# mulf_seq_reg

mulf_seq_reg, cell classes on the final placement:
Drawn at 4 px/um.
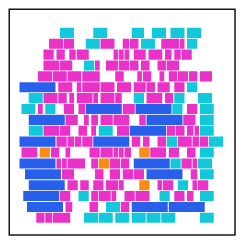
$ cat config.mk
export PLATFORM = sky130hd
export DESIGN_NAME = mulf_seq_reg
export DESIGN_NICKNAME = d
export VERILOG_FILES = /design/src/rtl/mulf_seq_reg.sv
export SDC_FILE = /design/constraint.sdc
export NUM_CORES = 1
export LEC_CHECK = 0
export ABC_AREA = 0
export CORE_MARGIN = 2
export CORE_UTILIZATION = 53
export CTS_BUF_LIST = sky130_fd_sc_hd__clkbuf_4
export CTS_CLUSTER_SIZE = 16
export DETAILED_ROUTE_END_ITERATION = 6
export PLACE_DENSITY = 0.87
export SYNTH_ARGS = -nofsm -noshare
export SYNTH_HDL_FRONTEND = slang
export SYNTH_SLANG_ARGS = --single-unit
$ cat constraint.sdc
create_clock -name clk -period 2.2 [get_ports clk]
set_input_delay 0.22 -clock clk [delete_from_list [all_inputs] [get_ports clk]]
set_output_delay 0.22 -clock clk [all_outputs]
set_load 0.03 [all_outputs]
$ cat src/rtl/mulf_seq_reg.sv
// Multifunction register: load, increment/decrement, and bit-serial shift/rotate
// driven by a two-state sequencer that reports busy/done and the outgoing bit.
module mulf_seq_reg #(
  parameter int WIDTH = 8,
  parameter int SHW   = 3
) (
  input  logic             clk,
  input  logic             reset,
  input  logic             start,
  input  logic [2:0]       op,
  input  logic [SHW-1:0]   amt,
  input  logic             sin,
  input  logic [WIDTH-1:0] din,
  output logic [WIDTH-1:0] q,
  output logic             busy,
  output logic             done,
  output logic             cout,
  output logic             zero
);

  typedef enum logic {
    IDLE,
    SHIFT
  } state_e;

  typedef enum logic [2:0] {
    OP_HOLD = 3'b000,
    OP_LOAD = 3'b001,
    OP_INC  = 3'b010,
    OP_DEC  = 3'b011,
    OP_SHL  = 3'b100,
    OP_SHR  = 3'b101,
    OP_ROL  = 3'b110,
    OP_ROR  = 3'b111
  } op_e;

  state_e           state_q, state_d;
  op_e              op_q, op_d;
  logic [SHW-1:0]   cnt_q, cnt_d;
  logic [WIDTH-1:0] q_q, q_d;
  logic             cout_q, cout_d;
  logic             done_q, done_d;

  logic [WIDTH:0]   inc_sum;
  logic [WIDTH-1:0] dec_val;
  logic             dec_borrow;
  logic [WIDTH-1:0] step_val;
  logic             step_bit;

  assign inc_sum    = {1'b0, q_q} + (WIDTH + 1)'(1);
  assign dec_val    = q_q - WIDTH'(1);
  assign dec_borrow = (q_q == '0);

  // One step of the latched shift/rotate and the bit that leaves the register
  always_comb begin
    step_val = q_q;
    step_bit = 1'b0;
    case (op_q)
      OP_SHL: begin
        step_val = {q_q[WIDTH-2:0], sin};
        step_bit = q_q[WIDTH-1];
      end
      OP_SHR: begin
        step_val = {sin, q_q[WIDTH-1:1]};
        step_bit = q_q[0];
      end
      OP_ROL: begin
        step_val = {q_q[WIDTH-2:0], q_q[WIDTH-1]};
        step_bit = q_q[WIDTH-1];
      end
      OP_ROR: begin
        step_val = {q_q[0], q_q[WIDTH-1:1]};
        step_bit = q_q[0];
      end
      default: begin
        step_val = q_q;
        step_bit = 1'b0;
      end
    endcase
  end

  always_comb begin
    state_d = state_q;
    op_d    = op_q;
    cnt_d   = cnt_q;
    q_d     = q_q;
    cout_d  = cout_q;
    done_d  = 1'b0;
    case (state_q)
      IDLE: begin
        if (start) begin
          case (op_e'(op))
            OP_HOLD: begin
              cout_d = 1'b0;
              done_d = 1'b1;
            end
            OP_LOAD: begin
              q_d    = din;
              cout_d = 1'b0;
              done_d = 1'b1;
            end
            OP_INC: begin
              q_d    = inc_sum[WIDTH-1:0];
              cout_d = inc_sum[WIDTH];
              done_d = 1'b1;
            end
            OP_DEC: begin
              q_d    = dec_val;
              cout_d = dec_borrow;
              done_d = 1'b1;
            end
            default: begin
              // A zero-length shift completes immediately and leaves cout alone
              if (amt == '0) begin
                done_d = 1'b1;
              end else begin
                op_d    = op_e'(op);
                cnt_d   = amt;
                state_d = SHIFT;
              end
            end
          endcase
        end
      end
      SHIFT: begin
        q_d    = step_val;
        cout_d = step_bit;
        cnt_d  = cnt_q - SHW'(1);
        if (cnt_q == SHW'(1)) begin
          state_d = IDLE;
          done_d  = 1'b1;
        end
      end
      default: begin
        state_d = IDLE;
      end
    endcase
  end

  always_ff @(posedge clk or negedge reset) begin
    if (!reset) begin
      state_q <= IDLE;
      op_q    <= OP_HOLD;
      cnt_q   <= '0;
      q_q     <= '0;
      cout_q  <= 1'b0;
      done_q  <= 1'b0;
    end else begin
      state_q <= state_d;
      op_q    <= op_d;
      cnt_q   <= cnt_d;
      q_q     <= q_d;
      cout_q  <= cout_d;
      done_q  <= done_d;
    end
  end

  assign q    = q_q;
  assign busy = (state_q == SHIFT);
  assign done = done_q;
  assign cout = cout_q;
  assign zero = (q_q == '0);

endmodule

==> run summary <==
fresh numbers from the pnr run: residual antenna-violating net count after detailed routing=0, final core utilization=0.727, average footprint of a synthesized cell=8.65 um^2, sequence of cells on the critical path=inv_1 -> ha_1 -> and3_1 -> dlygate4sd2_1, startpoint type of the worst setup path=flop, non-clock inverter total of the final layout=8, yosys-reported design area after synthesis=0.00144 mm^2, sequential cell area share=0.232, switching share of power=0.487, worst relative slew slack=0.502, area grow syn2layout=27.7%, largest voltage drop on the vdd net=0.982 mV, dominant kind of cell=multi-input combinational cells, Final GP Congestion=0.960, Post-Syn Nets=189, Internal Power=1.30 mW, data required time of the worst path=between 1.5 and 2 ns, commonest cells after routing, fill and taps aside=clkdlybuf4s50_1 (28), dfrtp_1 (17), buf_4 (12), nand2_1 (10), a21oi_1 (10), Placement Setup Slack=0.198 ns, Port-buffer cells=29, die height=56.0 um, result of the run=finished clean, Yosys reg bits=17
Notes on 'cell classes on the final placement' of mulf_seq_reg above:
legend:
  other buffers and delay cells:
    colour: cyan
    cells: 41
    share_of_their_area: 21%
  all other logic:
    colour: magenta
    cells: 137
    share_of_their_area: 54%
  clock drivers and dummy loads:
    colour: orange
    cells: 4
    share_of_their_area: 1.7%
  flip-flops:
    colour: blue
    cells: 17
    share_of_their_area: 24%

==> state kept, by name, summed over array words and instances (netlist names) <==
register,count
busy,1
cnt_q,3
cout,1
done,1
op_q,3
q,8
==> path summary, 6_finish.rpt <==
check / endpoint / slack [ns]
min in group clk: cnt_q[0] / 0.54
setup / recovery: zero / 0.23
max in group asynchronous: cnt_q[0] / 1.37
hold / removal: cout / 0.36
hold reg to reg: cnt_q[0] / 0.54
setup reg to reg: q[7] / 0.29
==> per-layer routing <==
layer  vias to the layer above  wire length, um
li1                        707                -
met4                         0               61
met2                        84             1970
met1                       721             1690
met3                         9              368
met5                         -                0

# rf_wb_ctrl

`src/rtl/rf_wb_ctrl.sv`:
```
// Register-file write-back controller: queues ALU and memory results, drains one
// write per cycle to the file's write port, and serves a two-port bypass lookup.
module rf_wb_ctrl #(
   parameter int unsigned DEPTH = 4,
   parameter int unsigned XLEN  = 32
) (
   input  logic                   clk,
   input  logic                   rst_n,
   input  logic                   alu_valid,
   input  logic [4:0]             alu_rd,
   input  logic [XLEN-1:0]        alu_data,
   output logic                   alu_ready,
   input  logic                   mem_valid,
   input  logic [4:0]             mem_rd,
   input  logic [XLEN-1:0]        mem_data,
   output logic                   mem_ready,
   output logic                   rf_write_e,
   output logic [4:0]             rf_rd,
   output logic [XLEN-1:0]        rf_write_d,
   input  logic [4:0]             fwd_s1,
   input  logic [4:0]             fwd_s2,
   output logic                   fwd_hit1,
   output logic [XLEN-1:0]        fwd_d1,
   output logic                   fwd_hit2,
   output logic [XLEN-1:0]        fwd_d2,
   output logic [$clog2(DEPTH):0] count
);

   localparam int unsigned PW = $clog2(DEPTH);
   localparam int unsigned CW = PW + 1;

   logic [4:0]      r_rd   [DEPTH];
   logic [XLEN-1:0] r_data [DEPTH];
   logic [DEPTH-1:0] r_vld;
   logic [PW-1:0]   r_rptr;
   logic [PW-1:0]   r_wptr;
   logic [CW-1:0]   r_count;

   logic [CW-1:0]   w_free;
   logic            w_empty;
   logic            w_pop;
   logic            w_mem_push;
   logic            w_alu_push;
   logic [PW-1:0]   w_alu_slot;

   // Credit comes only from registered occupancy; a same-cycle pop earns nothing.
   assign w_free     = CW'(DEPTH) - r_count;
   assign w_empty    = (r_count == '0);
   assign w_pop      = !w_empty;
   assign mem_ready  = (w_free >= CW'(1));
   assign alu_ready  = (w_free >= CW'(2)) || ((w_free >= CW'(1)) && !mem_valid);

   // x0 results complete the handshake but never occupy a slot.
   assign w_mem_push = mem_valid && mem_ready && (mem_rd != 5'd0);
   assign w_alu_push = alu_valid && alu_ready && (alu_rd != 5'd0);
   assign w_alu_slot = r_wptr + PW'(w_mem_push);

   assign rf_write_e = !w_empty;
   assign rf_rd      = w_empty ? 5'd0 : r_rd[r_rptr];
   assign rf_write_d = w_empty ? '0   : r_data[r_rptr];
   assign count      = r_count;

   // Entry payload is not reset; validity is tracked separately.
   always_ff @(posedge clk) begin
      if (w_mem_push) begin
         r_rd[r_wptr]   <= mem_rd;
         r_data[r_wptr] <= mem_data;
      end
      if (w_alu_push) begin
         r_rd[w_alu_slot]   <= alu_rd;
         r_data[w_alu_slot] <= alu_data;
      end
   end

   always_ff @(posedge clk or negedge rst_n) begin
      if (!rst_n) begin
         r_rptr  <= '0;
         r_wptr  <= '0;
         r_count <= '0;
         r_vld   <= '0;
      end else begin
         if (w_pop) begin
            r_vld[r_rptr] <= 1'b0;
            r_rptr        <= r_rptr + PW'(1);
         end
         if (w_mem_push) r_vld[r_wptr]     <= 1'b1;
         if (w_alu_push) r_vld[w_alu_slot] <= 1'b1;
         r_wptr  <= r_wptr + PW'(w_mem_push) + PW'(w_alu_push);
         r_count <= r_count + CW'(w_mem_push) + CW'(w_alu_push) - CW'(w_pop);
      end
   end

   // Walk oldest to youngest so the last match left standing is the youngest.
   always_comb begin
      fwd_hit1 = 1'b0;
      fwd_d1   = '0;
      fwd_hit2 = 1'b0;
      fwd_d2   = '0;
      for (int i = 0; i < DEPTH; i++) begin
         logic [PW-1:0] idx;
         idx = r_rptr + PW'(i);
         if (r_vld[idx] && (fwd_s1 != 5'd0) && (r_rd[idx] == fwd_s1)) begin
            fwd_hit1 = 1'b1;
            fwd_d1   = r_data[idx];
         end
         if (r_vld[idx] && (fwd_s2 != 5'd0) && (r_rd[idx] == fwd_s2)) begin
            fwd_hit2 = 1'b1;
            fwd_d2   = r_data[idx];
         end
      end
   end

endmodule

```
`config.mk`:
```
export PLATFORM = sky130hd
export DESIGN_NAME = rf_wb_ctrl
export DESIGN_NICKNAME = d
export VERILOG_FILES = /design/src/rtl/rf_wb_ctrl.sv
export SDC_FILE = /design/constraint.sdc
export NUM_CORES = 1
export LEC_CHECK = 0
export ABC_AREA = 1
export CORE_ASPECT_RATIO = 0.9
export CORE_UTILIZATION = 44
export CTS_CLUSTER_SIZE = 16
export DETAILED_ROUTE_END_ITERATION = 10
export GPL_ROUTABILITY_DRIVEN = 0
export MAX_ROUTING_LAYER = met4
export PLACE_DENSITY = 0.72
export SLEW_MARGIN = 20
export SYNTH_ARGS = -nofsm -noshare
export SYNTH_HDL_FRONTEND = slang
export SYNTH_SLANG_ARGS = --single-unit
export TNS_END_PERCENT = 100
```
`constraint.sdc`:
```
create_clock -name clk -period 5.4 [get_ports clk]
set_input_delay 1.35 -clock clk [delete_from_list [all_inputs] [get_ports clk]]
set_output_delay 1.35 -clock clk [all_outputs]
set_load 0.02 [all_outputs]
```
rf_wb_ctrl, routed clock nets over the placement:
Drawn at 1.5 px/um.
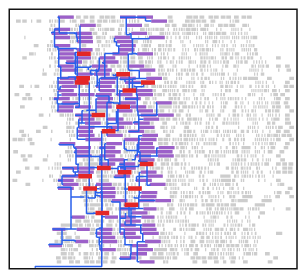
legend:
  clock wires:
    colour: blue
    length: 1770 um
  cells driving clock nets:
    colour: red
    count: 17
  flip-flops:
    colour: purple
    count: 159
routed clock nets: 18

==> run summary <==
fresh numbers from the pnr run: leading cell types by count after synthesis=nand2_1 (612), o21ai_0 (292), nor2_1 (268), inv_1 (175), edfxtp_1 (148), fin cells=2665, DRT met1 WL=around 22000 um, Yosys top cell by area=edfxtp_1, Synth Area in Adders=0.0126, Global Route met2 Usage=0.379, Port-buffer cells=a little under 200, most instantiated flip-flop cell in the synthesis netlist=edfxtp_1, count of buffers not belonging to the clock network in the layout=261, Yosys reg bits=159, worst relative slew slack=0.285, average footprint of a synthesized cell=between 6 and 7 um^2, most used standard cell by instance count after synthesis=nand2_1, dominant combinational cell family by area after synthesis=simple AND/OR/NAND/NOR gates, global-route usage over all layers=0.297, result of the run=finished clean, area occupied by registers=roughly 0.0047 mm^2, die height=~170 um, post-route worst hold slack=0.511 ns, Initial DRC Count=~2100, Met3 Wirelength=7060 um, number of instances in the synthesized netlist=2103, source of the worst register-to-register timing path=count[1], number of logic gates=approximately 1600, total number of warnings across the stage logs=34, first-pass GRT wire length=73000 um, cell count in the Yosys report=between 2000 and 2500, CTS HTree Levels=4, CTS buffer count=17, end of the worst register-to-register path=r_data[2][20], max reg flops=128, FFs w/ async S/R, synth=0.0692, YS warnings=0
-- placed cells by master, fill, tap and decap left out, drive strengths merged, types with 2 or more instances in the layout --
cell           count
a21o               4
a21oi             38
buf               64
clkbuf            18
clkdlybuf4s50    189
clkinv             3
dfrtp             11
diode              4
dlymetal6s2s       7
edfxtp           148
fa                 2
ha                11
inv              193
mux2i             92
nand2            623
nand3            128
nand3b            15
nand4             48
nor2             276
nor3               4
o21a              19
o21ai            306
o31ai              2
or2               38
xnor2              4
xor2               7
-- repair_timing --
action,4_1_cts,5_1_grt
setup endpoints to repair,0,63
hold buffers,0,0
resized,0,14

# generador_mdio_param

`src/rtl/generador_mdio_param.sv`:
```
// generador_mdio_param
//   MDIO management-frame generator (Clause 22 / Clause 45 framing).
//   A 32-bit frame is latched on an accepted start and shifted out MSB first
//   after an optional all-ones preamble. Read-type frames release the line at
//   the turnaround, check the target's turnaround zero and capture 16 data bits.
//
// Parameters
//   DIV      MDC half-period in clk cycles (1..255)
//   PRE_LEN  preamble length in bits (0..32, 0 = no preamble)
//
// Ports
//   clk          single clock, rising edge
//   reset        synchronous active-high reset
//   start_stb    one-cycle request to launch a frame (ignored while busy)
//   transaccion  frame: ST[31:30] OP[29:28] PHYAD[27:23] REGAD[22:18] TA[17:16] DATA[15:0]
//   mdio_in      MDIO line value driven by the target
//   mdc          management clock
//   mdio_out     MDIO value driven by this block
//   mdio_oe      1 = this block drives MDIO
//   busy         frame in progress
//   data_rdy     one-cycle pulse at the end of a read frame
//   rd_data      data captured by the last completed read frame
//   ta_err       target did not pull the second turnaround bit low on the last read
//
// State   | meaning
// --------+------------------------------------------------------------
// IDLE    | line released, waiting for start_stb
// PREAMBLE| sending PRE_LEN ones
// HEAD    | sending frame bits 31..18 (ST, OP, PHYAD, REGAD)
// TA      | turnaround bits 17..16 (released on reads)
// DATA    | frame bits 15..0 sent (write) or sampled (read)
// DONE    | one cycle after busy falls; data_rdy pulse, start ignored
module generador_mdio_param #(
  parameter int DIV     = 2,
  parameter int PRE_LEN = 32
) (
  input  logic        clk,
  input  logic        reset,
  input  logic        start_stb,
  input  logic [31:0] transaccion,
  input  logic        mdio_in,
  output logic        mdc,
  output logic        mdio_out,
  output logic        mdio_oe,
  output logic        busy,
  output logic        data_rdy,
  output logic [15:0] rd_data,
  output logic        ta_err
);

  localparam logic [2:0] S_IDLE     = 3'd0;
  localparam logic [2:0] S_PREAMBLE = 3'd1;
  localparam logic [2:0] S_HEAD     = 3'd2;
  localparam logic [2:0] S_TA       = 3'd3;
  localparam logic [2:0] S_DATA     = 3'd4;
  localparam logic [2:0] S_DONE     = 3'd5;

  // Bit indices are counted over the whole frame, preamble included.
  localparam logic [6:0] HEAD_START = 7'(PRE_LEN);
  localparam logic [6:0] TA_START   = 7'(PRE_LEN + 14);
  localparam logic [6:0] TA2_BIT    = 7'(PRE_LEN + 15);
  localparam logic [6:0] DATA_START = 7'(PRE_LEN + 16);
  localparam logic [6:0] LAST_BIT   = 7'(PRE_LEN + 31);
  localparam logic [7:0] DIV_M1     = 8'(DIV - 1);

  logic [2:0]  state;
  logic [7:0]  div_cnt;
  logic [6:0]  bit_cnt;
  logic [6:0]  bit_nxt;
  logic [31:0] frame_q;
  logic        is_read_q;
  logic [15:0] shift_q;

  assign bit_nxt = bit_cnt + 7'd1;

  function automatic logic read_type(input logic [3:0] st_op);
    // ST=01 OP=10 (C22 read); ST=00 OP=1x (C45 read / post-read-increment)
    return (st_op == 4'b0110) || (st_op[3:1] == 3'b001);
  endfunction

  function automatic logic [2:0] state_for(input logic [6:0] b);
    if (b < HEAD_START)      return S_PREAMBLE;
    else if (b < TA_START)   return S_HEAD;
    else if (b < DATA_START) return S_TA;
    else                     return S_DATA;
  endfunction

  function automatic logic bit_val(input logic [6:0] b, input logic [31:0] fr);
    logic [6:0] f;
    f = b - HEAD_START;
    // frame bit 31-f: for f in 0..31 that index is simply ~f[4:0]
    if (b < HEAD_START) return 1'b1;
    else                return fr[~f[4:0]];
  endfunction

  always_ff @(posedge clk) begin
    if (reset) begin
      state     <= S_IDLE;
      div_cnt   <= 8'd0;
      bit_cnt   <= 7'd0;
      frame_q   <= 32'h0;
      is_read_q <= 1'b0;
      shift_q   <= 16'h0;
      mdc       <= 1'b0;
      mdio_out  <= 1'b0;
      mdio_oe   <= 1'b0;
      busy      <= 1'b0;
      data_rdy  <= 1'b0;
      rd_data   <= 16'h0;
      ta_err    <= 1'b0;
    end else begin
      data_rdy <= 1'b0;
      case (state)
        S_IDLE: begin
          if (start_stb) begin
            // The acceptance edge is also the start of bit 0.
            frame_q   <= transaccion;
            is_read_q <= read_type(transaccion[31:28]);
            ta_err    <= 1'b0;
            div_cnt   <= 8'd0;
            bit_cnt   <= 7'd0;
            mdc       <= 1'b0;
            busy      <= 1'b1;
            state     <= state_for(7'd0);
            mdio_out  <= bit_val(7'd0, transaccion);
            mdio_oe   <= 1'b1;
          end
        end
        S_DONE: begin
          state <= S_IDLE;
        end
        default: begin
          if (div_cnt == DIV_M1) begin
            div_cnt <= 8'd0;
            if (!mdc) begin
              // rising mdc: sample the target
              mdc <= 1'b1;
              if (is_read_q && bit_cnt == TA2_BIT && mdio_in) ta_err <= 1'b1;
              if (is_read_q && state == S_DATA) shift_q <= {shift_q[14:0], mdio_in};
            end else begin
              // falling mdc: next bit, or end of frame
              mdc <= 1'b0;
              if (bit_cnt == LAST_BIT) begin
                state    <= S_DONE;
                busy     <= 1'b0;
                mdio_out <= 1'b0;
                mdio_oe  <= 1'b0;
                if (is_read_q) begin
                  data_rdy <= 1'b1;
                  rd_data  <= shift_q;
                end
              end else begin
                bit_cnt  <= bit_nxt;
                state    <= state_for(bit_nxt);
                mdio_out <= bit_val(bit_nxt, frame_q);
                mdio_oe  <= !(is_read_q && bit_nxt >= TA_START);
              end
            end
          end else begin
            div_cnt <= div_cnt + 8'd1;
          end
        end
      endcase
    end
  end

endmodule

```
`config.mk`:
```
export PLATFORM = sky130hd
export DESIGN_NAME = generador_mdio_param
export DESIGN_NICKNAME = d
export VERILOG_FILES = /design/src/rtl/generador_mdio_param.sv
export SDC_FILE = /design/constraint.sdc
export NUM_CORES = 1
export LEC_CHECK = 0
export CELL_PAD_IN_SITES_DETAIL_PLACEMENT = 0
export CELL_PAD_IN_SITES_GLOBAL_PLACEMENT = 1
export CORE_MARGIN = 4
export CORE_UTILIZATION = 40
export DETAILED_ROUTE_END_ITERATION = 10
export GPL_TIMING_DRIVEN = 0
export PLACE_DENSITY_LB_ADDON = 0.1
export SYNTH_ARGS = -nofsm -noshare
export SYNTH_HDL_FRONTEND = slang
export SYNTH_SLANG_ARGS = --single-unit
export TNS_END_PERCENT = 100
```
`constraint.sdc`:
```
create_clock -name clk -period 4.03 [get_ports clk]
set_input_delay 0.806 -clock clk [delete_from_list [all_inputs] [get_ports clk]]
set_output_delay 0.806 -clock clk [all_outputs]
set_load 0.005 [all_outputs]
```
==> run summary <==
fresh numbers from the pnr run: result of the run=finished clean, number of cell rows=36, area share of the largest cell type after synthesis=0.439, Seq/Total Area, Yosys=0.439, largest power group=registers, max_cap viols=0, portion of netlist area occupied by mux cells=0.136, die extent in x=roughly 110 um, Synth Area in Adders=0.00926, final count of pins violating max slew=0, Port-buffer cells=~56, switching share of power=0.250, first-pass GRT wire length=between 15000 and 20000 um, average footprint of a synthesized cell=8.82 um^2, post-route worst setup slack=1.46 ns, total power=about 1.7 mW, Post-synth area hogs=dfxtp_1 (44%), mux2i_1 (8.6%), nand2_1 (7.0%), source of the worst register-to-register timing path=bit_cnt[1], start-to-end type of the worst setup path=flop to flop, CTS HTree Levels=3, sequential fraction of design power=0.538, power density relative to cell area=~340 mW/mm^2, wire length reported by the detailed router=9550 um, global-route usage over all layers=0.171, die height=roughly 110 um, most instantiated flip-flop cell in the synthesis netlist=dfxtp_1, # IOs=approximately 58, number of global-route vias before repair=about 3200, time the worst path needs with I/O delays and setup=2.57 ns, Clk Tree Root Cell=clkbuf_8, Initial DRC Count=approximately 210, met1 track demand over resource in global routing=0.246, Arr. time, crit path=between 2 and 3 ns, clock net sink count=89, buffer count from post-CTS setup fixing=0, data required time of the worst path=4.27 ns, Yosys reg bits=between 80 and 90, leading cell types by count after synthesis=dfxtp_1 (89), nand2_1 (76), a21oi_1 (53), nor2_1 (51), mux2i_1 (35), Global Route met2 Usage=0.254, grt total ovfl=0, area grow syn2layout=22.5%
-- area by class of cell --
class	instances	area share
plain buffers	35	0.0335
repair buffers	56	0.113
clock inverters	4	0.0108
flip-flops and latches	89	0.359
multi-input cells	330	0.420
clock buffers	11	0.0264
well taps	133	0.0335
inverters	6	0.00453
-- critical path, cell delays in order (launching register included) --
cell and delay [ns]:
dfxtp_1 0.37, ha_1 0.29, buf_1 0.50, mux4_2 0.42
mux4_2 0.47, and2_1 0.15, o31a_1 0.28
-- routing by layer --
metal	part of all wire	up-vias
met5	0	-
met4	0.016	0
met3	0.058	12
met2	0.44	82
met1	0.48	1583
li1	-	1751
generador_mdio_param, routed clock nets over the placement:
Drawn at 2 px/um.
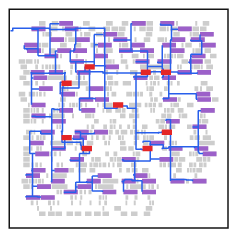
legend:
  cells driving clock nets:
    colour: red
    count: 9
  clock wires:
    colour: blue
    length: 1090 um
  flip-flops:
    colour: purple
    count: 89
routed clock nets: 10
flops lie: all over the die

generador_mdio_param, sequential cells grouped by signal name:
Drawn at 2 px/um.
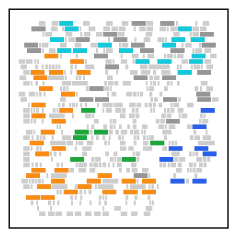
legend:
  shift_q:
    colour: cyan
    flops: 16
  frame_q:
    colour: orange
    flops: 32
  div_cnt:
    colour: blue
    flops: 8
  bit_cnt:
    colour: green
    flops: 7
power dissipated in sequential cells: 0.922 mW
final core utilization: 0.506
area occupied by registers: 0.00178 mm^2


# bf_exec_unit

bf_exec_unit, cell classes on the final placement:
Drawn at 3 px/um.
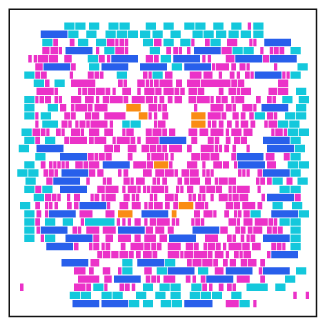
bf_exec_unit, routed clock nets over the placement:
Drawn at 3 px/um.
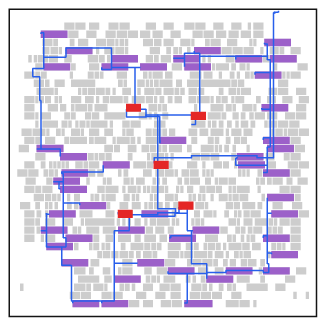
[src/rtl/bf_exec_unit.sv]
// bf_exec_unit: Brainfuck execute stage with run-length ops, BRNZ, I/O handshakes, write-back bypass and HALT.
// Optional build macro BF_EXEC_SAT_EN: PLUS/MINUS saturate instead of wrapping.
module bf_exec_unit #(
    parameter int DATA_W = 16,
    parameter int PTR_W = 16,
    parameter logic [PTR_W-1:0] PTR_RESET = PTR_W'(128)
) (
    input  logic              clk,
    input  logic              rst,
    input  logic [15:0]       ins_in,
    input  logic              ins_valid,
    output logic              stall,
    input  logic [DATA_W-1:0] val_in,
    output logic [DATA_W-1:0] val_out,
    output logic              wb_en,
    output logic [PTR_W-1:0]  ptr_select,
    output logic [PTR_W-1:0]  ptr_wb,
    output logic [15:0]       branch_val,
    output logic              branch_en,
    output logic [DATA_W-1:0] out_data,
    output logic              out_valid,
    input  logic              out_ready,
    input  logic [DATA_W-1:0] in_data,
    input  logic              in_valid,
    output logic              in_ready,
    output logic              halted
);
    typedef enum logic {RUN, HALT} state_t;
    state_t state_q;
    logic [15:0] ins_q;
    logic [DATA_W-1:0] val_q, n_dat, plus_v, minus_v;
    logic [PTR_W-1:0] ptr_q, n_ptr, nptr;
    logic [11:0] n12;
    logic [3:0] op;
    logic take;
    assign op = ins_q[15:12];
    assign n12 = (ins_q[11:0] == 12'd0) ? 12'd1 : ins_q[11:0];
    assign n_dat = DATA_W'(n12);
    assign n_ptr = PTR_W'(n12);
`ifdef BF_EXEC_SAT_EN
    logic [DATA_W:0] sum, diff;
    assign sum = {1'b0, val_q} + {1'b0, n_dat};
    assign diff = {1'b0, val_q} - {1'b0, n_dat};
    assign plus_v = sum[DATA_W] ? '1 : sum[DATA_W-1:0];
    assign minus_v = diff[DATA_W] ? '0 : diff[DATA_W-1:0];
`else
    assign plus_v = val_q + n_dat;
    assign minus_v = val_q - n_dat;
`endif
    assign ptr_select = nptr;
    assign ptr_wb = ptr_q;
    assign out_data = val_q;
    assign halted = (state_q == HALT);
    assign branch_val = branch_en ? {4'h0, ins_q[11:0]} : 16'h0000;
    // Decode the held instruction into next pointer, write-back, branch, handshake and stall.
    always_comb begin
        nptr = ptr_q;
        val_out = val_q;
        wb_en = 1'b0;
        take = 1'b0;
        out_valid = 1'b0;
        in_ready = 1'b0;
        stall = halted;
        if (!halted) begin
            case (op)
                4'h1: begin val_out = plus_v; wb_en = 1'b1; end
                4'h2: begin val_out = minus_v; wb_en = 1'b1; end
                4'h3: nptr = ptr_q + n_ptr;
                4'h4: nptr = ptr_q - n_ptr;
                4'h5: take = (val_q == '0);
                4'h6: take = 1'b1;
                4'h7: take = (val_q != '0);
                4'h9: begin out_valid = 1'b1; stall = !out_ready; end
                4'hA: begin
                    in_ready = 1'b1;
                    val_out = in_valid ? in_data : val_q;
                    wb_en = in_valid;
                    stall = !in_valid;
                end
                default: ;
            endcase
        end
        branch_en = take;
    end
    // Retire on every non-stalled edge; the val bypass covers a tape write that has not landed yet.
    always_ff @(posedge clk or posedge rst) begin
        if (rst) begin
            ins_q <= 16'h0000;
            val_q <= '0;
            ptr_q <= PTR_RESET;
            state_q <= RUN;
        end else if (!stall) begin
            ins_q <= ins_valid ? ins_in : 16'h0000;
            ptr_q <= nptr;
            val_q <= wb_en ? val_out : val_in;
            if (op == 4'hF) state_q <= HALT;
        end
    end
endmodule

[config.mk]
export PLATFORM = sky130hd
export DESIGN_NAME = bf_exec_unit
export DESIGN_NICKNAME = d
export VERILOG_FILES = /design/src/rtl/bf_exec_unit.sv
export SDC_FILE = /design/constraint.sdc
export NUM_CORES = 1
export LEC_CHECK = 0
export CAP_MARGIN = 20
export CORE_MARGIN = 2
export CORE_UTILIZATION = 48
export DETAILED_ROUTE_END_ITERATION = 7
export GPL_TIMING_DRIVEN = 0
export PLACE_DENSITY = 0.81
export REMOVE_ABC_BUFFERS = 1
export SYNTH_ARGS = -nofsm -noshare
export SYNTH_HDL_FRONTEND = slang
export SYNTH_SLANG_ARGS = --single-unit
[constraint.sdc]
create_clock -name clk -period 6.75 [get_ports clk]
set_clock_uncertainty 0.15 [all_clocks]
set_input_delay 1.35 -clock clk [delete_from_list [all_inputs] [get_ports clk]]
set_output_delay 1.35 -clock clk [all_outputs]
set_load 0.01 [all_outputs]
==> run summary <==
fresh numbers from the pnr run: cell area after placement=between 0.006 and 0.007 mm^2, FFs w/ async S/R, synth=1.00, number of cell rows=35, area grow syn2layout=33.9%, Placement Setup Slack=0.458 ns, grt total ovfl=0, clock share of power=0.061, Clk Tree Root Cell=clkbuf_8, Largest delay share family, worst path=simple AND/OR/NAND/NOR gates, worst relative slew slack=0.475, Global Route met2 Usage=0.447, Arr. time, crit path=4.96 ns, commonest cells after routing, fill and taps aside=clkdlybuf4s50_1 (134), nand2_1 (104), nor2_1 (52), o21ai_0 (51), dfrtp_1 (48), portion of the layout cell area used by non-clock buffers=0.229, wire length reported by the detailed router=approximately 14000 um, Initial DRC Count=290, remaining routing DRC violations=0, total number of sequential cells=approximately 50, Clock buffer cells=6, Yosys reg bits=49, number of library cell types mapped by synthesis=68, cell count in the Yosys report=602, Crit path largest cell delay=0.54 ns, Filler Cells Inserted=838, data required time of the worst path=5.25 ns, largest power group=combinational cells, sequence of cells on the critical path=nor2_2 -> nand3_1 -> nor4_2 -> a21o_1 -> inv_1 -> ha_1 -> nand2b_1 -> nor4_2 -> and2_1 -> nor2_1 -> xnor2_1 -> ha_1 -> and4_1 -> o2bb2ai_1 -> a31o_2 -> o41ai_4 -> o21ai_1 -> nand3b_1 -> and3_1 -> clkdlybuf4s50_1, grt met3 use=0.0390, Final GP Congestion=0.930, type of element capturing the critical path=primary output, AND/OR/NAND/NOR Cells, Area Fraction=0.269, result of the run=finished clean, fraction of final layout cells with drive strength greater than 1=0.0529, post-route worst setup slack=just under 0.3 ns, combinational-cell power consumption=2.37 mW, Met3 Wirelength=1010 um, well-tap cell count=129, final instance area=0.00616 mm^2, most instantiated flip-flop cell in the synthesis netlist=dfrtp_1, slowest stage cell on the critical path=clkdlybuf4s50_1, yosys-reported design area after synthesis=0.00460 mm^2, CTS HTree Levels=2, final core utilization=0.664, # IOs=139, fin cells=847
About 'cell classes on the final placement' of bf_exec_unit:
legend:
  all other logic:
    colour: magenta
    cells: 523
    share_of_their_area: 54%
  clock drivers and dummy loads:
    colour: orange
    cells: 8
    share_of_their_area: 1.6%
  other buffers and delay cells:
    colour: cyan
    cells: 138
    share_of_their_area: 24%
  flip-flops:
    colour: blue
    cells: 49
    share_of_their_area: 20%

About 'routed clock nets over the placement' of bf_exec_unit:
legend:
  clock wires:
    colour: blue
    length: 749 um
  cells driving clock nets:
    colour: red
    count: 5
  flip-flops:
    colour: purple
    count: 49
flops lie: all over the die
routed clock nets: 6

==> final timing paths <==
path / startpoint / endpoint / slack [ns] / depth (start not counted)
worst min register to register: ptr_wb[15] / ptr_wb[15] / 0.37 / 1
min in group asynchronous: rst / ptr_wb[14] / 1.24 / 2
worst max register to register: ins_q[8] / out_data[15] / 2.16 / 19
worst max-delay path: ins_q[8] / val_out[15] / 0.29 / 20
max in group asynchronous: rst / ptr_wb[7] / 4.60 / 3
worst min-delay path: ptr_wb[15] / ptr_wb[15] / 0.37 / 1
==> registers in the layout (all words and copies together), names as in the netlist <==
name / count
ptr_wb: 16
out_data: 16
halted: 1
ins_q: 16

# bus_master

[config.mk]
export PLATFORM = sky130hd
export DESIGN_NAME = bus_master
export DESIGN_NICKNAME = d
export VERILOG_FILES = /design/src/rtl/bus_master.sv
export SDC_FILE = /design/constraint.sdc
export NUM_CORES = 1
export LEC_CHECK = 0
export CAP_MARGIN = 20
export CORE_MARGIN = 2
export CORE_UTILIZATION = 65
export DETAILED_ROUTE_END_ITERATION = 7
export DONT_BUFFER_PORTS = 1
export PLACE_DENSITY = 0.81
export SYNTH_ARGS = -nofsm -noshare
export SYNTH_HDL_FRONTEND = slang
export SYNTH_SLANG_ARGS = --single-unit
export TNS_END_PERCENT = 20
[constraint.sdc]
create_clock -name CLK -period 3.1 [get_ports CLK]
set_input_delay 0.31 -clock CLK [delete_from_list [all_inputs] [get_ports CLK]]
set_output_delay 0.31 -clock CLK [all_outputs]
set_load 0.03 [all_outputs]
[src/rtl/bus_master.sv]
// 68000-style asynchronous bus initiator: turns a one-cycle request into an AS/UDS/LDS bus cycle.
// Optional ASSERT-phase timeout is compiled in with `define BUS_TIMEOUT_EN.
module bus_master #(
   parameter int unsigned TIMEOUT_CYCLES = 255
) (
   input  logic        CLK,
   input  logic        RST,
   input  logic        REQ,
   input  logic        REQ_RW,
   input  logic [23:1] REQ_ADDR,
   input  logic        REQ_UDS_EN,
   input  logic        REQ_LDS_EN,
   input  logic [15:0] REQ_WDATA,
   output logic        BUSY,
   output logic        DONE,
   output logic        ERR,
   output logic [15:0] RDATA,
   output logic [23:1] ADDR,
   output logic [15:0] DATA_OUT,
   output logic        DATA_OE,
   input  logic [15:0] DATA_IN,
   output logic        AS,
   output logic        UDS,
   output logic        LDS,
   output logic        RW,
   input  logic        DTACK,
   input  logic        BERR
);

   if (TIMEOUT_CYCLES < 1 || TIMEOUT_CYCLES > 255) begin : g_bad_timeout
      $error("bus_master: TIMEOUT_CYCLES must be in 1..255");
   end

   typedef enum logic [1:0] {
      S_IDLE,
      S_ADDR,
      S_ASSERT,
      S_NEGATE
   } state_t;

   state_t      state, state_nxt;

   logic        dtack_m, dtack_s;
   logic        berr_m, berr_s;

   logic        uds_en, uds_en_nxt;
   logic        lds_en, lds_en_nxt;
   logic        err_flag, err_flag_nxt;

   logic        busy_nxt, done_nxt, err_nxt;
   logic [15:0] rdata_nxt;
   logic [23:1] addr_nxt;
   logic [15:0] dout_nxt;
   logic        oe_nxt;
   logic        as_nxt, uds_nxt, lds_nxt, rw_nxt;

`ifdef BUS_TIMEOUT_EN
   localparam logic [7:0] TMO_LIMIT = 8'(TIMEOUT_CYCLES);
   logic [7:0]  tmo_cnt, tmo_cnt_nxt;
   logic [7:0]  tmo_cnt_inc;
   assign tmo_cnt_inc = tmo_cnt + 8'd1;
`endif

   // DTACK/BERR come from another clock domain; two flops each, idle high.
   always_ff @(posedge CLK) begin
      if (!RST) begin
         dtack_m <= 1'b1;
         dtack_s <= 1'b1;
         berr_m  <= 1'b1;
         berr_s  <= 1'b1;
      end else begin
         dtack_m <= DTACK;
         dtack_s <= dtack_m;
         berr_m  <= BERR;
         berr_s  <= berr_m;
      end
   end

   always_comb begin
      state_nxt    = state;
      uds_en_nxt   = uds_en;
      lds_en_nxt   = lds_en;
      err_flag_nxt = err_flag;
      busy_nxt     = BUSY;
      done_nxt     = 1'b0;
      err_nxt      = 1'b0;
      rdata_nxt    = RDATA;
      addr_nxt     = ADDR;
      dout_nxt     = DATA_OUT;
      oe_nxt       = DATA_OE;
      as_nxt       = AS;
      uds_nxt      = UDS;
      lds_nxt      = LDS;
      rw_nxt       = RW;
`ifdef BUS_TIMEOUT_EN
      tmo_cnt_nxt  = tmo_cnt;
`endif

      case (state)
         S_IDLE: begin
            if (REQ) begin
               if (REQ_UDS_EN || REQ_LDS_EN) begin
                  uds_en_nxt   = REQ_UDS_EN;
                  lds_en_nxt   = REQ_LDS_EN;
                  err_flag_nxt = 1'b0;
                  addr_nxt     = REQ_ADDR;
                  dout_nxt     = REQ_WDATA;
                  rw_nxt       = REQ_RW;
                  oe_nxt       = ~REQ_RW;
                  busy_nxt     = 1'b1;
                  state_nxt    = S_ADDR;
               end else begin
                  // Nothing to transfer: report an error without touching the bus.
                  done_nxt = 1'b1;
                  err_nxt  = 1'b1;
               end
            end
         end

         S_ADDR: begin
            as_nxt    = 1'b0;
            uds_nxt   = ~uds_en;
            lds_nxt   = ~lds_en;
`ifdef BUS_TIMEOUT_EN
            tmo_cnt_nxt = 8'd0;
`endif
            state_nxt = S_ASSERT;
         end

         S_ASSERT: begin
            if (!berr_s) begin
               err_flag_nxt = 1'b1;
               state_nxt    = S_NEGATE;
            end else if (!dtack_s) begin
               if (RW) begin
                  rdata_nxt = DATA_IN;
               end
               state_nxt = S_NEGATE;
            end else begin
`ifdef BUS_TIMEOUT_EN
               // The count reaches the limit at the edge ending the last allowed ASSERT cycle.
               tmo_cnt_nxt = tmo_cnt_inc;
               if (tmo_cnt_inc == TMO_LIMIT) begin
                  err_flag_nxt = 1'b1;
                  state_nxt    = S_NEGATE;
               end
`endif
            end
            if (state_nxt == S_NEGATE) begin
               as_nxt  = 1'b1;
               uds_nxt = 1'b1;
               lds_nxt = 1'b1;
            end
         end

         S_NEGATE: begin
            // RW and write data were held one cycle past strobe negation for hold time.
            done_nxt  = 1'b1;
            err_nxt   = err_flag;
            busy_nxt  = 1'b0;
            rw_nxt    = 1'b1;
            oe_nxt    = 1'b0;
            state_nxt = S_IDLE;
         end

         default: begin
            state_nxt = S_IDLE;
         end
      endcase
   end

   always_ff @(posedge CLK) begin
      if (!RST) begin
         state    <= S_IDLE;
         uds_en   <= 1'b0;
         lds_en   <= 1'b0;
         err_flag <= 1'b0;
         BUSY     <= 1'b0;
         DONE     <= 1'b0;
         ERR      <= 1'b0;
         RDATA    <= '0;
         ADDR     <= '0;
         DATA_OUT <= '0;
         DATA_OE  <= 1'b0;
         AS       <= 1'b1;
         UDS      <= 1'b1;
         LDS      <= 1'b1;
         RW       <= 1'b1;
`ifdef BUS_TIMEOUT_EN
         tmo_cnt  <= 8'd0;
`endif
      end else begin
         state    <= state_nxt;
         uds_en   <= uds_en_nxt;
         lds_en   <= lds_en_nxt;
         err_flag <= err_flag_nxt;
         BUSY     <= busy_nxt;
         DONE     <= done_nxt;
         ERR      <= err_nxt;
         RDATA    <= rdata_nxt;
         ADDR     <= addr_nxt;
         DATA_OUT <= dout_nxt;
         DATA_OE  <= oe_nxt;
         AS       <= as_nxt;
         UDS      <= uds_nxt;
         LDS      <= lds_nxt;
         RW       <= rw_nxt;
`ifdef BUS_TIMEOUT_EN
         tmo_cnt  <= tmo_cnt_nxt;
`endif
      end
   end

endmodule

bus_master, sequential cells grouped by signal name:
Drawn at 4 px/um.
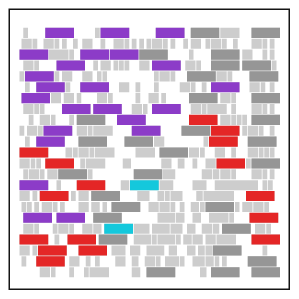
legend:
  ADDR:
    colour: purple
    flops: 23
  DATA_OUT:
    colour: red
    flops: 16
  state:
    colour: cyan
    flops: 2
power dissipated in sequential cells: 1.36 mW
final core utilization: 0.726
sequential cell area share: 0.486
area occupied by registers: 0.00144 mm^2

==> run summary <==
fresh numbers from the pnr run: post-route worst hold slack=0.0539 ns, buffer count from post-CTS setup fixing=0, core area=~0.0041 mm^2, Cell Area, Synth=0.00280 mm^2, dominant combinational cell family by area after synthesis=AND-OR/OR-AND gates, Final GP Congestion=0.801, leakage power summed over all cells=about 1.1 nW, AND/OR/NAND/NOR Cells, Area Fraction=0.203, type of element capturing the critical path=flop, total number of warnings across the stage logs=30, sum of buffers and inverters on the critical path=2, Placement Setup Slack=1.19 ns, fp util=0.685, number of instances in the synthesized netlist=320, largest voltage drop on the vdd net=between 0.4 and 0.5 mV, startpoint type of the worst setup path=flop, final count of pins violating max slew=0, Crit. path cell count=6, area fraction in xor and xnor cells=0, result of the run=finished clean, Clk Tree Root Cell=clkbuf_8, CTS tree=built, Hold Path Class=input pin to flop, time the worst path needs with I/O delays and setup=1.94 ns, area share of the largest cell type after synthesis=0.515, number of diodes=0, wire per inst=15.6 um, grt total ovfl=0, number of detailed-route iterations in the first pass=4, Arr. time, crit path=around 2.2 ns, CTS buffer count=9, max_cap viols=0, P_sw=roughly 0.86 mW, Crit path largest cell delay=around 0.42 ns, combinational gate area=about 0.0012 mm^2, Resized Gates After CTS=0, setup repair after global routing missed its margin=no, final number of hold-violating endpoints=0, sequence of cells on the critical path=inv_1 -> ha_1 -> o211ai_4 -> buf_4 -> nand2_1 -> a21boi_0, Seq/Total Area, Yosys=0.515, dominant logic cell type in the layout=nand2_1, start-to-end type of the worst setup path=flop to flop, most used standard cell by instance count after synthesis=nand2_1
==> final cells by class <==
class	count	area share
Clock buffer	12	0.0489
Clock inverter	3	0.0143
Sequential cell	72	0.486
Timing Repair Buffer	2	0.00506
Multi-Input combinational cell	223	0.419
Tap cell	50	0.0211
Inverter	4	0.00506
==> metrics by stage <==
step	cell area, um^2	utilization	power [mW]
floorplan	2800	-	1.69
global placement	2780	0.680	1.75
detailed placement	2780	0.680	1.77
CTS	2970	0.726	2.47
global route	2970	0.726	2.58
finish	2970	0.726	2.46

# wb_port_arbiter

wb_port_arbiter, cell outlines without signal wires:
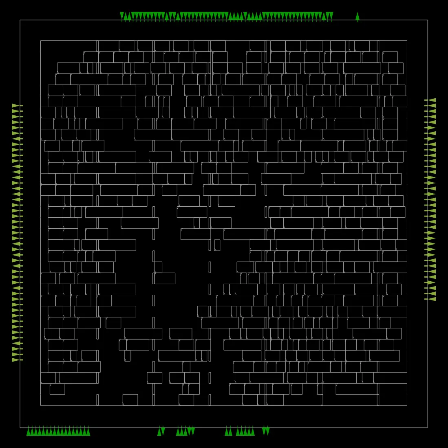
wb_port_arbiter, sequential cells grouped by signal name:
Drawn at 3 px/um.
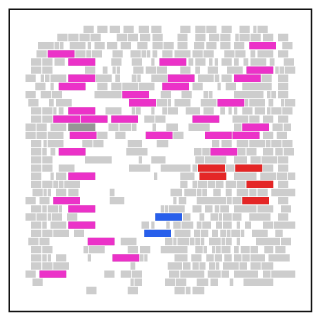
wb_port_arbiter, wires at chosen ports, followed through buffers:
Drawn at 4 px/um.
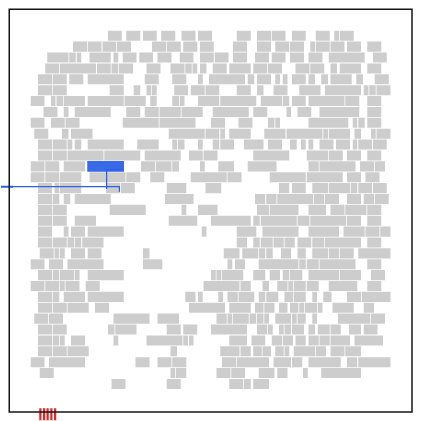
$ cat src/rtl/wb_port_arbiter_pkg.sv
// rtl/wb_port_arbiter_pkg.sv - shared widths and helpers for the writeback port arbiter
package wb_port_arbiter_pkg;

   localparam int XLEN         = 32;
   localparam int REG_NUM      = 32;
   localparam int RADDR_W_DFLT = 5;
   localparam int WB_NREQ      = 3;

   // Round-robin successor of a requester index, wrapping n-1 -> 0.
   function automatic int rr_next(input int idx, input int n);
      return (idx + 1 >= n) ? 0 : idx + 1;
   endfunction

endpackage

$ cat src/rtl/wb_port_arbiter_rr_arbiter.sv
// rtl/wb_port_arbiter_rr_arbiter.sv - combinational round-robin arbiter (rr_arbiter)
// Grants the first active request at or after the pointer, wrapping around.
module rr_arbiter #(
   parameter  int NREQ  = 3,
   localparam int PTR_W = (NREQ > 1) ? $clog2(NREQ) : 1
) (
   input  logic [NREQ-1:0]  req_i,
   input  logic [PTR_W-1:0] ptr_i,
   output logic [NREQ-1:0]  grant_o,
   output logic [PTR_W-1:0] grant_idx_o
);

   always_comb begin
      int  idx;
      logic found;
      grant_o     = '0;
      grant_idx_o = '0;
      found       = 1'b0;
      idx         = 0;
      for (int k = 0; k < NREQ; k++) begin
         idx = int'(ptr_i) + k;
         if (idx >= NREQ) idx = idx - NREQ;
         if (!found && req_i[idx]) begin
            found        = 1'b1;
            grant_o[idx] = 1'b1;
            grant_idx_o  = PTR_W'(idx);
         end
      end
   end

endmodule

$ cat src/rtl/wb_port_arbiter.sv
// rtl/wb_port_arbiter.sv - round-robin sharing of the RegFile write port among writeback sources
// Optional busy-bit scoreboard for issue stalls is enabled by defining WB_SCOREBOARD_EN.
module wb_port_arbiter
   import wb_port_arbiter_pkg::*;
#(
   parameter int NREQ    = WB_NREQ,
   parameter int RADDR_W = RADDR_W_DFLT
) (
   input  logic                    clk,
   input  logic                    rst_n,
   input  logic [NREQ-1:0]         req_valid,
   output logic [NREQ-1:0]         req_ready,
   input  logic [NREQ*RADDR_W-1:0] req_rd,
   input  logic [NREQ*XLEN-1:0]    req_wdata,
   output logic                    rf_wen,
   output logic [RADDR_W-1:0]      rf_rd,
   output logic [XLEN-1:0]         rf_wdata,
   input  logic                    issue_valid,
   input  logic [RADDR_W-1:0]      issue_rd,
   input  logic [RADDR_W-1:0]      issue_rs1,
   input  logic [RADDR_W-1:0]      issue_rs2,
   output logic                    issue_stall,
   input  logic                    flush
);

   localparam int PTR_W = (NREQ > 1) ? $clog2(NREQ) : 1;

   logic [PTR_W-1:0]   ptr_q, ptr_d;
   logic               wen_q, wen_d;
   logic [RADDR_W-1:0] rd_q, rd_d;
   logic [XLEN-1:0]    wdata_q, wdata_d;

   logic [NREQ-1:0]    grant;
   logic [PTR_W-1:0]   grant_idx;
   logic               xfer;
   logic [RADDR_W-1:0] sel_rd;
   logic [XLEN-1:0]    sel_wdata;

   rr_arbiter #(.NREQ(NREQ)) u_rr (
      .req_i       (req_valid),
      .ptr_i       (ptr_q),
      .grant_o     (grant),
      .grant_idx_o (grant_idx)
   );

   // Ready is forced low while reset is held, even though the grant is combinational.
   assign req_ready = rst_n ? grant : '0;
   assign xfer      = |req_ready;
   assign sel_rd    = req_rd[grant_idx*RADDR_W +: RADDR_W];
   assign sel_wdata = req_wdata[grant_idx*XLEN +: XLEN];

   always_comb begin
      ptr_d   = ptr_q;
      wen_d   = 1'b0;
      rd_d    = rd_q;
      wdata_d = wdata_q;
      if (xfer) begin
         ptr_d = PTR_W'(rr_next(int'(grant_idx), NREQ));
         // x0 writes are consumed but never reach the RegFile.
         if (sel_rd != '0) begin
            wen_d   = 1'b1;
            rd_d    = sel_rd;
            wdata_d = sel_wdata;
         end
      end
   end

   always_ff @(posedge clk or negedge rst_n) begin
      if (!rst_n) begin
         ptr_q   <= '0;
         wen_q   <= 1'b0;
         rd_q    <= '0;
         wdata_q <= '0;
      end else begin
         ptr_q   <= ptr_d;
         wen_q   <= wen_d;
         rd_q    <= rd_d;
         wdata_q <= wdata_d;
      end
   end

   assign rf_wen   = wen_q;
   assign rf_rd    = rd_q;
   assign rf_wdata = wdata_q;

`ifdef WB_SCOREBOARD_EN
   logic [REG_NUM-1:0] busy_q, busy_d;

   assign issue_stall = issue_valid &
                        (busy_q[issue_rs1] | busy_q[issue_rs2] | busy_q[issue_rd]);

   // Ordering: commit clear, then issue set (set wins), then flush (flush wins).
   always_comb begin
      busy_d = busy_q;
      if (wen_q) busy_d[rd_q] = 1'b0;
      if (issue_valid && !issue_stall && issue_rd != '0) busy_d[issue_rd] = 1'b1;
      if (flush) busy_d = '0;
      busy_d[0] = 1'b0;
   end

   always_ff @(posedge clk or negedge rst_n) begin
      if (!rst_n) busy_q <= '0;
      else        busy_q <= busy_d;
   end
`else
   logic unused_issue;
   assign unused_issue = ^{issue_valid, issue_rd, issue_rs1, issue_rs2, flush};
   assign issue_stall  = 1'b0;
`endif

endmodule
$ cat config.mk
export PLATFORM = sky130hd
export DESIGN_NAME = wb_port_arbiter
export DESIGN_NICKNAME = d
export VERILOG_FILES = /design/src/rtl/wb_port_arbiter_pkg.sv /design/src/rtl/wb_port_arbiter_rr_arbiter.sv /design/src/rtl/wb_port_arbiter.sv
export SDC_FILE = /design/constraint.sdc
export NUM_CORES = 1
export LEC_CHECK = 0
export ABC_CLOCK_PERIOD_IN_PS = 3190
export CAP_MARGIN = 10
export CORE_MARGIN = 5
export CORE_UTILIZATION = 34
export DETAILED_ROUTE_END_ITERATION = 6
export GPL_TIMING_DRIVEN = 0
export PLACE_DENSITY = 0.83
export SLEW_MARGIN = 25
export SYNTH_ARGS = -nofsm -noshare
export SYNTH_HDL_FRONTEND = slang
export SYNTH_HIERARCHICAL = 1
export SYNTH_SLANG_ARGS = --single-unit
$ cat constraint.sdc
create_clock -name clk -period 3.19 [get_ports clk]
set_clock_uncertainty 0.15 [all_clocks]
set_input_delay 0.7975 -clock clk [delete_from_list [all_inputs] [get_ports clk]]
set_output_delay 0.7975 -clock clk [all_outputs]
set_load 0.01 [all_outputs]
==> run summary <==
fresh numbers from the pnr run: area occupied by registers=0.00100 mm^2, # IOs=175, dominant combinational cell family by area after synthesis=multiplexers, wire length reported by the detailed router=9880 um, first-pass GRT wire length=15500 um, cell count in the Yosys report=between 200 and 300, multi-input gate share of the layout cell area=0.353, remaining routing DRC violations=0, total number of sequential cells=40, sequential fraction of design power=0.166, buffer count from post-CTS setup fixing=23, count of endpoints failing setup in the final report=35, Crit path largest cell delay=0.43 ns, portion of the layout cell area used by non-clock buffers=0.410, total power=5.59 mW, type of element capturing the critical path=flop, uppermost layer routed=met4, clock share of power=0.058, Synth Area in Adders=0.0181, clock net sink count=40, AND/OR/NAND/NOR Cells, Area Fraction=0.0898, post-route worst setup slack=-0.278 ns, Die Area=roughly 0.010 mm^2, maximum number of pins on one net before global-route repair=24, startpoint type of the worst setup path=flop, DRT met1 WL=3750 um, largest power group=combinational cells, Port-buffer cells=~160, logic depth of the worst register-to-register path=14, result of the run=complete, but fails checks, number of logic gates=206, number of buffers inserted by hold repair at cts=0, combinational gate area=0.00184 mm^2, violated checks=negative setup slack, worst relative slew slack=0.556, buffer levels on the longest clock path=2, clock network power=approximately 0.32 mW, Yosys top cell by area=dfrtp_1, Reg2Reg Setup Slack=-0.28 ns, area grow syn2layout=87.9%, combinational share of power=0.776, met1 track demand over resource in global routing=0.222, fin cells=around 580, total vias in the final route=2924
Notes on 'cell outlines without signal wires' of wb_port_arbiter above:
Filler Cells Inserted: 644
final core utilization: 0.644
well-tap cell count: 105

Notes on 'sequential cells grouped by signal name' of wb_port_arbiter above:
legend:
  rf_rd:
    colour: red
    flops: 5
    where: middle right
  rf_wdata:
    colour: magenta
    flops: 32
  ptr_q:
    colour: blue
    flops: 2
not coloured: 1

Notes on 'wires at chosen ports, followed through buffers' of wb_port_arbiter above:
legend:
  issue_rs1:
    colour: red
    bits: 5
    direction: input
    edge: bottom
    end_cells: 0
    buffers: 0
  rf_wen:
    colour: blue
    bits: 1
    direction: output
    edge: left
    end_cells: 1
    buffers: 1
    wire: 37.0 um

==> worst max path at each step <==
stage,endpoint,slack (ns),start,cells past startpoint
after global placement,req_ready[1],-1.29,rst_n,3
final,rf_wdata[22],-0.28,ptr_q[1],14
after global routing,rf_wdata[4],-0.40,ptr_q[1],14
after detailed placement,rf_wdata[11],-1.19,req_valid[2],12
after CTS,rf_wdata[24],-0.24,ptr_q[0],15
after floorplan,rf_wdata[11],-0.26,req_valid[1],13

# instrumentation_trip_latch

## src/rtl/instrumentation_pkg.sv

```systemverilog
// rtl/instrumentation_pkg.sv - shared constants, mode and trip-state types for the trip latch
package instrumentation_pkg;

  localparam int NChannels   = 3;
  localparam int Log2Modes   = 2;
  localparam int DebounceMax = 15;
  localparam int CountWidth  = 4;

  typedef enum logic [Log2Modes-1:0] {
    MODE_BYPASS   = 2'd0,
    MODE_OPERATE  = 2'd1,
    MODE_MANUAL   = 2'd2,
    MODE_RESERVED = 2'd3
  } mode_t;

  typedef enum logic [1:0] {
    IDLE     = 2'd0,
    COUNTING = 2'd1,
    TRIPPED  = 2'd2
  } trip_state_t;

  // RESERVED is handled exactly like MANUAL so an undefined mode fails safe.
  function automatic logic mode_forces_trip(input mode_t m);
    return (m == MODE_MANUAL) || (m == MODE_RESERVED);
  endfunction

endpackage

```

## src/rtl/trip_channel_latch.sv

```systemverilog
// rtl/trip_channel_latch.sv - one channel: debounce counter, trip FSM and latched trip output
module trip_channel_latch
  import instrumentation_pkg::*;
#(
  parameter int Debounce = 3
) (
  input  logic                  clk,
  input  logic                  rst,
  input  logic                  sample_valid,
  input  logic                  sensor_trip,
  input  mode_t                 mode,
  input  logic                  reset_req,
  output logic                  trip_out,
  output logic [CountWidth-1:0] trip_count
);

  localparam logic [CountWidth-1:0] Limit = CountWidth'(Debounce);

  trip_state_t state;
  logic        qualifying;
  logic        clearing;

  assign qualifying = sample_valid & sensor_trip;
  assign clearing   = sample_valid & ~sensor_trip;

  always_ff @(posedge clk or posedge rst) begin
    if (rst) begin
      state      <= IDLE;
      trip_count <= '0;
      trip_out   <= 1'b0;
    end else if (mode == MODE_BYPASS) begin
      state      <= IDLE;
      trip_count <= '0;
      trip_out   <= 1'b0;
    end else if (mode_forces_trip(mode)) begin
      // Counter is left alone: a forced trip is not a sensor sample.
      state    <= TRIPPED;
      trip_out <= 1'b1;
    end else begin
      case (state)
        IDLE: begin
          if (qualifying) begin
            trip_count <= CountWidth'(1);
            if (Limit == CountWidth'(1)) begin
              state    <= TRIPPED;
              trip_out <= 1'b1;
            end else begin
              state <= COUNTING;
            end
          end
        end
        COUNTING: begin
          if (qualifying) begin
            trip_count <= trip_count + CountWidth'(1);
            if (trip_count + CountWidth'(1) >= Limit) begin
              state    <= TRIPPED;
              trip_out <= 1'b1;
            end
          end else if (clearing) begin
            trip_count <= '0;
            state      <= IDLE;
          end
        end
        TRIPPED: begin
          // A qualifying sample beats an operator reset in the same cycle.
          if (qualifying) begin
            if (trip_count < Limit) begin
              trip_count <= trip_count + CountWidth'(1);
            end
          end else if (reset_req && (trip_count == '0)) begin
            state    <= IDLE;
            trip_out <= 1'b0;
          end else if (clearing) begin
            trip_count <= '0;
          end
        end
        default: begin
          state      <= IDLE;
          trip_count <= '0;
          trip_out   <= 1'b0;
        end
      endcase
    end
  end

endmodule

```

## src/rtl/instrumentation_trip_latch.sv

```systemverilog
// rtl/instrumentation_trip_latch.sv - per-channel debounced trip latches for one division
// Optional first-out capture is enabled by defining INSTR_FIRST_OUT_EN.
module instrumentation_trip_latch
  import instrumentation_pkg::*;
#(
  parameter int Debounce = 3
) (
  input  logic                           clk,
  input  logic                           rst,
  input  logic                           sample_valid,
  input  logic [NChannels-1:0]           sensor_trip,
  input  logic [NChannels*Log2Modes-1:0] mode,
  input  logic [NChannels-1:0]           reset_req,
  output logic [NChannels-1:0]           trip_out,
  output logic [NChannels*CountWidth-1:0] trip_count
`ifdef INSTR_FIRST_OUT_EN
  ,
  output logic [NChannels-1:0]           first_out
`endif
);

  // Out-of-range settings are clamped so the 4-bit counter can never wrap.
  localparam int DebounceEff = (Debounce < 1) ? 1 :
                               (Debounce > DebounceMax) ? DebounceMax : Debounce;

  for (genvar ch = 0; ch < NChannels; ch++) begin : g_channel
    trip_channel_latch #(
      .Debounce(DebounceEff)
    ) u_channel (
      .clk         (clk),
      .rst         (rst),
      .sample_valid(sample_valid),
      .sensor_trip (sensor_trip[ch]),
      .mode        (mode_t'(mode[ch*Log2Modes +: Log2Modes])),
      .reset_req   (reset_req[ch]),
      .trip_out    (trip_out[ch]),
      .trip_count  (trip_count[ch*CountWidth +: CountWidth])
    );
  end

`ifdef INSTR_FIRST_OUT_EN
  logic [NChannels-1:0] trip_prev;

  // Captures the riser set one cycle after the first rise from all-clear.
  always_ff @(posedge clk or posedge rst) begin
    if (rst) begin
      trip_prev <= '0;
      first_out <= '0;
    end else begin
      trip_prev <= trip_out;
      if (trip_out == '0) begin
        first_out <= '0;
      end else if (trip_prev == '0) begin
        first_out <= trip_out;
      end
    end
  end
`endif

endmodule

```

## config.mk

```make
export PLATFORM = sky130hd
export DESIGN_NAME = instrumentation_trip_latch
export DESIGN_NICKNAME = d
export VERILOG_FILES = /design/src/rtl/instrumentation_pkg.sv /design/src/rtl/trip_channel_latch.sv /design/src/rtl/instrumentation_trip_latch.sv
export SDC_FILE = /design/constraint.sdc
export NUM_CORES = 1
export LEC_CHECK = 0
export CAP_MARGIN = 25
export CELL_PAD_IN_SITES_DETAIL_PLACEMENT = 1
export CELL_PAD_IN_SITES_GLOBAL_PLACEMENT = 1
export CORE_MARGIN = 5
export CORE_UTILIZATION = 51
export DETAILED_ROUTE_END_ITERATION = 10
export DONT_BUFFER_PORTS = 1
export PLACE_DENSITY_LB_ADDON = 0.25
export SYNTH_ARGS = -nofsm -noshare
export SYNTH_HDL_FRONTEND = slang
export SYNTH_HIERARCHICAL = 1
export SYNTH_SLANG_ARGS = --single-unit
```

## constraint.sdc

```tcl
create_clock -name clk -period 3.5 [get_ports clk]
set_input_delay 0.875 -clock clk [delete_from_list [all_inputs] [get_ports clk]]
set_output_delay 0.875 -clock clk [all_outputs]
set_load 0.02 [all_outputs]
```

instrumentation_trip_latch, cell outlines without signal wires:
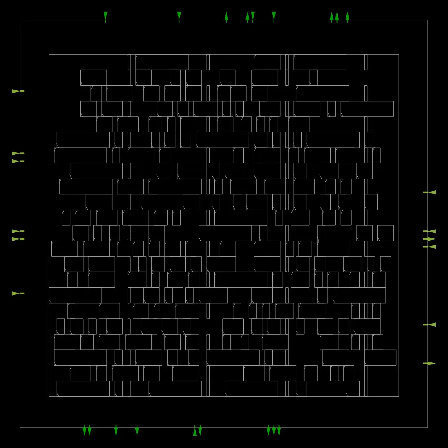
well-tap cell count: 48
sequential cell area share: 0.263

instrumentation_trip_latch, routed clock nets over the placement:
Drawn at 4 px/um.
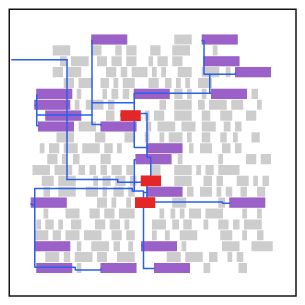
legend:
  flip-flops:
    colour: purple
    count: 21
  clock wires:
    colour: blue
    length: 335 um
  cells driving clock nets:
    colour: red
    count: 3
flops lie: all over the die

==> run summary <==
fresh numbers from the pnr run: dominant combinational cell family by area after synthesis=AND-OR/OR-AND gates, per-cell via count in the routed design=about 6.3, Post-Route Skew=0.00159 ns, Final GP Congestion=0.817, Met3 Wirelength=216 um, number of global-route vias before repair=1822, Reg with most FFs=g_channel.u_channel/trip_count, grt total ovfl=0, dominant logic cell type in the layout=ha_1, result of the run=finished clean, Initial DRC Count=154, Synth Area in Adders=0.157, switching share of power=0.346, DRT met1 WL=2130 um, startpoint type of the worst setup path=flop, first-pass GRT wire length=8690 um, type of element capturing the critical path=flop, most used standard cell by instance count after synthesis=ha_1, Reg2Reg Setup Slack=1.03 ns, YS warnings=6, count of flip-flops with a built-in enable after synthesis=0
-- how the worst min path moves through the flow --
stage | endpoint | startpoint | slack (ns) | cells after the start
after floorplan | g_channel[1].u_channel/state[1] | g_channel[1].u_channel/state[1] | 0.58 | 2
after global placement | g_channel[1].u_channel/state[1] | g_channel[1].u_channel/state[1] | 0.62 | 2
after detailed placement | g_channel[2].u_channel/state[0] | g_channel[2].u_channel/state[0] | 0.65 | 2
after CTS | g_channel[2].u_channel/trip_out | rst | 0.44 | 1
after global routing | g_channel[1].u_channel/state[0] | rst | 0.44 | 1
final | g_channel[2].u_channel/trip_count[3] | rst | 0.44 | 1

# stat_reg_writer_flat

stat_reg_writer_flat, wires at chosen ports, followed through buffers:
Drawn at 3 px/um.
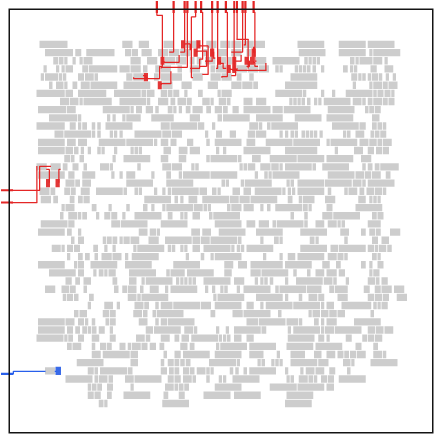
stat_reg_writer_flat, sequential cells grouped by signal name:
Drawn at 2 px/um.
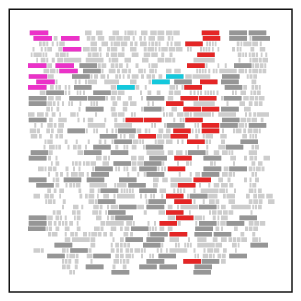
===== config.mk =====
export PLATFORM = sky130hd
export DESIGN_NAME = stat_reg_writer_flat
export DESIGN_NICKNAME = d
export VERILOG_FILES = /design/src/rtl/stat_reg_writer_if.sv /design/src/rtl/stat_reg_writer.sv /design/src/flat_wrapper.sv
export SDC_FILE = /design/constraint.sdc
export NUM_CORES = 1
export LEC_CHECK = 0
export CORE_MARGIN = 8
export CORE_UTILIZATION = 50
export CTS_CLUSTER_DIAMETER = 120
export DETAILED_ROUTE_END_ITERATION = 10
export PLACE_DENSITY_LB_ADDON = 0.1
export RECOVER_POWER = 100
export SYNTH_ARGS = -nofsm -noshare
export SYNTH_HDL_FRONTEND = slang
export SYNTH_SLANG_ARGS = --single-unit

===== constraint.sdc =====
create_clock -name clk -period 13.7 [get_ports clk]
set_input_delay 2.74 -clock clk [delete_from_list [all_inputs] [get_ports clk]]
set_output_delay 2.74 -clock clk [all_outputs]
set_load 0.02 [all_outputs]

===== src/rtl/stat_reg_writer_if.sv =====
// Register-file access port: one write/read strobe pair, a 5-bit address
// and 16-bit write data. The same bundle describes the host bus feeding
// this block and the arbitrated port driving the 32x16 register file.
//   din  : write data
//   we   : write strobe
//   re   : read strobe
//   addr : register address
// Modports: master drives the bundle, slave receives it.
interface stat_reg_writer_if;
  logic [15:0] din;
  logic        we;
  logic        re;
  logic [4:0]  addr;

  modport master (output din, output we, output re, output addr);
  modport slave  (input din, input we, input re, input addr);
endinterface


===== src/rtl/stat_reg_writer.sv =====
// Sample/spike statistics writer for the 32x16 host register file.
// Counts sample and spike pulses in saturating 32-bit counters. It takes a
// snapshot of both counters every UPDATE_PERIOD cycles and writes the
// snapshot as four 16-bit halves into fixed registers. The register-file
// port is shared with the host; host accesses always win.
// Ports:
//   clk, rst            : clock, asynchronous active-high reset
//   host (slave)        : host write data / strobes / address
//   smp_valid, spk_valid: one pulse per sample / per spike
//   cnt_clr             : synchronous clear of counters and overflow
//   eof                 : end-of-frame, freezes counting while high
//   mem (master)        : arbitrated register-file port
//   busy                : snapshot write sequence in progress
//   overflow            : sticky, a counter saturated
module stat_reg_writer #(
  parameter logic [4:0]  SMP_LO_ADDR   = 5'd4,
  parameter logic [4:0]  SMP_HI_ADDR   = 5'd5,
  parameter logic [4:0]  SPK_LO_ADDR   = 5'd6,
  parameter logic [4:0]  SPK_HI_ADDR   = 5'd7,
  parameter int unsigned UPDATE_PERIOD = 1024
) (
  input  logic                     clk,
  input  logic                     rst,
  stat_reg_writer_if.slave         host,
  input  logic                     smp_valid,
  input  logic                     spk_valid,
  input  logic                     cnt_clr,
  input  logic                     eof,
  stat_reg_writer_if.master        mem,
  output logic                     busy,
  output logic                     overflow
);

  localparam int          TW           = $clog2(UPDATE_PERIOD);
  localparam logic [TW-1:0] TIMER_RELOAD = TW'(UPDATE_PERIOD - 1);
  localparam logic [31:0] CNT_MAX      = 32'hFFFF_FFFF;

  typedef enum logic [2:0] {
    IDLE      = 3'd0,
    WR_SMP_LO = 3'd1,
    WR_SMP_HI = 3'd2,
    WR_SPK_LO = 3'd3,
    WR_SPK_HI = 3'd4
  } state_t;

  state_t        state;
  state_t        state_nxt;
  logic [TW-1:0] timer;
  logic          tick;
  logic          pending;
  logic          host_active;
  logic          start;
  logic          smp_inc;
  logic          spk_inc;
  logic          ovf_set;
  logic [31:0]   smp_cnt;
  logic [31:0]   spk_cnt;
  logic [31:0]   smp_nxt;
  logic [31:0]   spk_nxt;
  logic [31:0]   smp_snap;
  logic [31:0]   spk_snap;

  // Saturating counter step; clear beats a same-cycle increment.
  function automatic logic [31:0] cnt_next(input logic [31:0] cnt,
                                           input logic        inc,
                                           input logic        clr);
    logic [31:0] res;
    if (clr) begin
      res = 32'd0;
    end else if (inc && (cnt != CNT_MAX)) begin
      res = cnt + 32'd1;
    end else begin
      res = cnt;
    end
    return res;
  endfunction

  assign host_active = host.we | host.re;
  assign tick        = (timer == '0);
  assign smp_inc     = smp_valid & ~eof;
  assign spk_inc     = spk_valid & ~eof;
  assign smp_nxt     = cnt_next(smp_cnt, smp_inc, cnt_clr);
  assign spk_nxt     = cnt_next(spk_cnt, spk_inc, cnt_clr);
  // Saturation is flagged on the increment that reaches (or sits at) the max.
  assign ovf_set     = (smp_inc && (smp_nxt == CNT_MAX)) ||
                       (spk_inc && (spk_nxt == CNT_MAX));
  // A tick seen while busy or while the host owns the port is deferred via
  // pending, so it is never lost and never queued more than once.
  assign start       = (state == IDLE) && !host_active && (tick || pending);
  assign busy        = (state != IDLE);

  // Snapshot timer: free-running down-counter, tick on reaching zero.
  always_ff @(posedge clk or posedge rst) begin
    if (rst) begin
      timer <= TIMER_RELOAD;
    end else if (tick) begin
      timer <= TIMER_RELOAD;
    end else begin
      timer <= timer - TW'(1);
    end
  end

  // Live counters and sticky overflow flag.
  always_ff @(posedge clk or posedge rst) begin
    if (rst) begin
      smp_cnt  <= 32'd0;
      spk_cnt  <= 32'd0;
      overflow <= 1'b0;
    end else begin
      smp_cnt  <= smp_nxt;
      spk_cnt  <= spk_nxt;
      overflow <= cnt_clr ? 1'b0 : (overflow | ovf_set);
    end
  end

  // Snapshot capture (includes this cycle's increment) and deferred tick.
  always_ff @(posedge clk or posedge rst) begin
    if (rst) begin
      smp_snap <= 32'd0;
      spk_snap <= 32'd0;
      pending  <= 1'b0;
    end else begin
      if (start) begin
        smp_snap <= smp_nxt;
        spk_snap <= spk_nxt;
      end
      if (start) begin
        pending <= 1'b0;
      end else if (tick) begin
        pending <= 1'b1;
      end else begin
        pending <= pending;
      end
    end
  end

  // Write-sequence state register.
  always_ff @(posedge clk or posedge rst) begin
    if (rst) begin
      state <= IDLE;
    end else begin
      state <= state_nxt;
    end
  end

  // Port arbitration and next state: host passes straight through; the FSM
  // only drives the port, and only advances, when the host is idle.
  always_comb begin
    state_nxt = state;
    mem.we    = host.we;
    mem.re    = host.re;
    mem.addr  = host.addr;
    mem.din   = host.din;
    if (!host_active) begin
      case (state)
        IDLE: begin
          if (start) begin
            state_nxt = WR_SMP_LO;
          end else begin
            state_nxt = IDLE;
          end
        end
        WR_SMP_LO: begin
          state_nxt = WR_SMP_HI;
          mem.we    = 1'b1;
          mem.re    = 1'b0;
          mem.addr  = SMP_LO_ADDR;
          mem.din   = smp_snap[15:0];
        end
        WR_SMP_HI: begin
          state_nxt = WR_SPK_LO;
          mem.we    = 1'b1;
          mem.re    = 1'b0;
          mem.addr  = SMP_HI_ADDR;
          mem.din   = smp_snap[31:16];
        end
        WR_SPK_LO: begin
          state_nxt = WR_SPK_HI;
          mem.we    = 1'b1;
          mem.re    = 1'b0;
          mem.addr  = SPK_LO_ADDR;
          mem.din   = spk_snap[15:0];
        end
        WR_SPK_HI: begin
          state_nxt = IDLE;
          mem.we    = 1'b1;
          mem.re    = 1'b0;
          mem.addr  = SPK_HI_ADDR;
          mem.din   = spk_snap[31:16];
        end
        default: begin
          state_nxt = IDLE;
        end
      endcase
    end else begin
      state_nxt = state;
    end
  end

endmodule


===== src/flat_wrapper.sv =====
// flat-port wrapper written by rule: the top's interface ports become plain ports
module stat_reg_writer_flat 
#(
  parameter logic [4:0]  SMP_LO_ADDR   = 5'd4,
  parameter logic [4:0]  SMP_HI_ADDR   = 5'd5,
  parameter logic [4:0]  SPK_LO_ADDR   = 5'd6,
  parameter logic [4:0]  SPK_HI_ADDR   = 5'd7,
  parameter int unsigned UPDATE_PERIOD = 1024
)
  (clk, rst, smp_valid, spk_valid, cnt_clr, eof, busy, overflow, host_din, host_we, host_re, host_addr, mem_din, mem_we, mem_re, mem_addr);
  stat_reg_writer_if host_i ();
  stat_reg_writer_if mem_i ();
  input  logic clk;
  input  logic rst;
  input  logic smp_valid;
  input  logic spk_valid;
  input  logic cnt_clr;
  input  logic eof;
  output logic busy;
  output logic overflow;
  input wire logic [$bits(host_i.din)-1:0] host_din;
  input wire logic [$bits(host_i.we)-1:0] host_we;
  input wire logic [$bits(host_i.re)-1:0] host_re;
  input wire logic [$bits(host_i.addr)-1:0] host_addr;
  output wire logic [$bits(mem_i.din)-1:0] mem_din;
  output wire logic [$bits(mem_i.we)-1:0] mem_we;
  output wire logic [$bits(mem_i.re)-1:0] mem_re;
  output wire logic [$bits(mem_i.addr)-1:0] mem_addr;
  assign host_i.din = host_din;
  assign host_i.we = host_we;
  assign host_i.re = host_re;
  assign host_i.addr = host_addr;
  assign mem_din = mem_i.din;
  assign mem_we = mem_i.we;
  assign mem_re = mem_i.re;
  assign mem_addr = mem_i.addr;
  stat_reg_writer #(.SMP_LO_ADDR(SMP_LO_ADDR), .SMP_HI_ADDR(SMP_HI_ADDR), .SPK_LO_ADDR(SPK_LO_ADDR), .SPK_HI_ADDR(SPK_HI_ADDR), .UPDATE_PERIOD(UPDATE_PERIOD)) u_core (.clk(clk), .rst(rst), .host(host_i), .smp_valid(smp_valid), .spk_valid(spk_valid), .cnt_clr(cnt_clr), .eof(eof), .mem(mem_i), .busy(busy), .overflow(overflow));
endmodule

==> run summary <==
fresh numbers from the pnr run: total vias in the final route=approximately 6800, Arr. time, crit path=8.02 ns, portion of netlist area occupied by mux cells=0.0290, start-to-end type of the worst setup path=input pin to async pin, average footprint of a synthesized cell=roughly 8.6 um^2, Reg2Reg Setup Slack=9.02 ns, worst-case hold path end point=u_core.smp_snap[28], end of the worst register-to-register path=u_core.overflow, Seq/Total Area, Yosys=0.462, startpoint of the worst hold path=u_core.smp_snap[28], portion of the layout cell area used by non-clock buffers=0.0615, Compound Share, Synth=0.127, result of the run=complete, but fails checks, final count of pins violating max slew=293, number of cells traversed by the worst hold path=2, Yosys reg bits=143, count of flip-flops with a built-in enable after synthesis=0, maximum fanout count along the critical path=78, Die Area=0.0198 mm^2, time the worst path needs with I/O delays and setup=8.43 ns, worst relative slew slack=-1.71, Hold Path Class=flop to flop, AND/OR/NAND/NOR Cells, Area Fraction=0.289, clock network area share=0.0697, die height=around 140 um, total number of sequential cells=143, FFs w/ async S/R, synth=1.00, commonest cells after routing, fill and taps aside=nand2_1 (240), dfrtp_1 (133), nor2_1 (57), o21ai_0 (45), nand3_1 (32), CTS buffer count=17, post-route worst setup slack=around 5.3 ns, violated checks=max-capacitance violations, max-slew violations, Crit path largest cell delay=2.97 ns, max_cap viols=5, largest power group=clock, buffer levels on the longest clock path=2, YS warnings=0
## Picture notes: 'wires at chosen ports, followed through buffers' of stat_reg_writer_flat
legend:
  rst:
    colour: blue
    bits: 1
    direction: input
    edge: left
    end_cells: 1
    buffers: 1
    wire: 12.6 um
  host_din:
    colour: red
    bits: 16
    direction: input
    edge: 14 top, 2 left
    end_cells: 16
    buffers: 16
    wire: 432 um
Port-buffer cells: 53
# IOs: 54

## Picture notes: 'sequential cells grouped by signal name' of stat_reg_writer_flat
legend:
  u_core.spk_snap:
    colour: red
    flops: 32
  u_core.timer:
    colour: magenta
    flops: 10
    where: upper left
  u_core.state:
    colour: cyan
    flops: 3
not coloured: 98
final core utilization: 0.591
area occupied by registers: 0.00359 mm^2
sequential cell area share: 0.400

-- how the worst max path moves through the flow --
stage	end	slack [ns]	cells past startpoint
final	u_core.spk_cnt[12]	5.27	3
after global routing	u_core.spk_cnt[12]	4.03	3
after CTS	mem_din[10]	5.45	5
after floorplan	mem_din[11]	7.03	4
after detailed placement	mem_din[14]	5.44	5
after global placement	mem_din[9]	5.62	5
-- routing by layer --
metal	track usage	vias up	wire, um
li1	-	3215	-
met2	0.379	214	11200
met3	0.0341	41	883
met5	0	-	0
met4	0.0922	0	589
met1	0.294	3321	9810

# prio_arbiter_flat

prio_arbiter_flat, sequential cells grouped by signal name:
Drawn at 6 px/um.
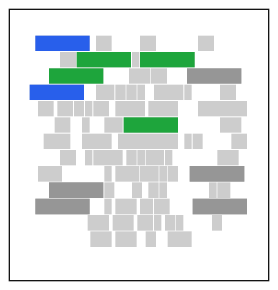
===== src/rtl/arb_pkg.sv =====
// Shared types and helpers for the N-input priority / round-robin arbiter.
package arb_pkg;

    typedef enum logic {IDLE = 1'b0, GRANT = 1'b1} arb_state_e;
    typedef enum logic {FIXED = 1'b0, RR = 1'b1} arb_mode_e;

    localparam int MAX_N = 32;

    // Full-width one-hot; callers slice down to their own N.
    function automatic logic [MAX_N-1:0] onehot(input logic [4:0] idx);
        logic [MAX_N-1:0] v;
        v = '0;
        v[idx] = 1'b1;
        return v;
    endfunction

endpackage


===== src/rtl/prio_arbiter_if.sv =====
// Request/grant bundle between request sources (master) and the arbiter (slave).
interface prio_arbiter_if #(
    parameter int N = 4
);
    localparam int W = (N > 1) ? $clog2(N) : 1;

    logic [N-1:0] req;
    logic         mode;
    logic         ack;
    logic         grant_vld;
    logic [W-1:0] grant_idx;
    logic [N-1:0] grant_oh;
    logic         any_req;

    modport master (
        output req, mode, ack,
        input  grant_vld, grant_idx, grant_oh, any_req
    );

    modport slave (
        input  req, mode, ack,
        output grant_vld, grant_idx, grant_oh, any_req
    );

endinterface


===== src/rtl/prio_arbiter_prio_enc.sv =====
// Combinational winner search: highest bit first in fixed mode, upward
// from start with wrap-around in round-robin mode.
module prio_enc #(
    parameter int N = 4,
    localparam int W = (N > 1) ? $clog2(N) : 1
) (
    input  logic [N-1:0] vec,
    input  logic [W-1:0] start,
    input  logic         rr,
    output logic         found,
    output logic [W-1:0] idx
);

    always_comb begin
        int p;
        p     = 0;
        found = |vec;
        idx   = '0;
        if (rr) begin
            // Walk distances from far to near so the closest hit overwrites last.
            for (int k = N - 1; k >= 0; k--) begin
                p = int'(start) + k;
                if (p >= N) p = p - N;
                if (vec[p]) idx = W'(p);
            end
        end else begin
            for (int i = 0; i < N; i++) begin
                if (vec[i]) idx = W'(i);
            end
        end
    end

endmodule


===== src/rtl/prio_arbiter.sv =====
// N-input arbiter with registered grant held until ack; fixed or round-robin
// selection chosen per arbitration by mode.
module prio_arbiter
    import arb_pkg::*;
#(
    parameter int N = 4
) (
    input  logic           clk,
    input  logic           rst_n,
    prio_arbiter_if.slave  bus
);

    localparam int W = (N > 1) ? $clog2(N) : 1;

    arb_state_e       state_reg, state_next;
    logic             grant_vld_reg, grant_vld_next;
    logic [W-1:0]     grant_idx_reg, grant_idx_next;
    logic [N-1:0]     grant_oh_reg, grant_oh_next;
    logic [W-1:0]     ptr_reg, ptr_next;
    logic             any_req_reg;

    logic             enc_found;
    logic [W-1:0]     enc_idx;
    logic [MAX_N-1:0] enc_oh;

    prio_enc #(.N(N)) u_enc (
        .vec   (bus.req),
        .start (ptr_reg),
        .rr    (bus.mode),
        .found (enc_found),
        .idx   (enc_idx)
    );

    assign enc_oh = onehot(5'(enc_idx));

    always_comb begin
        state_next     = state_reg;
        grant_vld_next = grant_vld_reg;
        grant_idx_next = grant_idx_reg;
        grant_oh_next  = grant_oh_reg;
        ptr_next       = ptr_reg;
        case (state_reg)
            IDLE: begin
                if (enc_found) begin
                    state_next     = GRANT;
                    grant_vld_next = 1'b1;
                    grant_idx_next = enc_idx;
                    grant_oh_next  = enc_oh[N-1:0];
                end
            end
            GRANT: begin
                // Outputs stay frozen until the consumer takes the grant.
                if (bus.ack) begin
                    state_next     = IDLE;
                    grant_vld_next = 1'b0;
                    grant_oh_next  = '0;
                    if (arb_mode_e'(bus.mode) == RR) begin
                        ptr_next = (grant_idx_reg == W'(N - 1)) ? '0 : grant_idx_reg + W'(1);
                    end
                end
            end
            default: state_next = IDLE;
        endcase
    end

    always_ff @(posedge clk or negedge rst_n) begin
        if (!rst_n) begin
            state_reg     <= IDLE;
            grant_vld_reg <= 1'b0;
            grant_idx_reg <= '0;
            grant_oh_reg  <= '0;
            ptr_reg       <= '0;
            any_req_reg   <= 1'b0;
        end else begin
            state_reg     <= state_next;
            grant_vld_reg <= grant_vld_next;
            grant_idx_reg <= grant_idx_next;
            grant_oh_reg  <= grant_oh_next;
            ptr_reg       <= ptr_next;
            any_req_reg   <= |bus.req;
        end
    end

    assign bus.grant_vld = grant_vld_reg;
    assign bus.grant_idx = grant_idx_reg;
    assign bus.grant_oh  = grant_oh_reg;
    assign bus.any_req   = any_req_reg;

endmodule

===== src/flat_wrapper.sv =====
// flat-port wrapper written by rule: the top's interface ports become plain ports
module prio_arbiter_flat import arb_pkg::*;
#(
    parameter int N = 4
)
  (clk, rst_n, bus_req, bus_mode, bus_ack, bus_grant_vld, bus_grant_idx, bus_grant_oh, bus_any_req);
  prio_arbiter_if #(.N(N)) bus_i ();
  input  logic clk;
  input  logic rst_n;
  input wire logic [$bits(bus_i.req)-1:0] bus_req;
  input wire logic [$bits(bus_i.mode)-1:0] bus_mode;
  input wire logic [$bits(bus_i.ack)-1:0] bus_ack;
  output wire logic [$bits(bus_i.grant_vld)-1:0] bus_grant_vld;
  output wire logic [$bits(bus_i.grant_idx)-1:0] bus_grant_idx;
  output wire logic [$bits(bus_i.grant_oh)-1:0] bus_grant_oh;
  output wire logic [$bits(bus_i.any_req)-1:0] bus_any_req;
  assign bus_i.req = bus_req;
  assign bus_i.mode = bus_mode;
  assign bus_i.ack = bus_ack;
  assign bus_grant_vld = bus_i.grant_vld;
  assign bus_grant_idx = bus_i.grant_idx;
  assign bus_grant_oh = bus_i.grant_oh;
  assign bus_any_req = bus_i.any_req;
  prio_arbiter #(.N(N)) u_core (.clk(clk), .rst_n(rst_n), .bus(bus_i));
endmodule

===== config.mk =====
export PLATFORM = sky130hd
export DESIGN_NAME = prio_arbiter_flat
export DESIGN_NICKNAME = d
export VERILOG_FILES = /design/src/rtl/arb_pkg.sv /design/src/rtl/prio_arbiter_if.sv /design/src/rtl/prio_arbiter_prio_enc.sv /design/src/rtl/prio_arbiter.sv /design/src/flat_wrapper.sv
export SDC_FILE = /design/constraint.sdc
export NUM_CORES = 1
export LEC_CHECK = 0
export CORE_AREA = 3 3 40 42
export CTS_BUF_LIST = sky130_fd_sc_hd__clkbuf_8
export DETAILED_ROUTE_END_ITERATION = 8
export DIE_AREA = 0 0 43 45
export GPL_TIMING_DRIVEN = 1
export PLACE_DENSITY = 0.76
export SYNTH_ARGS = -nofsm -noshare
export SYNTH_HDL_FRONTEND = slang
export SYNTH_SLANG_ARGS = --single-unit

===== constraint.sdc =====
create_clock -name clk -period 2.2 [get_ports clk]
set_clock_uncertainty 0.2 [all_clocks]
set_input_delay 0.33 -clock clk [delete_from_list [all_inputs] [get_ports clk]]
set_output_delay 0.33 -clock clk [all_outputs]
set_load 0.1 [all_outputs]

==> run summary <==
fresh numbers from the pnr run: result of the run=finished clean, die extent in x=43 um, clock network power=roughly 0.20 mW, Critical Path Start=bus_mode, Final GP Congestion=0.782, maximum number of pins on one net before global-route repair=12, number of global-route vias before repair=505, grt total ovfl=0, largest voltage drop on the vdd net=0.621 mV, start-to-end type of the worst setup path=input pin to flop, detailed-placement wirelength estimate=between 900 and 1000 um, core area=0.00128 mm^2, dominant combinational cell family by area after synthesis=AND-OR/OR-AND gates, buffer levels on the longest clock path=2, sequential fraction of design power=0.337, number of diodes=0, max reg flops=4, final instance area=812 um^2, end of the worst register-to-register path=u_core.bus.grant_oh[1], setup repair after global routing missed its margin=no, Met3 Wirelength=60 um, power density relative to cell area=1070 mW/mm^2, first-pass GRT wire length=between 2000 and 2500 um, switching share of power=0.448, commonest cells after routing, fill and taps aside=dfrtp_1 (11), nand2_1 (9), buf_4 (9), a21oi_1 (7), clkdlybuf4s50_1 (7), combinational-cell power consumption=0.377 mW, final count of pins violating max slew=0, Internal Power=0.478 mW, fp util=0.484, CTS buffer count=3, met1 track demand over resource in global routing=0.172, slowest stage cell on the critical path=clkdlybuf4s50_1, amount of wire on met2 after detailed routing=669 um, sequence of cells on the critical path=clkdlybuf4s50_1 -> inv_1 -> nor4b_1 -> a2111oi_4 -> a32o_1, Placement Setup Slack=-0.0187 ns, number of antenna violations at the first check in global routing=0
## Picture notes: 'sequential cells grouped by signal name' of prio_arbiter_flat
legend:
  u_core.bus.grant_idx:
    colour: blue
    flops: 2
  u_core.bus.grant_oh:
    colour: green
    flops: 4
    where: top centre
not coloured: 5
final core utilization: 0.632
power dissipated in sequential cells: 0.292 mW
area occupied by registers: 275 um^2

==> through the flow <==
stage	std cells	setup TNS, ns	hold WS [ns]
after floorplan	59	0	-0.166
after global placement	89	0	0.282
after detailed placement	89	-0.0231	0.274
after CTS	93	0	0.256
after global routing	93	0	0.264
final	93	0	0.233
==> final cells by class <==
cell class	instances	area, um^2	area share
multi-input cells	45	328	0.404
inverters	2	7.51	0.00924
repair buffers	16	138	0.169
clock inverters	1	3.75	0.00462
well taps	15	18.8	0.0231
clock buffers	3	41.3	0.0508
flip-flops and latches	11	275	0.339

# sipo_deserializer

sipo_deserializer, cell outlines without signal wires:
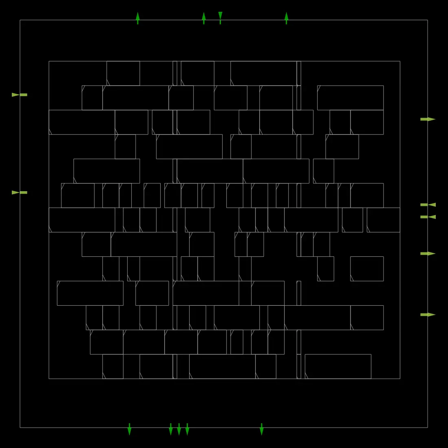
sipo_deserializer, wires at chosen ports, followed through buffers:
Drawn at 10 px/um.
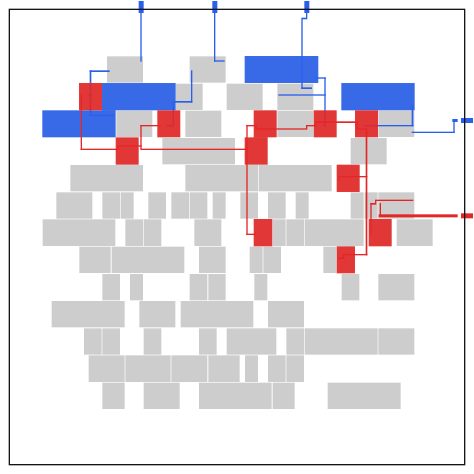
**src/rtl/sipo_deserializer.sv**
```systemverilog
// sipo_deserializer: collects a framed, MSB-first serial bit stream into a WIDTH-bit word.
// Latency: q/q_valid appear one cycle after the edge that samples the final bit of a frame.
// Backpressure: none; din_valid qualifies each bit. Define SIPO_PARITY_EN to add a trailing even-parity bit.
module sipo_deserializer #(
  parameter int WIDTH = 4
) (
  input  logic             clk,
  input  logic             rst,
  input  logic             start,
  input  logic             din,
  input  logic             din_valid,
  output logic [WIDTH-1:0] q,
  output logic             q_valid,
  output logic             busy,
`ifdef SIPO_PARITY_EN
  output logic             parity_err,
`endif
  output logic [4:0]       bit_cnt
);

  typedef enum logic [1:0] {
    IDLE   = 2'd0,
    SHIFT  = 2'd1,
    PARITY = 2'd2
  } state_t;

  // Count value of the final data bit within a frame.
  localparam logic [4:0] LAST_BIT = 5'(WIDTH - 1);

  state_t           r_state;
  logic [WIDTH-1:0] r_shreg;
  logic [WIDTH-1:0] r_q;
  logic             r_q_valid;
  logic             r_busy;
  logic [4:0]       r_bit_cnt;
  logic [WIDTH-1:0] w_shifted;
`ifdef SIPO_PARITY_EN
  logic             r_parity_err;
`endif

  // Shift register contents once the current din bit has been appended.
  assign w_shifted = {r_shreg[WIDTH-2:0], din};

  // Frame FSM: start always (re)opens a frame, otherwise din_valid consumes one bit.
  always_ff @(posedge clk) begin
    if (rst) begin
      r_state   <= IDLE;
      r_shreg   <= '0;
      r_q       <= '0;
      r_q_valid <= 1'b0;
      r_busy    <= 1'b0;
      r_bit_cnt <= 5'd0;
`ifdef SIPO_PARITY_EN
      r_parity_err <= 1'b0;
`endif
    end else begin
      r_q_valid <= 1'b0;
      if (start) begin
        // Opening from IDLE and aborting an open frame are the same action.
        r_state   <= SHIFT;
        r_shreg   <= '0;
        r_bit_cnt <= 5'd0;
        r_busy    <= 1'b1;
      end else if (din_valid) begin
        case (r_state)
          SHIFT: begin
            r_shreg <= w_shifted;
            if (r_bit_cnt == LAST_BIT) begin
`ifdef SIPO_PARITY_EN
              // Data word complete; bit_cnt stays at its last value until the parity bit lands.
              r_state <= PARITY;
`else
              r_q       <= w_shifted;
              r_q_valid <= 1'b1;
              r_bit_cnt <= 5'd0;
              r_busy    <= 1'b0;
              r_state   <= IDLE;
`endif
            end else begin
              r_bit_cnt <= r_bit_cnt + 5'd1;
            end
          end
`ifdef SIPO_PARITY_EN
          PARITY: begin
            // Even parity: the XOR of data and parity bit must be zero.
            r_q          <= r_shreg;
            r_q_valid    <= 1'b1;
            r_parity_err <= ^{r_shreg, din};
            r_bit_cnt    <= 5'd0;
            r_busy       <= 1'b0;
            r_state      <= IDLE;
          end
`endif
          IDLE: begin
            // Stray bits outside a frame are ignored.
            r_state <= IDLE;
          end
          default: begin
            r_state <= IDLE;
            r_busy  <= 1'b0;
          end
        endcase
      end
    end
  end

  assign q       = r_q;
  assign q_valid = r_q_valid;
  assign busy    = r_busy;
  assign bit_cnt = r_bit_cnt;
`ifdef SIPO_PARITY_EN
  assign parity_err = r_parity_err;
`endif

endmodule

```
**config.mk**
```make
export PLATFORM = sky130hd
export DESIGN_NAME = sipo_deserializer
export DESIGN_NICKNAME = d
export VERILOG_FILES = /design/src/rtl/sipo_deserializer.sv
export SDC_FILE = /design/constraint.sdc
export NUM_CORES = 1
export LEC_CHECK = 0
export CORE_MARGIN = 3
export CORE_UTILIZATION = 40
export DETAILED_ROUTE_END_ITERATION = 12
export GPL_TIMING_DRIVEN = 0
export HOLD_SLACK_MARGIN = 0.08
export MAX_ROUTING_LAYER = met4
export PLACE_DENSITY = 0.68
export SYNTH_ARGS = -nofsm -noshare
export SYNTH_HDL_FRONTEND = slang
export SYNTH_SLANG_ARGS = --single-unit
```
**constraint.sdc**
```tcl
create_clock -name clk -period 1.8 [get_ports clk]
set_input_delay 0.18 -clock clk [delete_from_list [all_inputs] [get_ports clk]]
set_output_delay 0.18 -clock clk [all_outputs]
set_load 0.01 [all_outputs]
```
==> run summary <==
fresh numbers from the pnr run: cell count in the Yosys report=68, multi-input gate share of the layout cell area=0.368, Yosys reg bits=15, clock network power=0.188 mW, CTS buffer count=3, per-cell via count in the routed design=5.00, first-pass GRT wire length=a little over 2000 um, FFs w/ async S/R, synth=0, number of nets in the layout=roughly 94, Arr. time, crit path=1.87 ns, total vias in the final route=510, result of the run=finished clean, area share of the largest cell type after synthesis=0.484, die height=45.4 um, maximum fanout count along the critical path=5, wire length reported by the detailed router=~1200 um, largest voltage drop on the vdd net=0.446 mV, combinational gate area=300 um^2, buffer levels on the longest clock path=2, YS warnings=0, clock net sink count=15, Seq/Total Area, Yosys=0.484, Post-Syn Nets=about 74, combinational share of power=0.072, grt total ovfl=0, switching share of power=0.229, sequence of cells on the critical path=ha_1 -> or4b_4 -> nor3_4 -> mux2i_1, end of the worst register-to-register path=q[2], slowest stage cell on the critical path=or4b_4, clock share of power=0.330
Notes on 'cell outlines without signal wires' of sipo_deserializer above:
total number of sequential cells: 15
sequential cell area share: 0.368
well-tap cell count: 15
final core utilization: 0.591
core area: 0.00138 mm^2

Notes on 'wires at chosen ports, followed through buffers' of sipo_deserializer above:
legend:
  rst:
    colour: red
    bits: 1
    direction: input
    edge: right
    end_cells: 11
    buffers: 2
    wire: 87.1 um
  q:
    colour: blue
    bits: 4
    direction: output
    edge: 3 top, 1 right
    end_cells: 4
    buffers: 4
    wire: 59.2 um

[cells by family (layout without fill, tap and decap cells)]
family | count (synthesis) | count (layout) | share of synthesized area
and+or+nand+nor | 29 | 29 | 0.274
xor gates and xnor gates | 2 | 2 | 0.0282
DFF | 15 | 15 | 0.484
muxes | 4 | 4 | 0.0645
buffers and inverters | 5 | 24 | 0.0323
adders and majority gates | 1 | 1 | 0.0202
AOI/OAI and AO/OA | 12 | 12 | 0.0968
[per-layer routing]
layer,vias to the layer above,wire length [um],global-route usage
li1,268,-,-
met1,226,568,0.181
met2,14,527,0.203
met3,2,65,0.0237
met4,0,13,0.0877
met5,-,0,-

# inst_encoder

$ cat src/rtl/inst_encoder.sv
// inst_encoder: packs instruction fields into 32-bit words and issues them
// in order from a DEPTH-entry FIFO over a valid/ready stream.
// Ports: clk, rst_n; in_valid/in_ready + in_ri, in_op, in_rs, in_rd, in_rt,
// in_imm; out_valid/out_ready + out_inst; level; err, err_cnt, clr_err.
// Option: define INST_ENC_NOP_FILL_EN to present NOP words when empty.
module inst_encoder #(
  parameter int DEPTH = 4
) (
  input  logic                     clk,
  input  logic                     rst_n,
  input  logic                     in_valid,
  output logic                     in_ready,
  input  logic                     in_ri,
  input  logic [3:0]               in_op,
  input  logic [5:0]               in_rs,
  input  logic [5:0]               in_rd,
  input  logic [5:0]               in_rt,
  input  logic [14:0]              in_imm,
  output logic                     out_valid,
  input  logic                     out_ready,
  output logic [31:0]              out_inst,
  output logic [$clog2(DEPTH):0]   level,
  output logic                     err,
  output logic [7:0]               err_cnt,
  input  logic                     clr_err
);

  localparam int AW = $clog2(DEPTH);
  localparam logic [AW:0] FULL = (AW+1)'(DEPTH);
  localparam logic [AW:0] ONE = (AW+1)'(1);

  logic [31:0]   mem [DEPTH];
  logic [AW-1:0] wr_ptr;
  logic [AW-1:0] rd_ptr;
  logic [AW:0]   cnt;

  logic [5:0]  a;
  logic [14:0] low;
  logic [31:0] word;
  logic        bad;
  logic        acc;
  logic        push;
  logic        pop;

  always_comb begin
    a    = in_rs;
    low  = in_ri ? in_imm : {in_rt, 9'b0};
    bad  = 1'b0;
    word = 32'h0;
    unique case (1'b1)
      (in_op == 4'b0000): begin
        low = 15'h0;
      end
      (in_op == 4'b1001): begin
        a   = in_rt;
        low = in_ri ? in_imm : 15'h0;
        bad = (in_rs != in_rd);
      end
      (in_op == 4'b1011): begin
        a   = in_rt;
        low = in_ri ? in_imm : 15'h0;
        bad = (in_rs != in_rt);
      end
      default: ;
    endcase
    // NOP is canonical: all-zero word whatever the other fields hold
    if (in_op != 4'b0000)
      word = {in_ri, a, in_rd, in_op, low};
  end

  assign in_ready = (cnt != FULL);
  assign acc      = in_valid && in_ready;
  assign push     = acc && !bad;
  // filler NOPs never consume an entry
  assign pop      = (cnt != '0) && out_ready;
  assign level    = cnt;
  assign out_inst = (cnt != '0) ? mem[rd_ptr] : 32'h0;

`ifdef INST_ENC_NOP_FILL_EN
  assign out_valid = 1'b1;
`else
  assign out_valid = (cnt != '0);
`endif

  always_ff @(posedge clk or negedge rst_n) begin
    if (!rst_n) begin
      for (int i = 0; i < DEPTH; i++)
        mem[i] <= 32'h0;
    end else if (push) begin
      mem[wr_ptr] <= word;
    end
  end

  always_ff @(posedge clk or negedge rst_n) begin
    if (!rst_n) begin
      wr_ptr <= '0;
      rd_ptr <= '0;
      cnt    <= '0;
    end else begin
      if (push)
        wr_ptr <= wr_ptr + 1'b1;
      if (pop)
        rd_ptr <= rd_ptr + 1'b1;
      unique case ({push, pop})
        2'b10:   cnt <= cnt + ONE;
        2'b01:   cnt <= cnt - ONE;
        default: ;
      endcase
    end
  end

  always_ff @(posedge clk or negedge rst_n) begin
    if (!rst_n) begin
      err     <= 1'b0;
      err_cnt <= 8'h0;
    end else begin
      err <= acc && bad;
      if (clr_err)
        err_cnt <= 8'h0;
      else if (acc && bad && err_cnt != 8'hff)
        err_cnt <= err_cnt + 8'h1;
    end
  end

endmodule

$ cat config.mk
export PLATFORM = sky130hd
export DESIGN_NAME = inst_encoder
export DESIGN_NICKNAME = d
export VERILOG_FILES = /design/src/rtl/inst_encoder.sv
export SDC_FILE = /design/constraint.sdc
export NUM_CORES = 1
export LEC_CHECK = 0
export ABC_AREA = 1
export CORE_UTILIZATION = 56
export DETAILED_ROUTE_END_ITERATION = 6
export PLACE_DENSITY = 0.8
export SETUP_SLACK_MARGIN = 0.1
export SLEW_MARGIN = 20
export SYNTH_ARGS = -nofsm -noshare
export SYNTH_HDL_FRONTEND = slang
export SYNTH_SLANG_ARGS = --single-unit
$ cat constraint.sdc
create_clock -name clk -period 3 [get_ports clk]
set_clock_uncertainty 0.15 [all_clocks]
set_input_delay 0.45 -clock clk [delete_from_list [all_inputs] [get_ports clk]]
set_output_delay 0.45 -clock clk [all_outputs]
set_load 0.01 [all_outputs]
inst_encoder, wires at chosen ports, followed through buffers:
Drawn at 4 px/um.
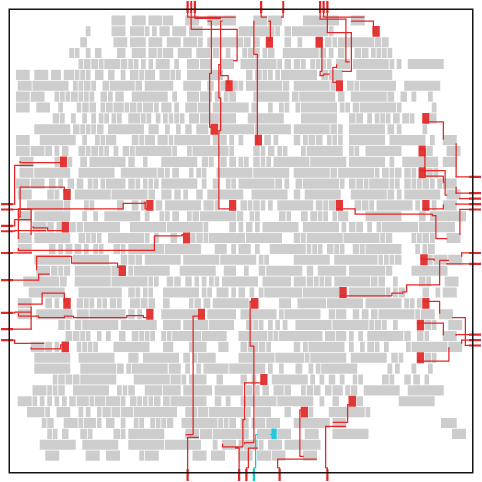
legend:
  out_ready:
    colour: cyan
    bits: 1
    direction: input
    edge: bottom
    end_cells: 1
    buffers: 1
    wire: 10.4 um
  out_inst:
    colour: red
    bits: 32
    direction: output
    edge: 10 right, 9 left, 8 top, 5 bottom
    end_cells: 32
    buffers: 32
    wire: 939 um
Port-buffer cells: 88
# IOs: 89

inst_encoder, cell outlines without signal wires:
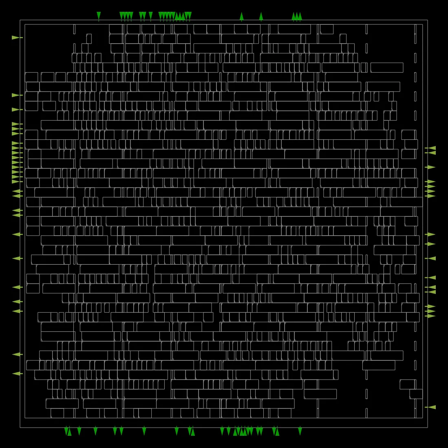
well-tap cell count: 172
fin cells: 1159
core area: 0.0126 mm^2
final core utilization: 0.712

inst_encoder, cell classes on the final placement:
Drawn at 2 px/um.
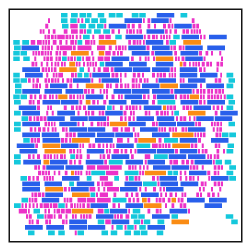
legend:
  all other logic:
    colour: magenta
    cells: 691
    share_of_their_area: 37%
  other buffers and delay cells:
    colour: cyan
    cells: 120
    share_of_their_area: 14%
  flip-flops:
    colour: blue
    cells: 144
    share_of_their_area: 41%
  clock drivers and dummy loads:
    colour: orange
    cells: 32
    share_of_their_area: 7.3%

==> run summary <==
fresh numbers from the pnr run: per-cell via count in the routed design=5.56, area share of the largest cell type after synthesis=0.500, uppermost layer routed=met4, die height=115 um, dominant combinational cell family by area after synthesis=simple AND/OR/NAND/NOR gates, Period Utilization, post-route=0.932, grt met3 use=0.0601, CTS tree=built, number of cells traversed by the worst hold path=2, power dissipated in sequential cells=about 3.3 mW, Crit path largest cell delay=0.58 ns, commonest cells after routing, fill and taps aside=nand2_1 (199), nor2_1 (147), dfrtp_1 (143), o21ai_1 (125), clkdlybuf4s50_1 (87), logic depth of the worst register-to-register path=11, residual antenna-violating net count after detailed routing=0, power density relative to cell area=about 1100 mW/mm^2, DRT met1 WL=7760 um, YS warnings=0, Largest delay share family, worst path=buffers and inverters, wire per inst=15.8 um, total number of sequential cells=144, count of buffers not belonging to the clock network in the layout=120, total number of warnings across the stage logs=29, clock network power=2.26 mW, CTS buffer count=17, Met3 Wirelength=1090 um, result of the run=finished clean
-- through the flow --
stage,setup TNS (ns),hold WS (ns)
2_1_floorplan,0,0.00441
3_3_place_gp,-0.109,0.312
3_5_place_dp,-0.275,0.313
4_1_cts,0,0.328
5_1_grt,0,0.353
6_report,0,0.324
-- worst register-to-register path, stage by stage (launching register included) --
cell and delay [ns]:
dfrtp_1 0.40, inv_1 0.14, nand3_1 0.11, nand2_1 0.10, clkinv_2 0.18, nand2_1 0.16
ha_1 0.15, inv_1 0.07, fa_1 0.39, a21oi_1 0.16, o21ai_1 0.09, xnor2_1 0.13

# mixer_scheduler

File: src/rtl/mixer_scheduler.sv
// Round-robin scheduler sharing one Mixer among CHANNELS requesters, each with a one-entry holding slot.
// Optional WAIT watchdog abort is built when MIXER_SCHEDULER_TIMEOUT_EN is defined.
package mixer_scheduler_pkg;
    localparam int unsigned DATA_W = 16;
    localparam int unsigned IQ_W   = 18;

    typedef struct packed {
        logic              Valid;
        logic [DATA_W-1:0] Data;
    } DataStream;

    typedef struct packed {
        logic            Valid;
        logic [IQ_W-1:0] I;
        logic [IQ_W-1:0] Q;
    } ComplexStream;
endpackage

module mixer_scheduler
    import mixer_scheduler_pkg::*;
#(
    parameter int unsigned CHANNELS = 4,
    parameter int unsigned TIMEOUT  = 15
) (
    input  logic                        ipClk,
    input  logic                        ipReset,
    input  DataStream [CHANNELS-1:0]    ipInput,
    output logic [CHANNELS-1:0]         opReady,
    output DataStream                   opMixInput,
    input  ComplexStream                ipMixOutput,
    output ComplexStream                opOutput,
    output logic [$clog2(CHANNELS)-1:0] opChannel,
    output logic                        opBusy,
    output logic                        opTimeout
);
    localparam int unsigned CH_W = $clog2(CHANNELS);

    localparam logic [1:0] IDLE  = 2'd0;
    localparam logic [1:0] ISSUE = 2'd1;
    localparam logic [1:0] WAIT  = 2'd2;

    logic [1:0]        state, nextState;
    logic [CH_W-1:0]   ptr, ptrNext;
    logic [CH_W-1:0]   grantIdx, grantNext;
    logic [CH_W-1:0]   rrIdx, rrCand;
    logic              rrFound;
    logic [CHANNELS-1:0] loadMask, readyNext;
    logic [DATA_W-1:0] slotData [CHANNELS];
    DataStream         mixNext;
    ComplexStream      outNext;
    logic [CH_W-1:0]   chanNext;
    logic              timeoutNext;

`ifdef MIXER_SCHEDULER_TIMEOUT_EN
    logic [7:0]        waitCnt, cntNext;
`else
    logic [7:0]        unusedTimeout;
    assign unusedTimeout = 8'(TIMEOUT);
`endif

    // Holding slots: a load is accepted only while the slot is empty (opReady high)
    for (genvar g = 0; g < CHANNELS; g++) begin : gSlot
        assign loadMask[g] = ipInput[g].Valid & opReady[g];

        always_ff @(posedge ipClk or negedge ipReset) begin
            if (!ipReset) begin
                slotData[g] <= '0;
            end else if (loadMask[g]) begin
                slotData[g] <= ipInput[g].Data;
            end
        end
    end

    // Round-robin search starting just after the last granted requester
    always_comb begin
        rrFound = 1'b0;
        rrIdx   = '0;
        rrCand  = '0;
        for (int k = 1; k <= int'(CHANNELS); k++) begin
            rrCand = CH_W'((int'(ptr) + k) % int'(CHANNELS));
            if (!rrFound && !opReady[rrCand]) begin
                rrFound = 1'b1;
                rrIdx   = rrCand;
            end
        end
    end

    always_comb begin
        nextState     = state;
        ptrNext       = ptr;
        grantNext     = grantIdx;
        readyNext     = opReady & ~loadMask;
        mixNext       = opMixInput;
        mixNext.Valid = 1'b0;
        outNext       = opOutput;
        outNext.Valid = 1'b0;
        chanNext      = opChannel;
        timeoutNext   = 1'b0;
`ifdef MIXER_SCHEDULER_TIMEOUT_EN
        cntNext       = waitCnt;
`endif
        case (state)
            IDLE: begin
                if (rrFound) begin
                    nextState     = ISSUE;
                    ptrNext       = rrIdx;
                    grantNext     = rrIdx;
                    mixNext.Valid = 1'b1;
                    mixNext.Data  = slotData[rrIdx];
                end
            end
            ISSUE: begin
                nextState           = WAIT;
                readyNext[grantIdx] = 1'b1;
`ifdef MIXER_SCHEDULER_TIMEOUT_EN
                cntNext             = 8'd0;
`endif
            end
            WAIT: begin
                if (ipMixOutput.Valid) begin
                    nextState     = IDLE;
                    outNext.Valid = 1'b1;
                    outNext.I     = ipMixOutput.I;
                    outNext.Q     = ipMixOutput.Q;
                    chanNext      = grantIdx;
                end
`ifdef MIXER_SCHEDULER_TIMEOUT_EN
                else if (waitCnt == 8'(TIMEOUT - 1)) begin
                    nextState   = IDLE;
                    timeoutNext = 1'b1;
                end else begin
                    cntNext = waitCnt + 8'd1;
                end
`endif
            end
            default: nextState = IDLE;
        endcase
    end

    always_ff @(posedge ipClk or negedge ipReset) begin
        if (!ipReset) begin
            state      <= IDLE;
            ptr        <= CH_W'(CHANNELS - 1);
            grantIdx   <= '0;
            opReady    <= '1;
            opMixInput <= '0;
            opOutput   <= '0;
            opChannel  <= '0;
            opBusy     <= 1'b0;
            opTimeout  <= 1'b0;
        end else begin
            state      <= nextState;
            ptr        <= ptrNext;
            grantIdx   <= grantNext;
            opReady    <= readyNext;
            opMixInput <= mixNext;
            opOutput   <= outNext;
            opChannel  <= chanNext;
            opBusy     <= (nextState != IDLE);
            opTimeout  <= timeoutNext;
        end
    end

`ifdef MIXER_SCHEDULER_TIMEOUT_EN
    always_ff @(posedge ipClk or negedge ipReset) begin
        if (!ipReset) begin
            waitCnt <= 8'd0;
        end else begin
            waitCnt <= cntNext;
        end
    end
`endif
endmodule

File: config.mk
export PLATFORM = sky130hd
export DESIGN_NAME = mixer_scheduler
export DESIGN_NICKNAME = d
export VERILOG_FILES = /design/src/rtl/mixer_scheduler.sv
export SDC_FILE = /design/constraint.sdc
export NUM_CORES = 1
export LEC_CHECK = 0
export CELL_PAD_IN_SITES_DETAIL_PLACEMENT = 0
export CELL_PAD_IN_SITES_GLOBAL_PLACEMENT = 1
export CORE_ASPECT_RATIO = 1.75
export CORE_MARGIN = 2
export CORE_UTILIZATION = 30
export DETAILED_ROUTE_END_ITERATION = 10
export PLACE_DENSITY = 0.65
export SYNTH_ARGS = -nofsm -noshare
export SYNTH_HDL_FRONTEND = slang
export SYNTH_SLANG_ARGS = --single-unit
File: constraint.sdc
create_clock -name ipClk -period 3.2 [get_ports ipClk]
set_input_delay 0.64 -clock ipClk [delete_from_list [all_inputs] [get_ports ipClk]]
set_output_delay 0.64 -clock ipClk [all_outputs]
set_load 0.01 [all_outputs]
mixer_scheduler, sequential cells grouped by signal name:
Drawn at 2 px/um.
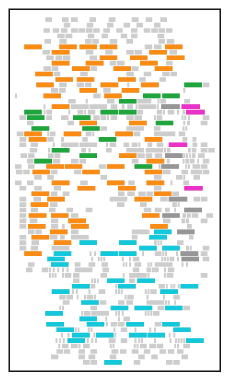
legend:
  slotData:
    colour: orange
    flops: 64
  opMixInput:
    colour: green
    flops: 17
  opOutput:
    colour: cyan
    flops: 37
  opReady:
    colour: magenta
    flops: 4
area occupied by registers: 0.00329 mm^2
power dissipated in sequential cells: 3.00 mW
final core utilization: 0.445

mixer_scheduler, wires at chosen ports, followed through buffers:
Drawn at 3 px/um.
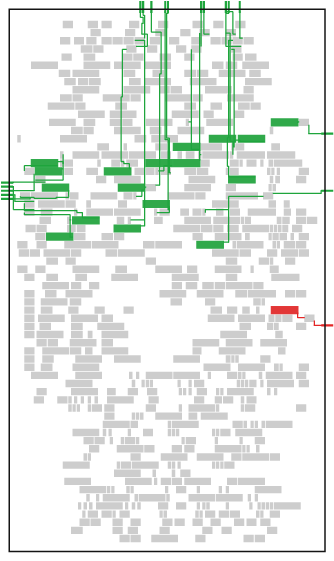
legend:
  opBusy:
    colour: red
    bits: 1
    direction: output
    edge: right
    end_cells: 1
    buffers: 1
    wire: 8.50 um
  opMixInput:
    colour: green
    bits: 17
    direction: output
    edge: 10 top, 5 left, 2 right
    end_cells: 17
    buffers: 17
    wire: 859 um
# IOs: 169
Port-buffer cells: 167

mixer_scheduler, routed clock nets over the placement:
Drawn at 2 px/um.
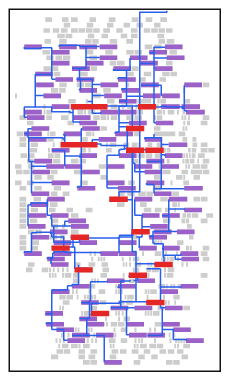
legend:
  flip-flops:
    colour: purple
    count: 131
  clock wires:
    colour: blue
    length: 1680 um
  cells driving clock nets:
    colour: red
    count: 17
flops lie: all over the die
Post-Route Skew: 0.0102 ns
Insertion Delay late pin: 0.41 ns

-- power groups by stage --
stage               clock network [mW]  registers [mW]  logic (mW)
floorplan                            0            3.04        1.78
global placement                     0            3.00        3.18
detailed placement                   0            3.03        3.24
CTS                               1.84            3.00        3.25
global route                      1.91            3.09        3.46
finish                            1.78            3.00        3.17
-- registers in the layout (all words and copies together) (netlist names) --
name / flops
grantIdx: 2
opBusy: 1
opChannel: 2
opMixInput: 17
opOutput: 37
opReady: 4
ptr: 2
slotData: 64
state: 2
==> run summary <==
fresh numbers from the pnr run: FFs w/ async S/R, synth=1.00, multi-input gate share of the layout cell area=0.244, Arr. time, crit path=around 2.5 ns, worst relative slew slack=0.474, start-to-end type of the worst setup path=flop to flop, residual antenna-violating net count after detailed routing=0, number of library cell types mapped by synthesis=28, number of diodes=2, largest voltage drop on the vdd net=0.744 mV, sequential cell area share=0.423, dominant kind of cell=flip-flops and latches, max_cap viols=0, grt met3 use=0.0354, setup repair after global routing missed its margin=no, count of flip-flops with a built-in enable after synthesis=0, commonest cells after routing, fill and taps aside=clkdlybuf4s50_1 (166), nand2_1 (140), dfrtp_1 (125), mux2_2 (64), mux2i_1 (32), source of the worst register-to-register timing path=opReady[3], Reg2Reg Setup Slack=0.93 ns, measured slew at the worst slew-check pin=0.786 ns, maximum number of pins on one net before global-route repair=approximately 84, result of the run=finished clean, Met3 Wirelength=463 um, power density relative to cell area=1020 mW/mm^2, total power=just under 8 mW, fraction of final layout cells with drive strength greater than 1=0.172, post-route worst setup slack=0.928 ns, met1 track demand over resource in global routing=0.178, cell count in the Yosys report=440

# ctrl_pipe

--- src/rtl/ctrl_pipe.sv ---
// ctrl_pipe: ID/EX, EX/MEM, MEM/WB control propagation, hazard stall and flush.
// Define CTRL_FWD_EN to build operand forwarding (only load-use then stalls).
module ctrl_pipe #(
  parameter int REG_W = 5,
  parameter int EX_W  = 7
) (
  input  logic             clk,
  input  logic             rst_n,
  input  logic [EX_W-1:0]  ex_d,
  input  logic [1:0]       mem_d,
  input  logic [1:0]       wb_d,
  input  logic             jal_in,
  input  logic             syscall_in,
  input  logic [REG_W-1:0] id_rs,
  input  logic [REG_W-1:0] id_rt,
  input  logic [REG_W-1:0] id_rd,
  input  logic             flush,
  output logic             stall,
  output logic [EX_W-1:0]  ex_ctrl,
  output logic [REG_W-1:0] ex_rs,
  output logic [REG_W-1:0] ex_rt,
  output logic [1:0]       mem_ctrl,
  output logic [1:0]       mem_wb_ctrl,
  output logic [REG_W-1:0] mem_dest,
  output logic [1:0]       wb_ctrl,
  output logic [REG_W-1:0] wb_dest,
  output logic             wb_syscall,
  output logic [1:0]       fwd_a,
  output logic [1:0]       fwd_b
);

  typedef struct packed {
    logic [EX_W-1:0]  ex;
    logic [1:0]       mem;
    logic [1:0]       wb;
    logic [REG_W-1:0] dest;
    logic [REG_W-1:0] rs;
    logic [REG_W-1:0] rt;
    logic             sys;
  } id_ex_t;

  typedef struct packed {
    logic [1:0]       mem;
    logic [1:0]       wb;
    logic [REG_W-1:0] dest;
    logic             sys;
  } ex_mem_t;

  typedef struct packed {
    logic [1:0]       wb;
    logic [REG_W-1:0] dest;
    logic             sys;
  } mem_wb_t;

  id_ex_t  idex;
  ex_mem_t exmem;
  mem_wb_t memwb;

  logic [REG_W-1:0] id_dest;
  logic             hazard;
  logic             bubble;
  logic             idex_w;
  logic             exmem_w;

  always_comb begin
    if (jal_in)
      id_dest = REG_W'(31);
    else if (ex_d[EX_W-1])
      id_dest = id_rd;
    else
      id_dest = id_rt;
  end

  // Writes to register 0 are discarded, so they never create a dependency
  assign idex_w  = idex.wb[1] && (idex.dest != '0);
  assign exmem_w = exmem.wb[1] && (exmem.dest != '0);

`ifdef CTRL_FWD_EN
  logic memwb_w;
  logic load_use;

  assign memwb_w  = memwb.wb[1] && (memwb.dest != '0);
  assign load_use = idex.mem[0] && (idex.dest != '0) &&
                    ((idex.dest == id_rs) || (idex.dest == id_rt));
  assign hazard   = load_use;

  assign fwd_a = (exmem_w && exmem.dest == idex.rs) ? 2'b10 :
                 (memwb_w && memwb.dest == idex.rs) ? 2'b01 : 2'b00;
  assign fwd_b = (exmem_w && exmem.dest == idex.rt) ? 2'b10 :
                 (memwb_w && memwb.dest == idex.rt) ? 2'b01 : 2'b00;
`else
  logic rs_dep;
  logic rt_dep;

  // No bypass: wait until the producer has left EX/MEM
  assign rs_dep = (id_rs != '0) &&
                  ((idex_w && idex.dest == id_rs) ||
                   (exmem_w && exmem.dest == id_rs));
  assign rt_dep = (id_rt != '0) &&
                  ((idex_w && idex.dest == id_rt) ||
                   (exmem_w && exmem.dest == id_rt));
  assign hazard = rs_dep || rt_dep;

  assign fwd_a = 2'b00;
  assign fwd_b = 2'b00;
`endif

  assign stall  = hazard && !flush;
  assign bubble = hazard || flush;

  always_ff @(posedge clk) begin
    if (!rst_n) begin
      idex  <= '0;
      exmem <= '0;
      memwb <= '0;
    end else begin
      if (bubble)
        idex <= '0;
      else
        idex <= '{ex: ex_d, mem: mem_d, wb: wb_d, dest: id_dest,
                  rs: id_rs, rt: id_rt, sys: syscall_in};
      exmem <= '{mem: idex.mem, wb: idex.wb,
                 dest: idex.dest, sys: idex.sys};
      memwb <= '{wb: exmem.wb, dest: exmem.dest, sys: exmem.sys};
    end
  end

  assign ex_ctrl     = idex.ex;
  assign ex_rs       = idex.rs;
  assign ex_rt       = idex.rt;
  assign mem_ctrl    = exmem.mem;
  assign mem_wb_ctrl = exmem.wb;
  assign mem_dest    = exmem.dest;
  assign wb_ctrl     = memwb.wb;
  assign wb_dest     = memwb.dest;
  assign wb_syscall  = memwb.sys;

endmodule

--- config.mk ---
export PLATFORM = sky130hd
export DESIGN_NAME = ctrl_pipe
export DESIGN_NICKNAME = d
export VERILOG_FILES = /design/src/rtl/ctrl_pipe.sv
export SDC_FILE = /design/constraint.sdc
export NUM_CORES = 1
export LEC_CHECK = 0
export CAP_MARGIN = 5
export CORE_MARGIN = 3
export CORE_UTILIZATION = 39
export DETAILED_ROUTE_END_ITERATION = 10
export PLACE_DENSITY = 0.74
export SETUP_SLACK_MARGIN = 0.3
export SLEW_MARGIN = 20
export SYNTH_ARGS = -nofsm -noshare
export SYNTH_HDL_FRONTEND = slang
export SYNTH_SLANG_ARGS = --single-unit
--- constraint.sdc ---
create_clock -name clk -period 1.7 [get_ports clk]
set_input_delay 0.34 -clock clk [delete_from_list [all_inputs] [get_ports clk]]
set_output_delay 0.34 -clock clk [all_outputs]
set_load 0.005 [all_outputs]
ctrl_pipe, routed clock nets over the placement:
Drawn at 4 px/um.
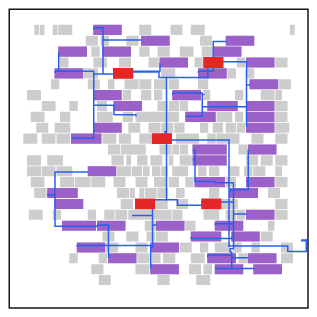
legend:
  cells driving clock nets:
    colour: red
    count: 5
  clock wires:
    colour: blue
    length: 506 um
  flip-flops:
    colour: purple
    count: 45
routed clock nets: 6
Insertion Delay late pin: 0.29 ns
Post-Route Skew: 0.00622 ns
clock network power: 0.929 mW
clock share of power: 0.402

ctrl_pipe, wires at chosen ports, followed through buffers:
Drawn at 6 px/um.
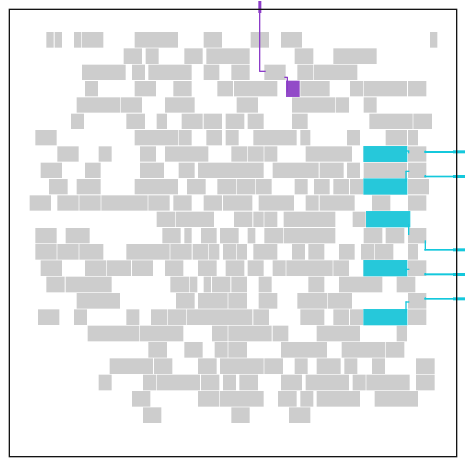
legend:
  syscall_in:
    colour: purple
    bits: 1
    direction: input
    edge: top
    end_cells: 1
    buffers: 1
    wire: 13.7 um
  wb_dest:
    colour: cyan
    bits: 5
    direction: output
    edge: right
    end_cells: 5
    buffers: 5
    wire: 34.0 um
# IOs: 70
Port-buffer cells: 65

ctrl_pipe, sequential cells grouped by signal name:
Drawn at 4 px/um.
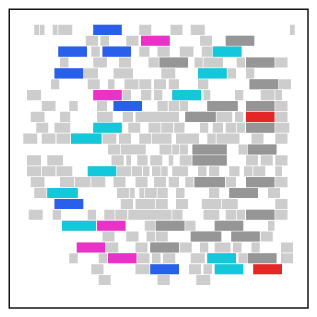
legend:
  idex:
    colour: cyan
    flops: 10
  ex_ctrl:
    colour: blue
    flops: 7
  wb_ctrl:
    colour: red
    flops: 2
  ex_rt:
    colour: magenta
    flops: 5
not coloured: 21
sequential cell area share: 0.358
area occupied by registers: 920 um^2
power dissipated in sequential cells: 1.11 mW
final core utilization: 0.578

==> run summary <==
fresh numbers from the pnr run: result of the run=complete, but fails checks, violated checks=negative setup slack, CTS HTree Levels=2, count of endpoints failing setup in the final report=11, Yosys top cell by area=dfxtp_1, global-route usage over all layers=0.138, post-route worst setup slack=-0.290 ns, fin cells=283, Cell Area, Synth=~0.0018 mm^2, number of library cell types mapped by synthesis=21, max reg flops=10, core area=0.00444 mm^2, power density relative to cell area=~900 mW/mm^2, per-cell via count in the routed design=4.52, die height=between 70 and 80 um, Seq/Total Area, Yosys=0.495
==> worst reg2reg max path, stage by stage, from the launching register on <==
cell and delay (ns):
dfxtp_2 0.34, or4_4 0.55, o21ai_4 0.16, o22a_4 0.16
buf_4 0.25, and3_2 0.21
==> area by class of cell <==
type / instances / area share
Clock buffer: 5 / 0.0268
Clock inverter: 3 / 0.0253
Multi-Input combinational cell: 91 / 0.270
Sequential cell: 45 / 0.358
Tap cell: 52 / 0.0253
Timing Repair Buffer: 87 / 0.295


==> gallery <==
Sequential cells grouped by signal name.
shot_01.png
Drawn at 2 px/um.
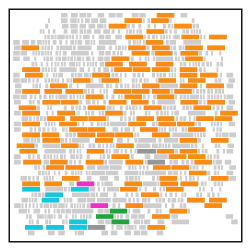
shot_02.png
Drawn at 4 px/um.
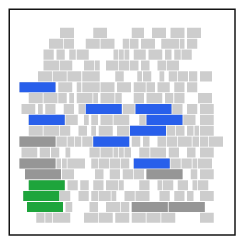
shot_03.png
Drawn at 4 px/um.
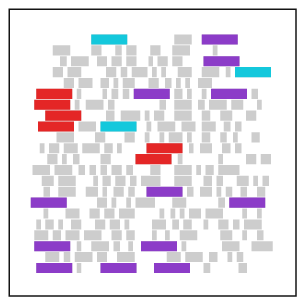
shot_04.png
Drawn at 1.5 px/um.
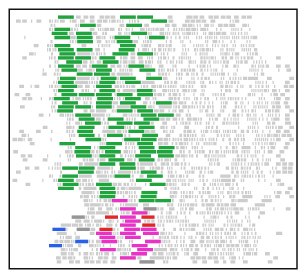
shot_05.png
Drawn at 6 px/um.
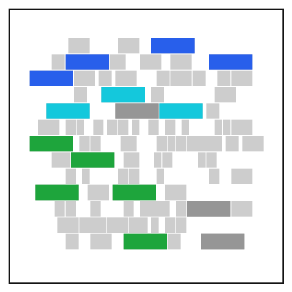
shot_02.png is mulf_seq_reg.
shot_03.png is instrumentation_trip_latch.
shot_04.png is rf_wb_ctrl.
shot_05.png is sipo_deserializer.
shot_01.png is inst_encoder.
- most cells: shot_04.png
- largest die: shot_04.png

Key to shot_04.png:
legend:
  r_rd:
    colour: magenta
    flops: 20
    where: bottom centre
  r_data:
    colour: green
    flops: 128
  r_vld:
    colour: red
    flops: 4
    where: bottom centre
  count:
    colour: blue
    flops: 3


==> gallery <==
Routed clock nets over the placement.
Plate I
Drawn at 2 px/um.
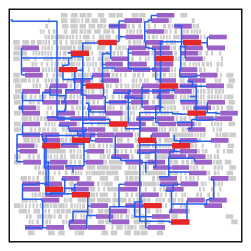
Plate II
Drawn at 6 px/um.
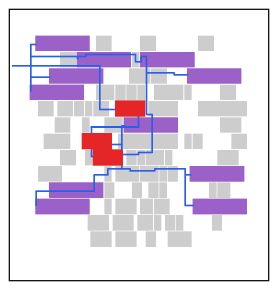
Plate III
Drawn at 4 px/um.
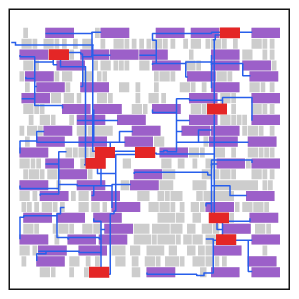
Plate IV
Drawn at 3 px/um.
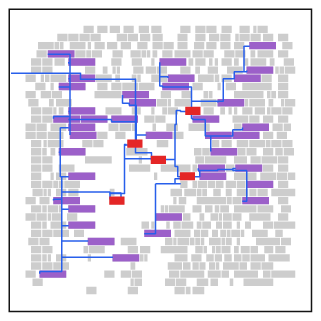
Plate V
Drawn at 2 px/um.
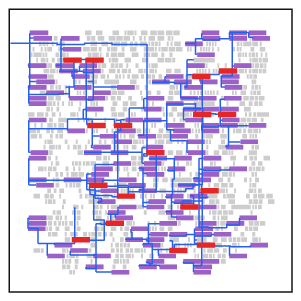
Plate VI
Drawn at 6 px/um.
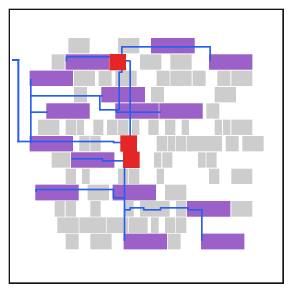
Plate III -> bus_master
Plate II -> prio_arbiter_flat
Plate I -> inst_encoder
Plate IV -> wb_port_arbiter
Plate V -> stat_reg_writer_flat
Plate VI -> sipo_deserializer

Key to Plate IV:
legend:
  flip-flops:
    colour: purple
    count: 40
  clock wires:
    colour: blue
    length: 532 um
  cells driving clock nets:
    colour: red
    count: 5
routed clock nets: 6

Power is estimated from default activity; no workload was simulated.
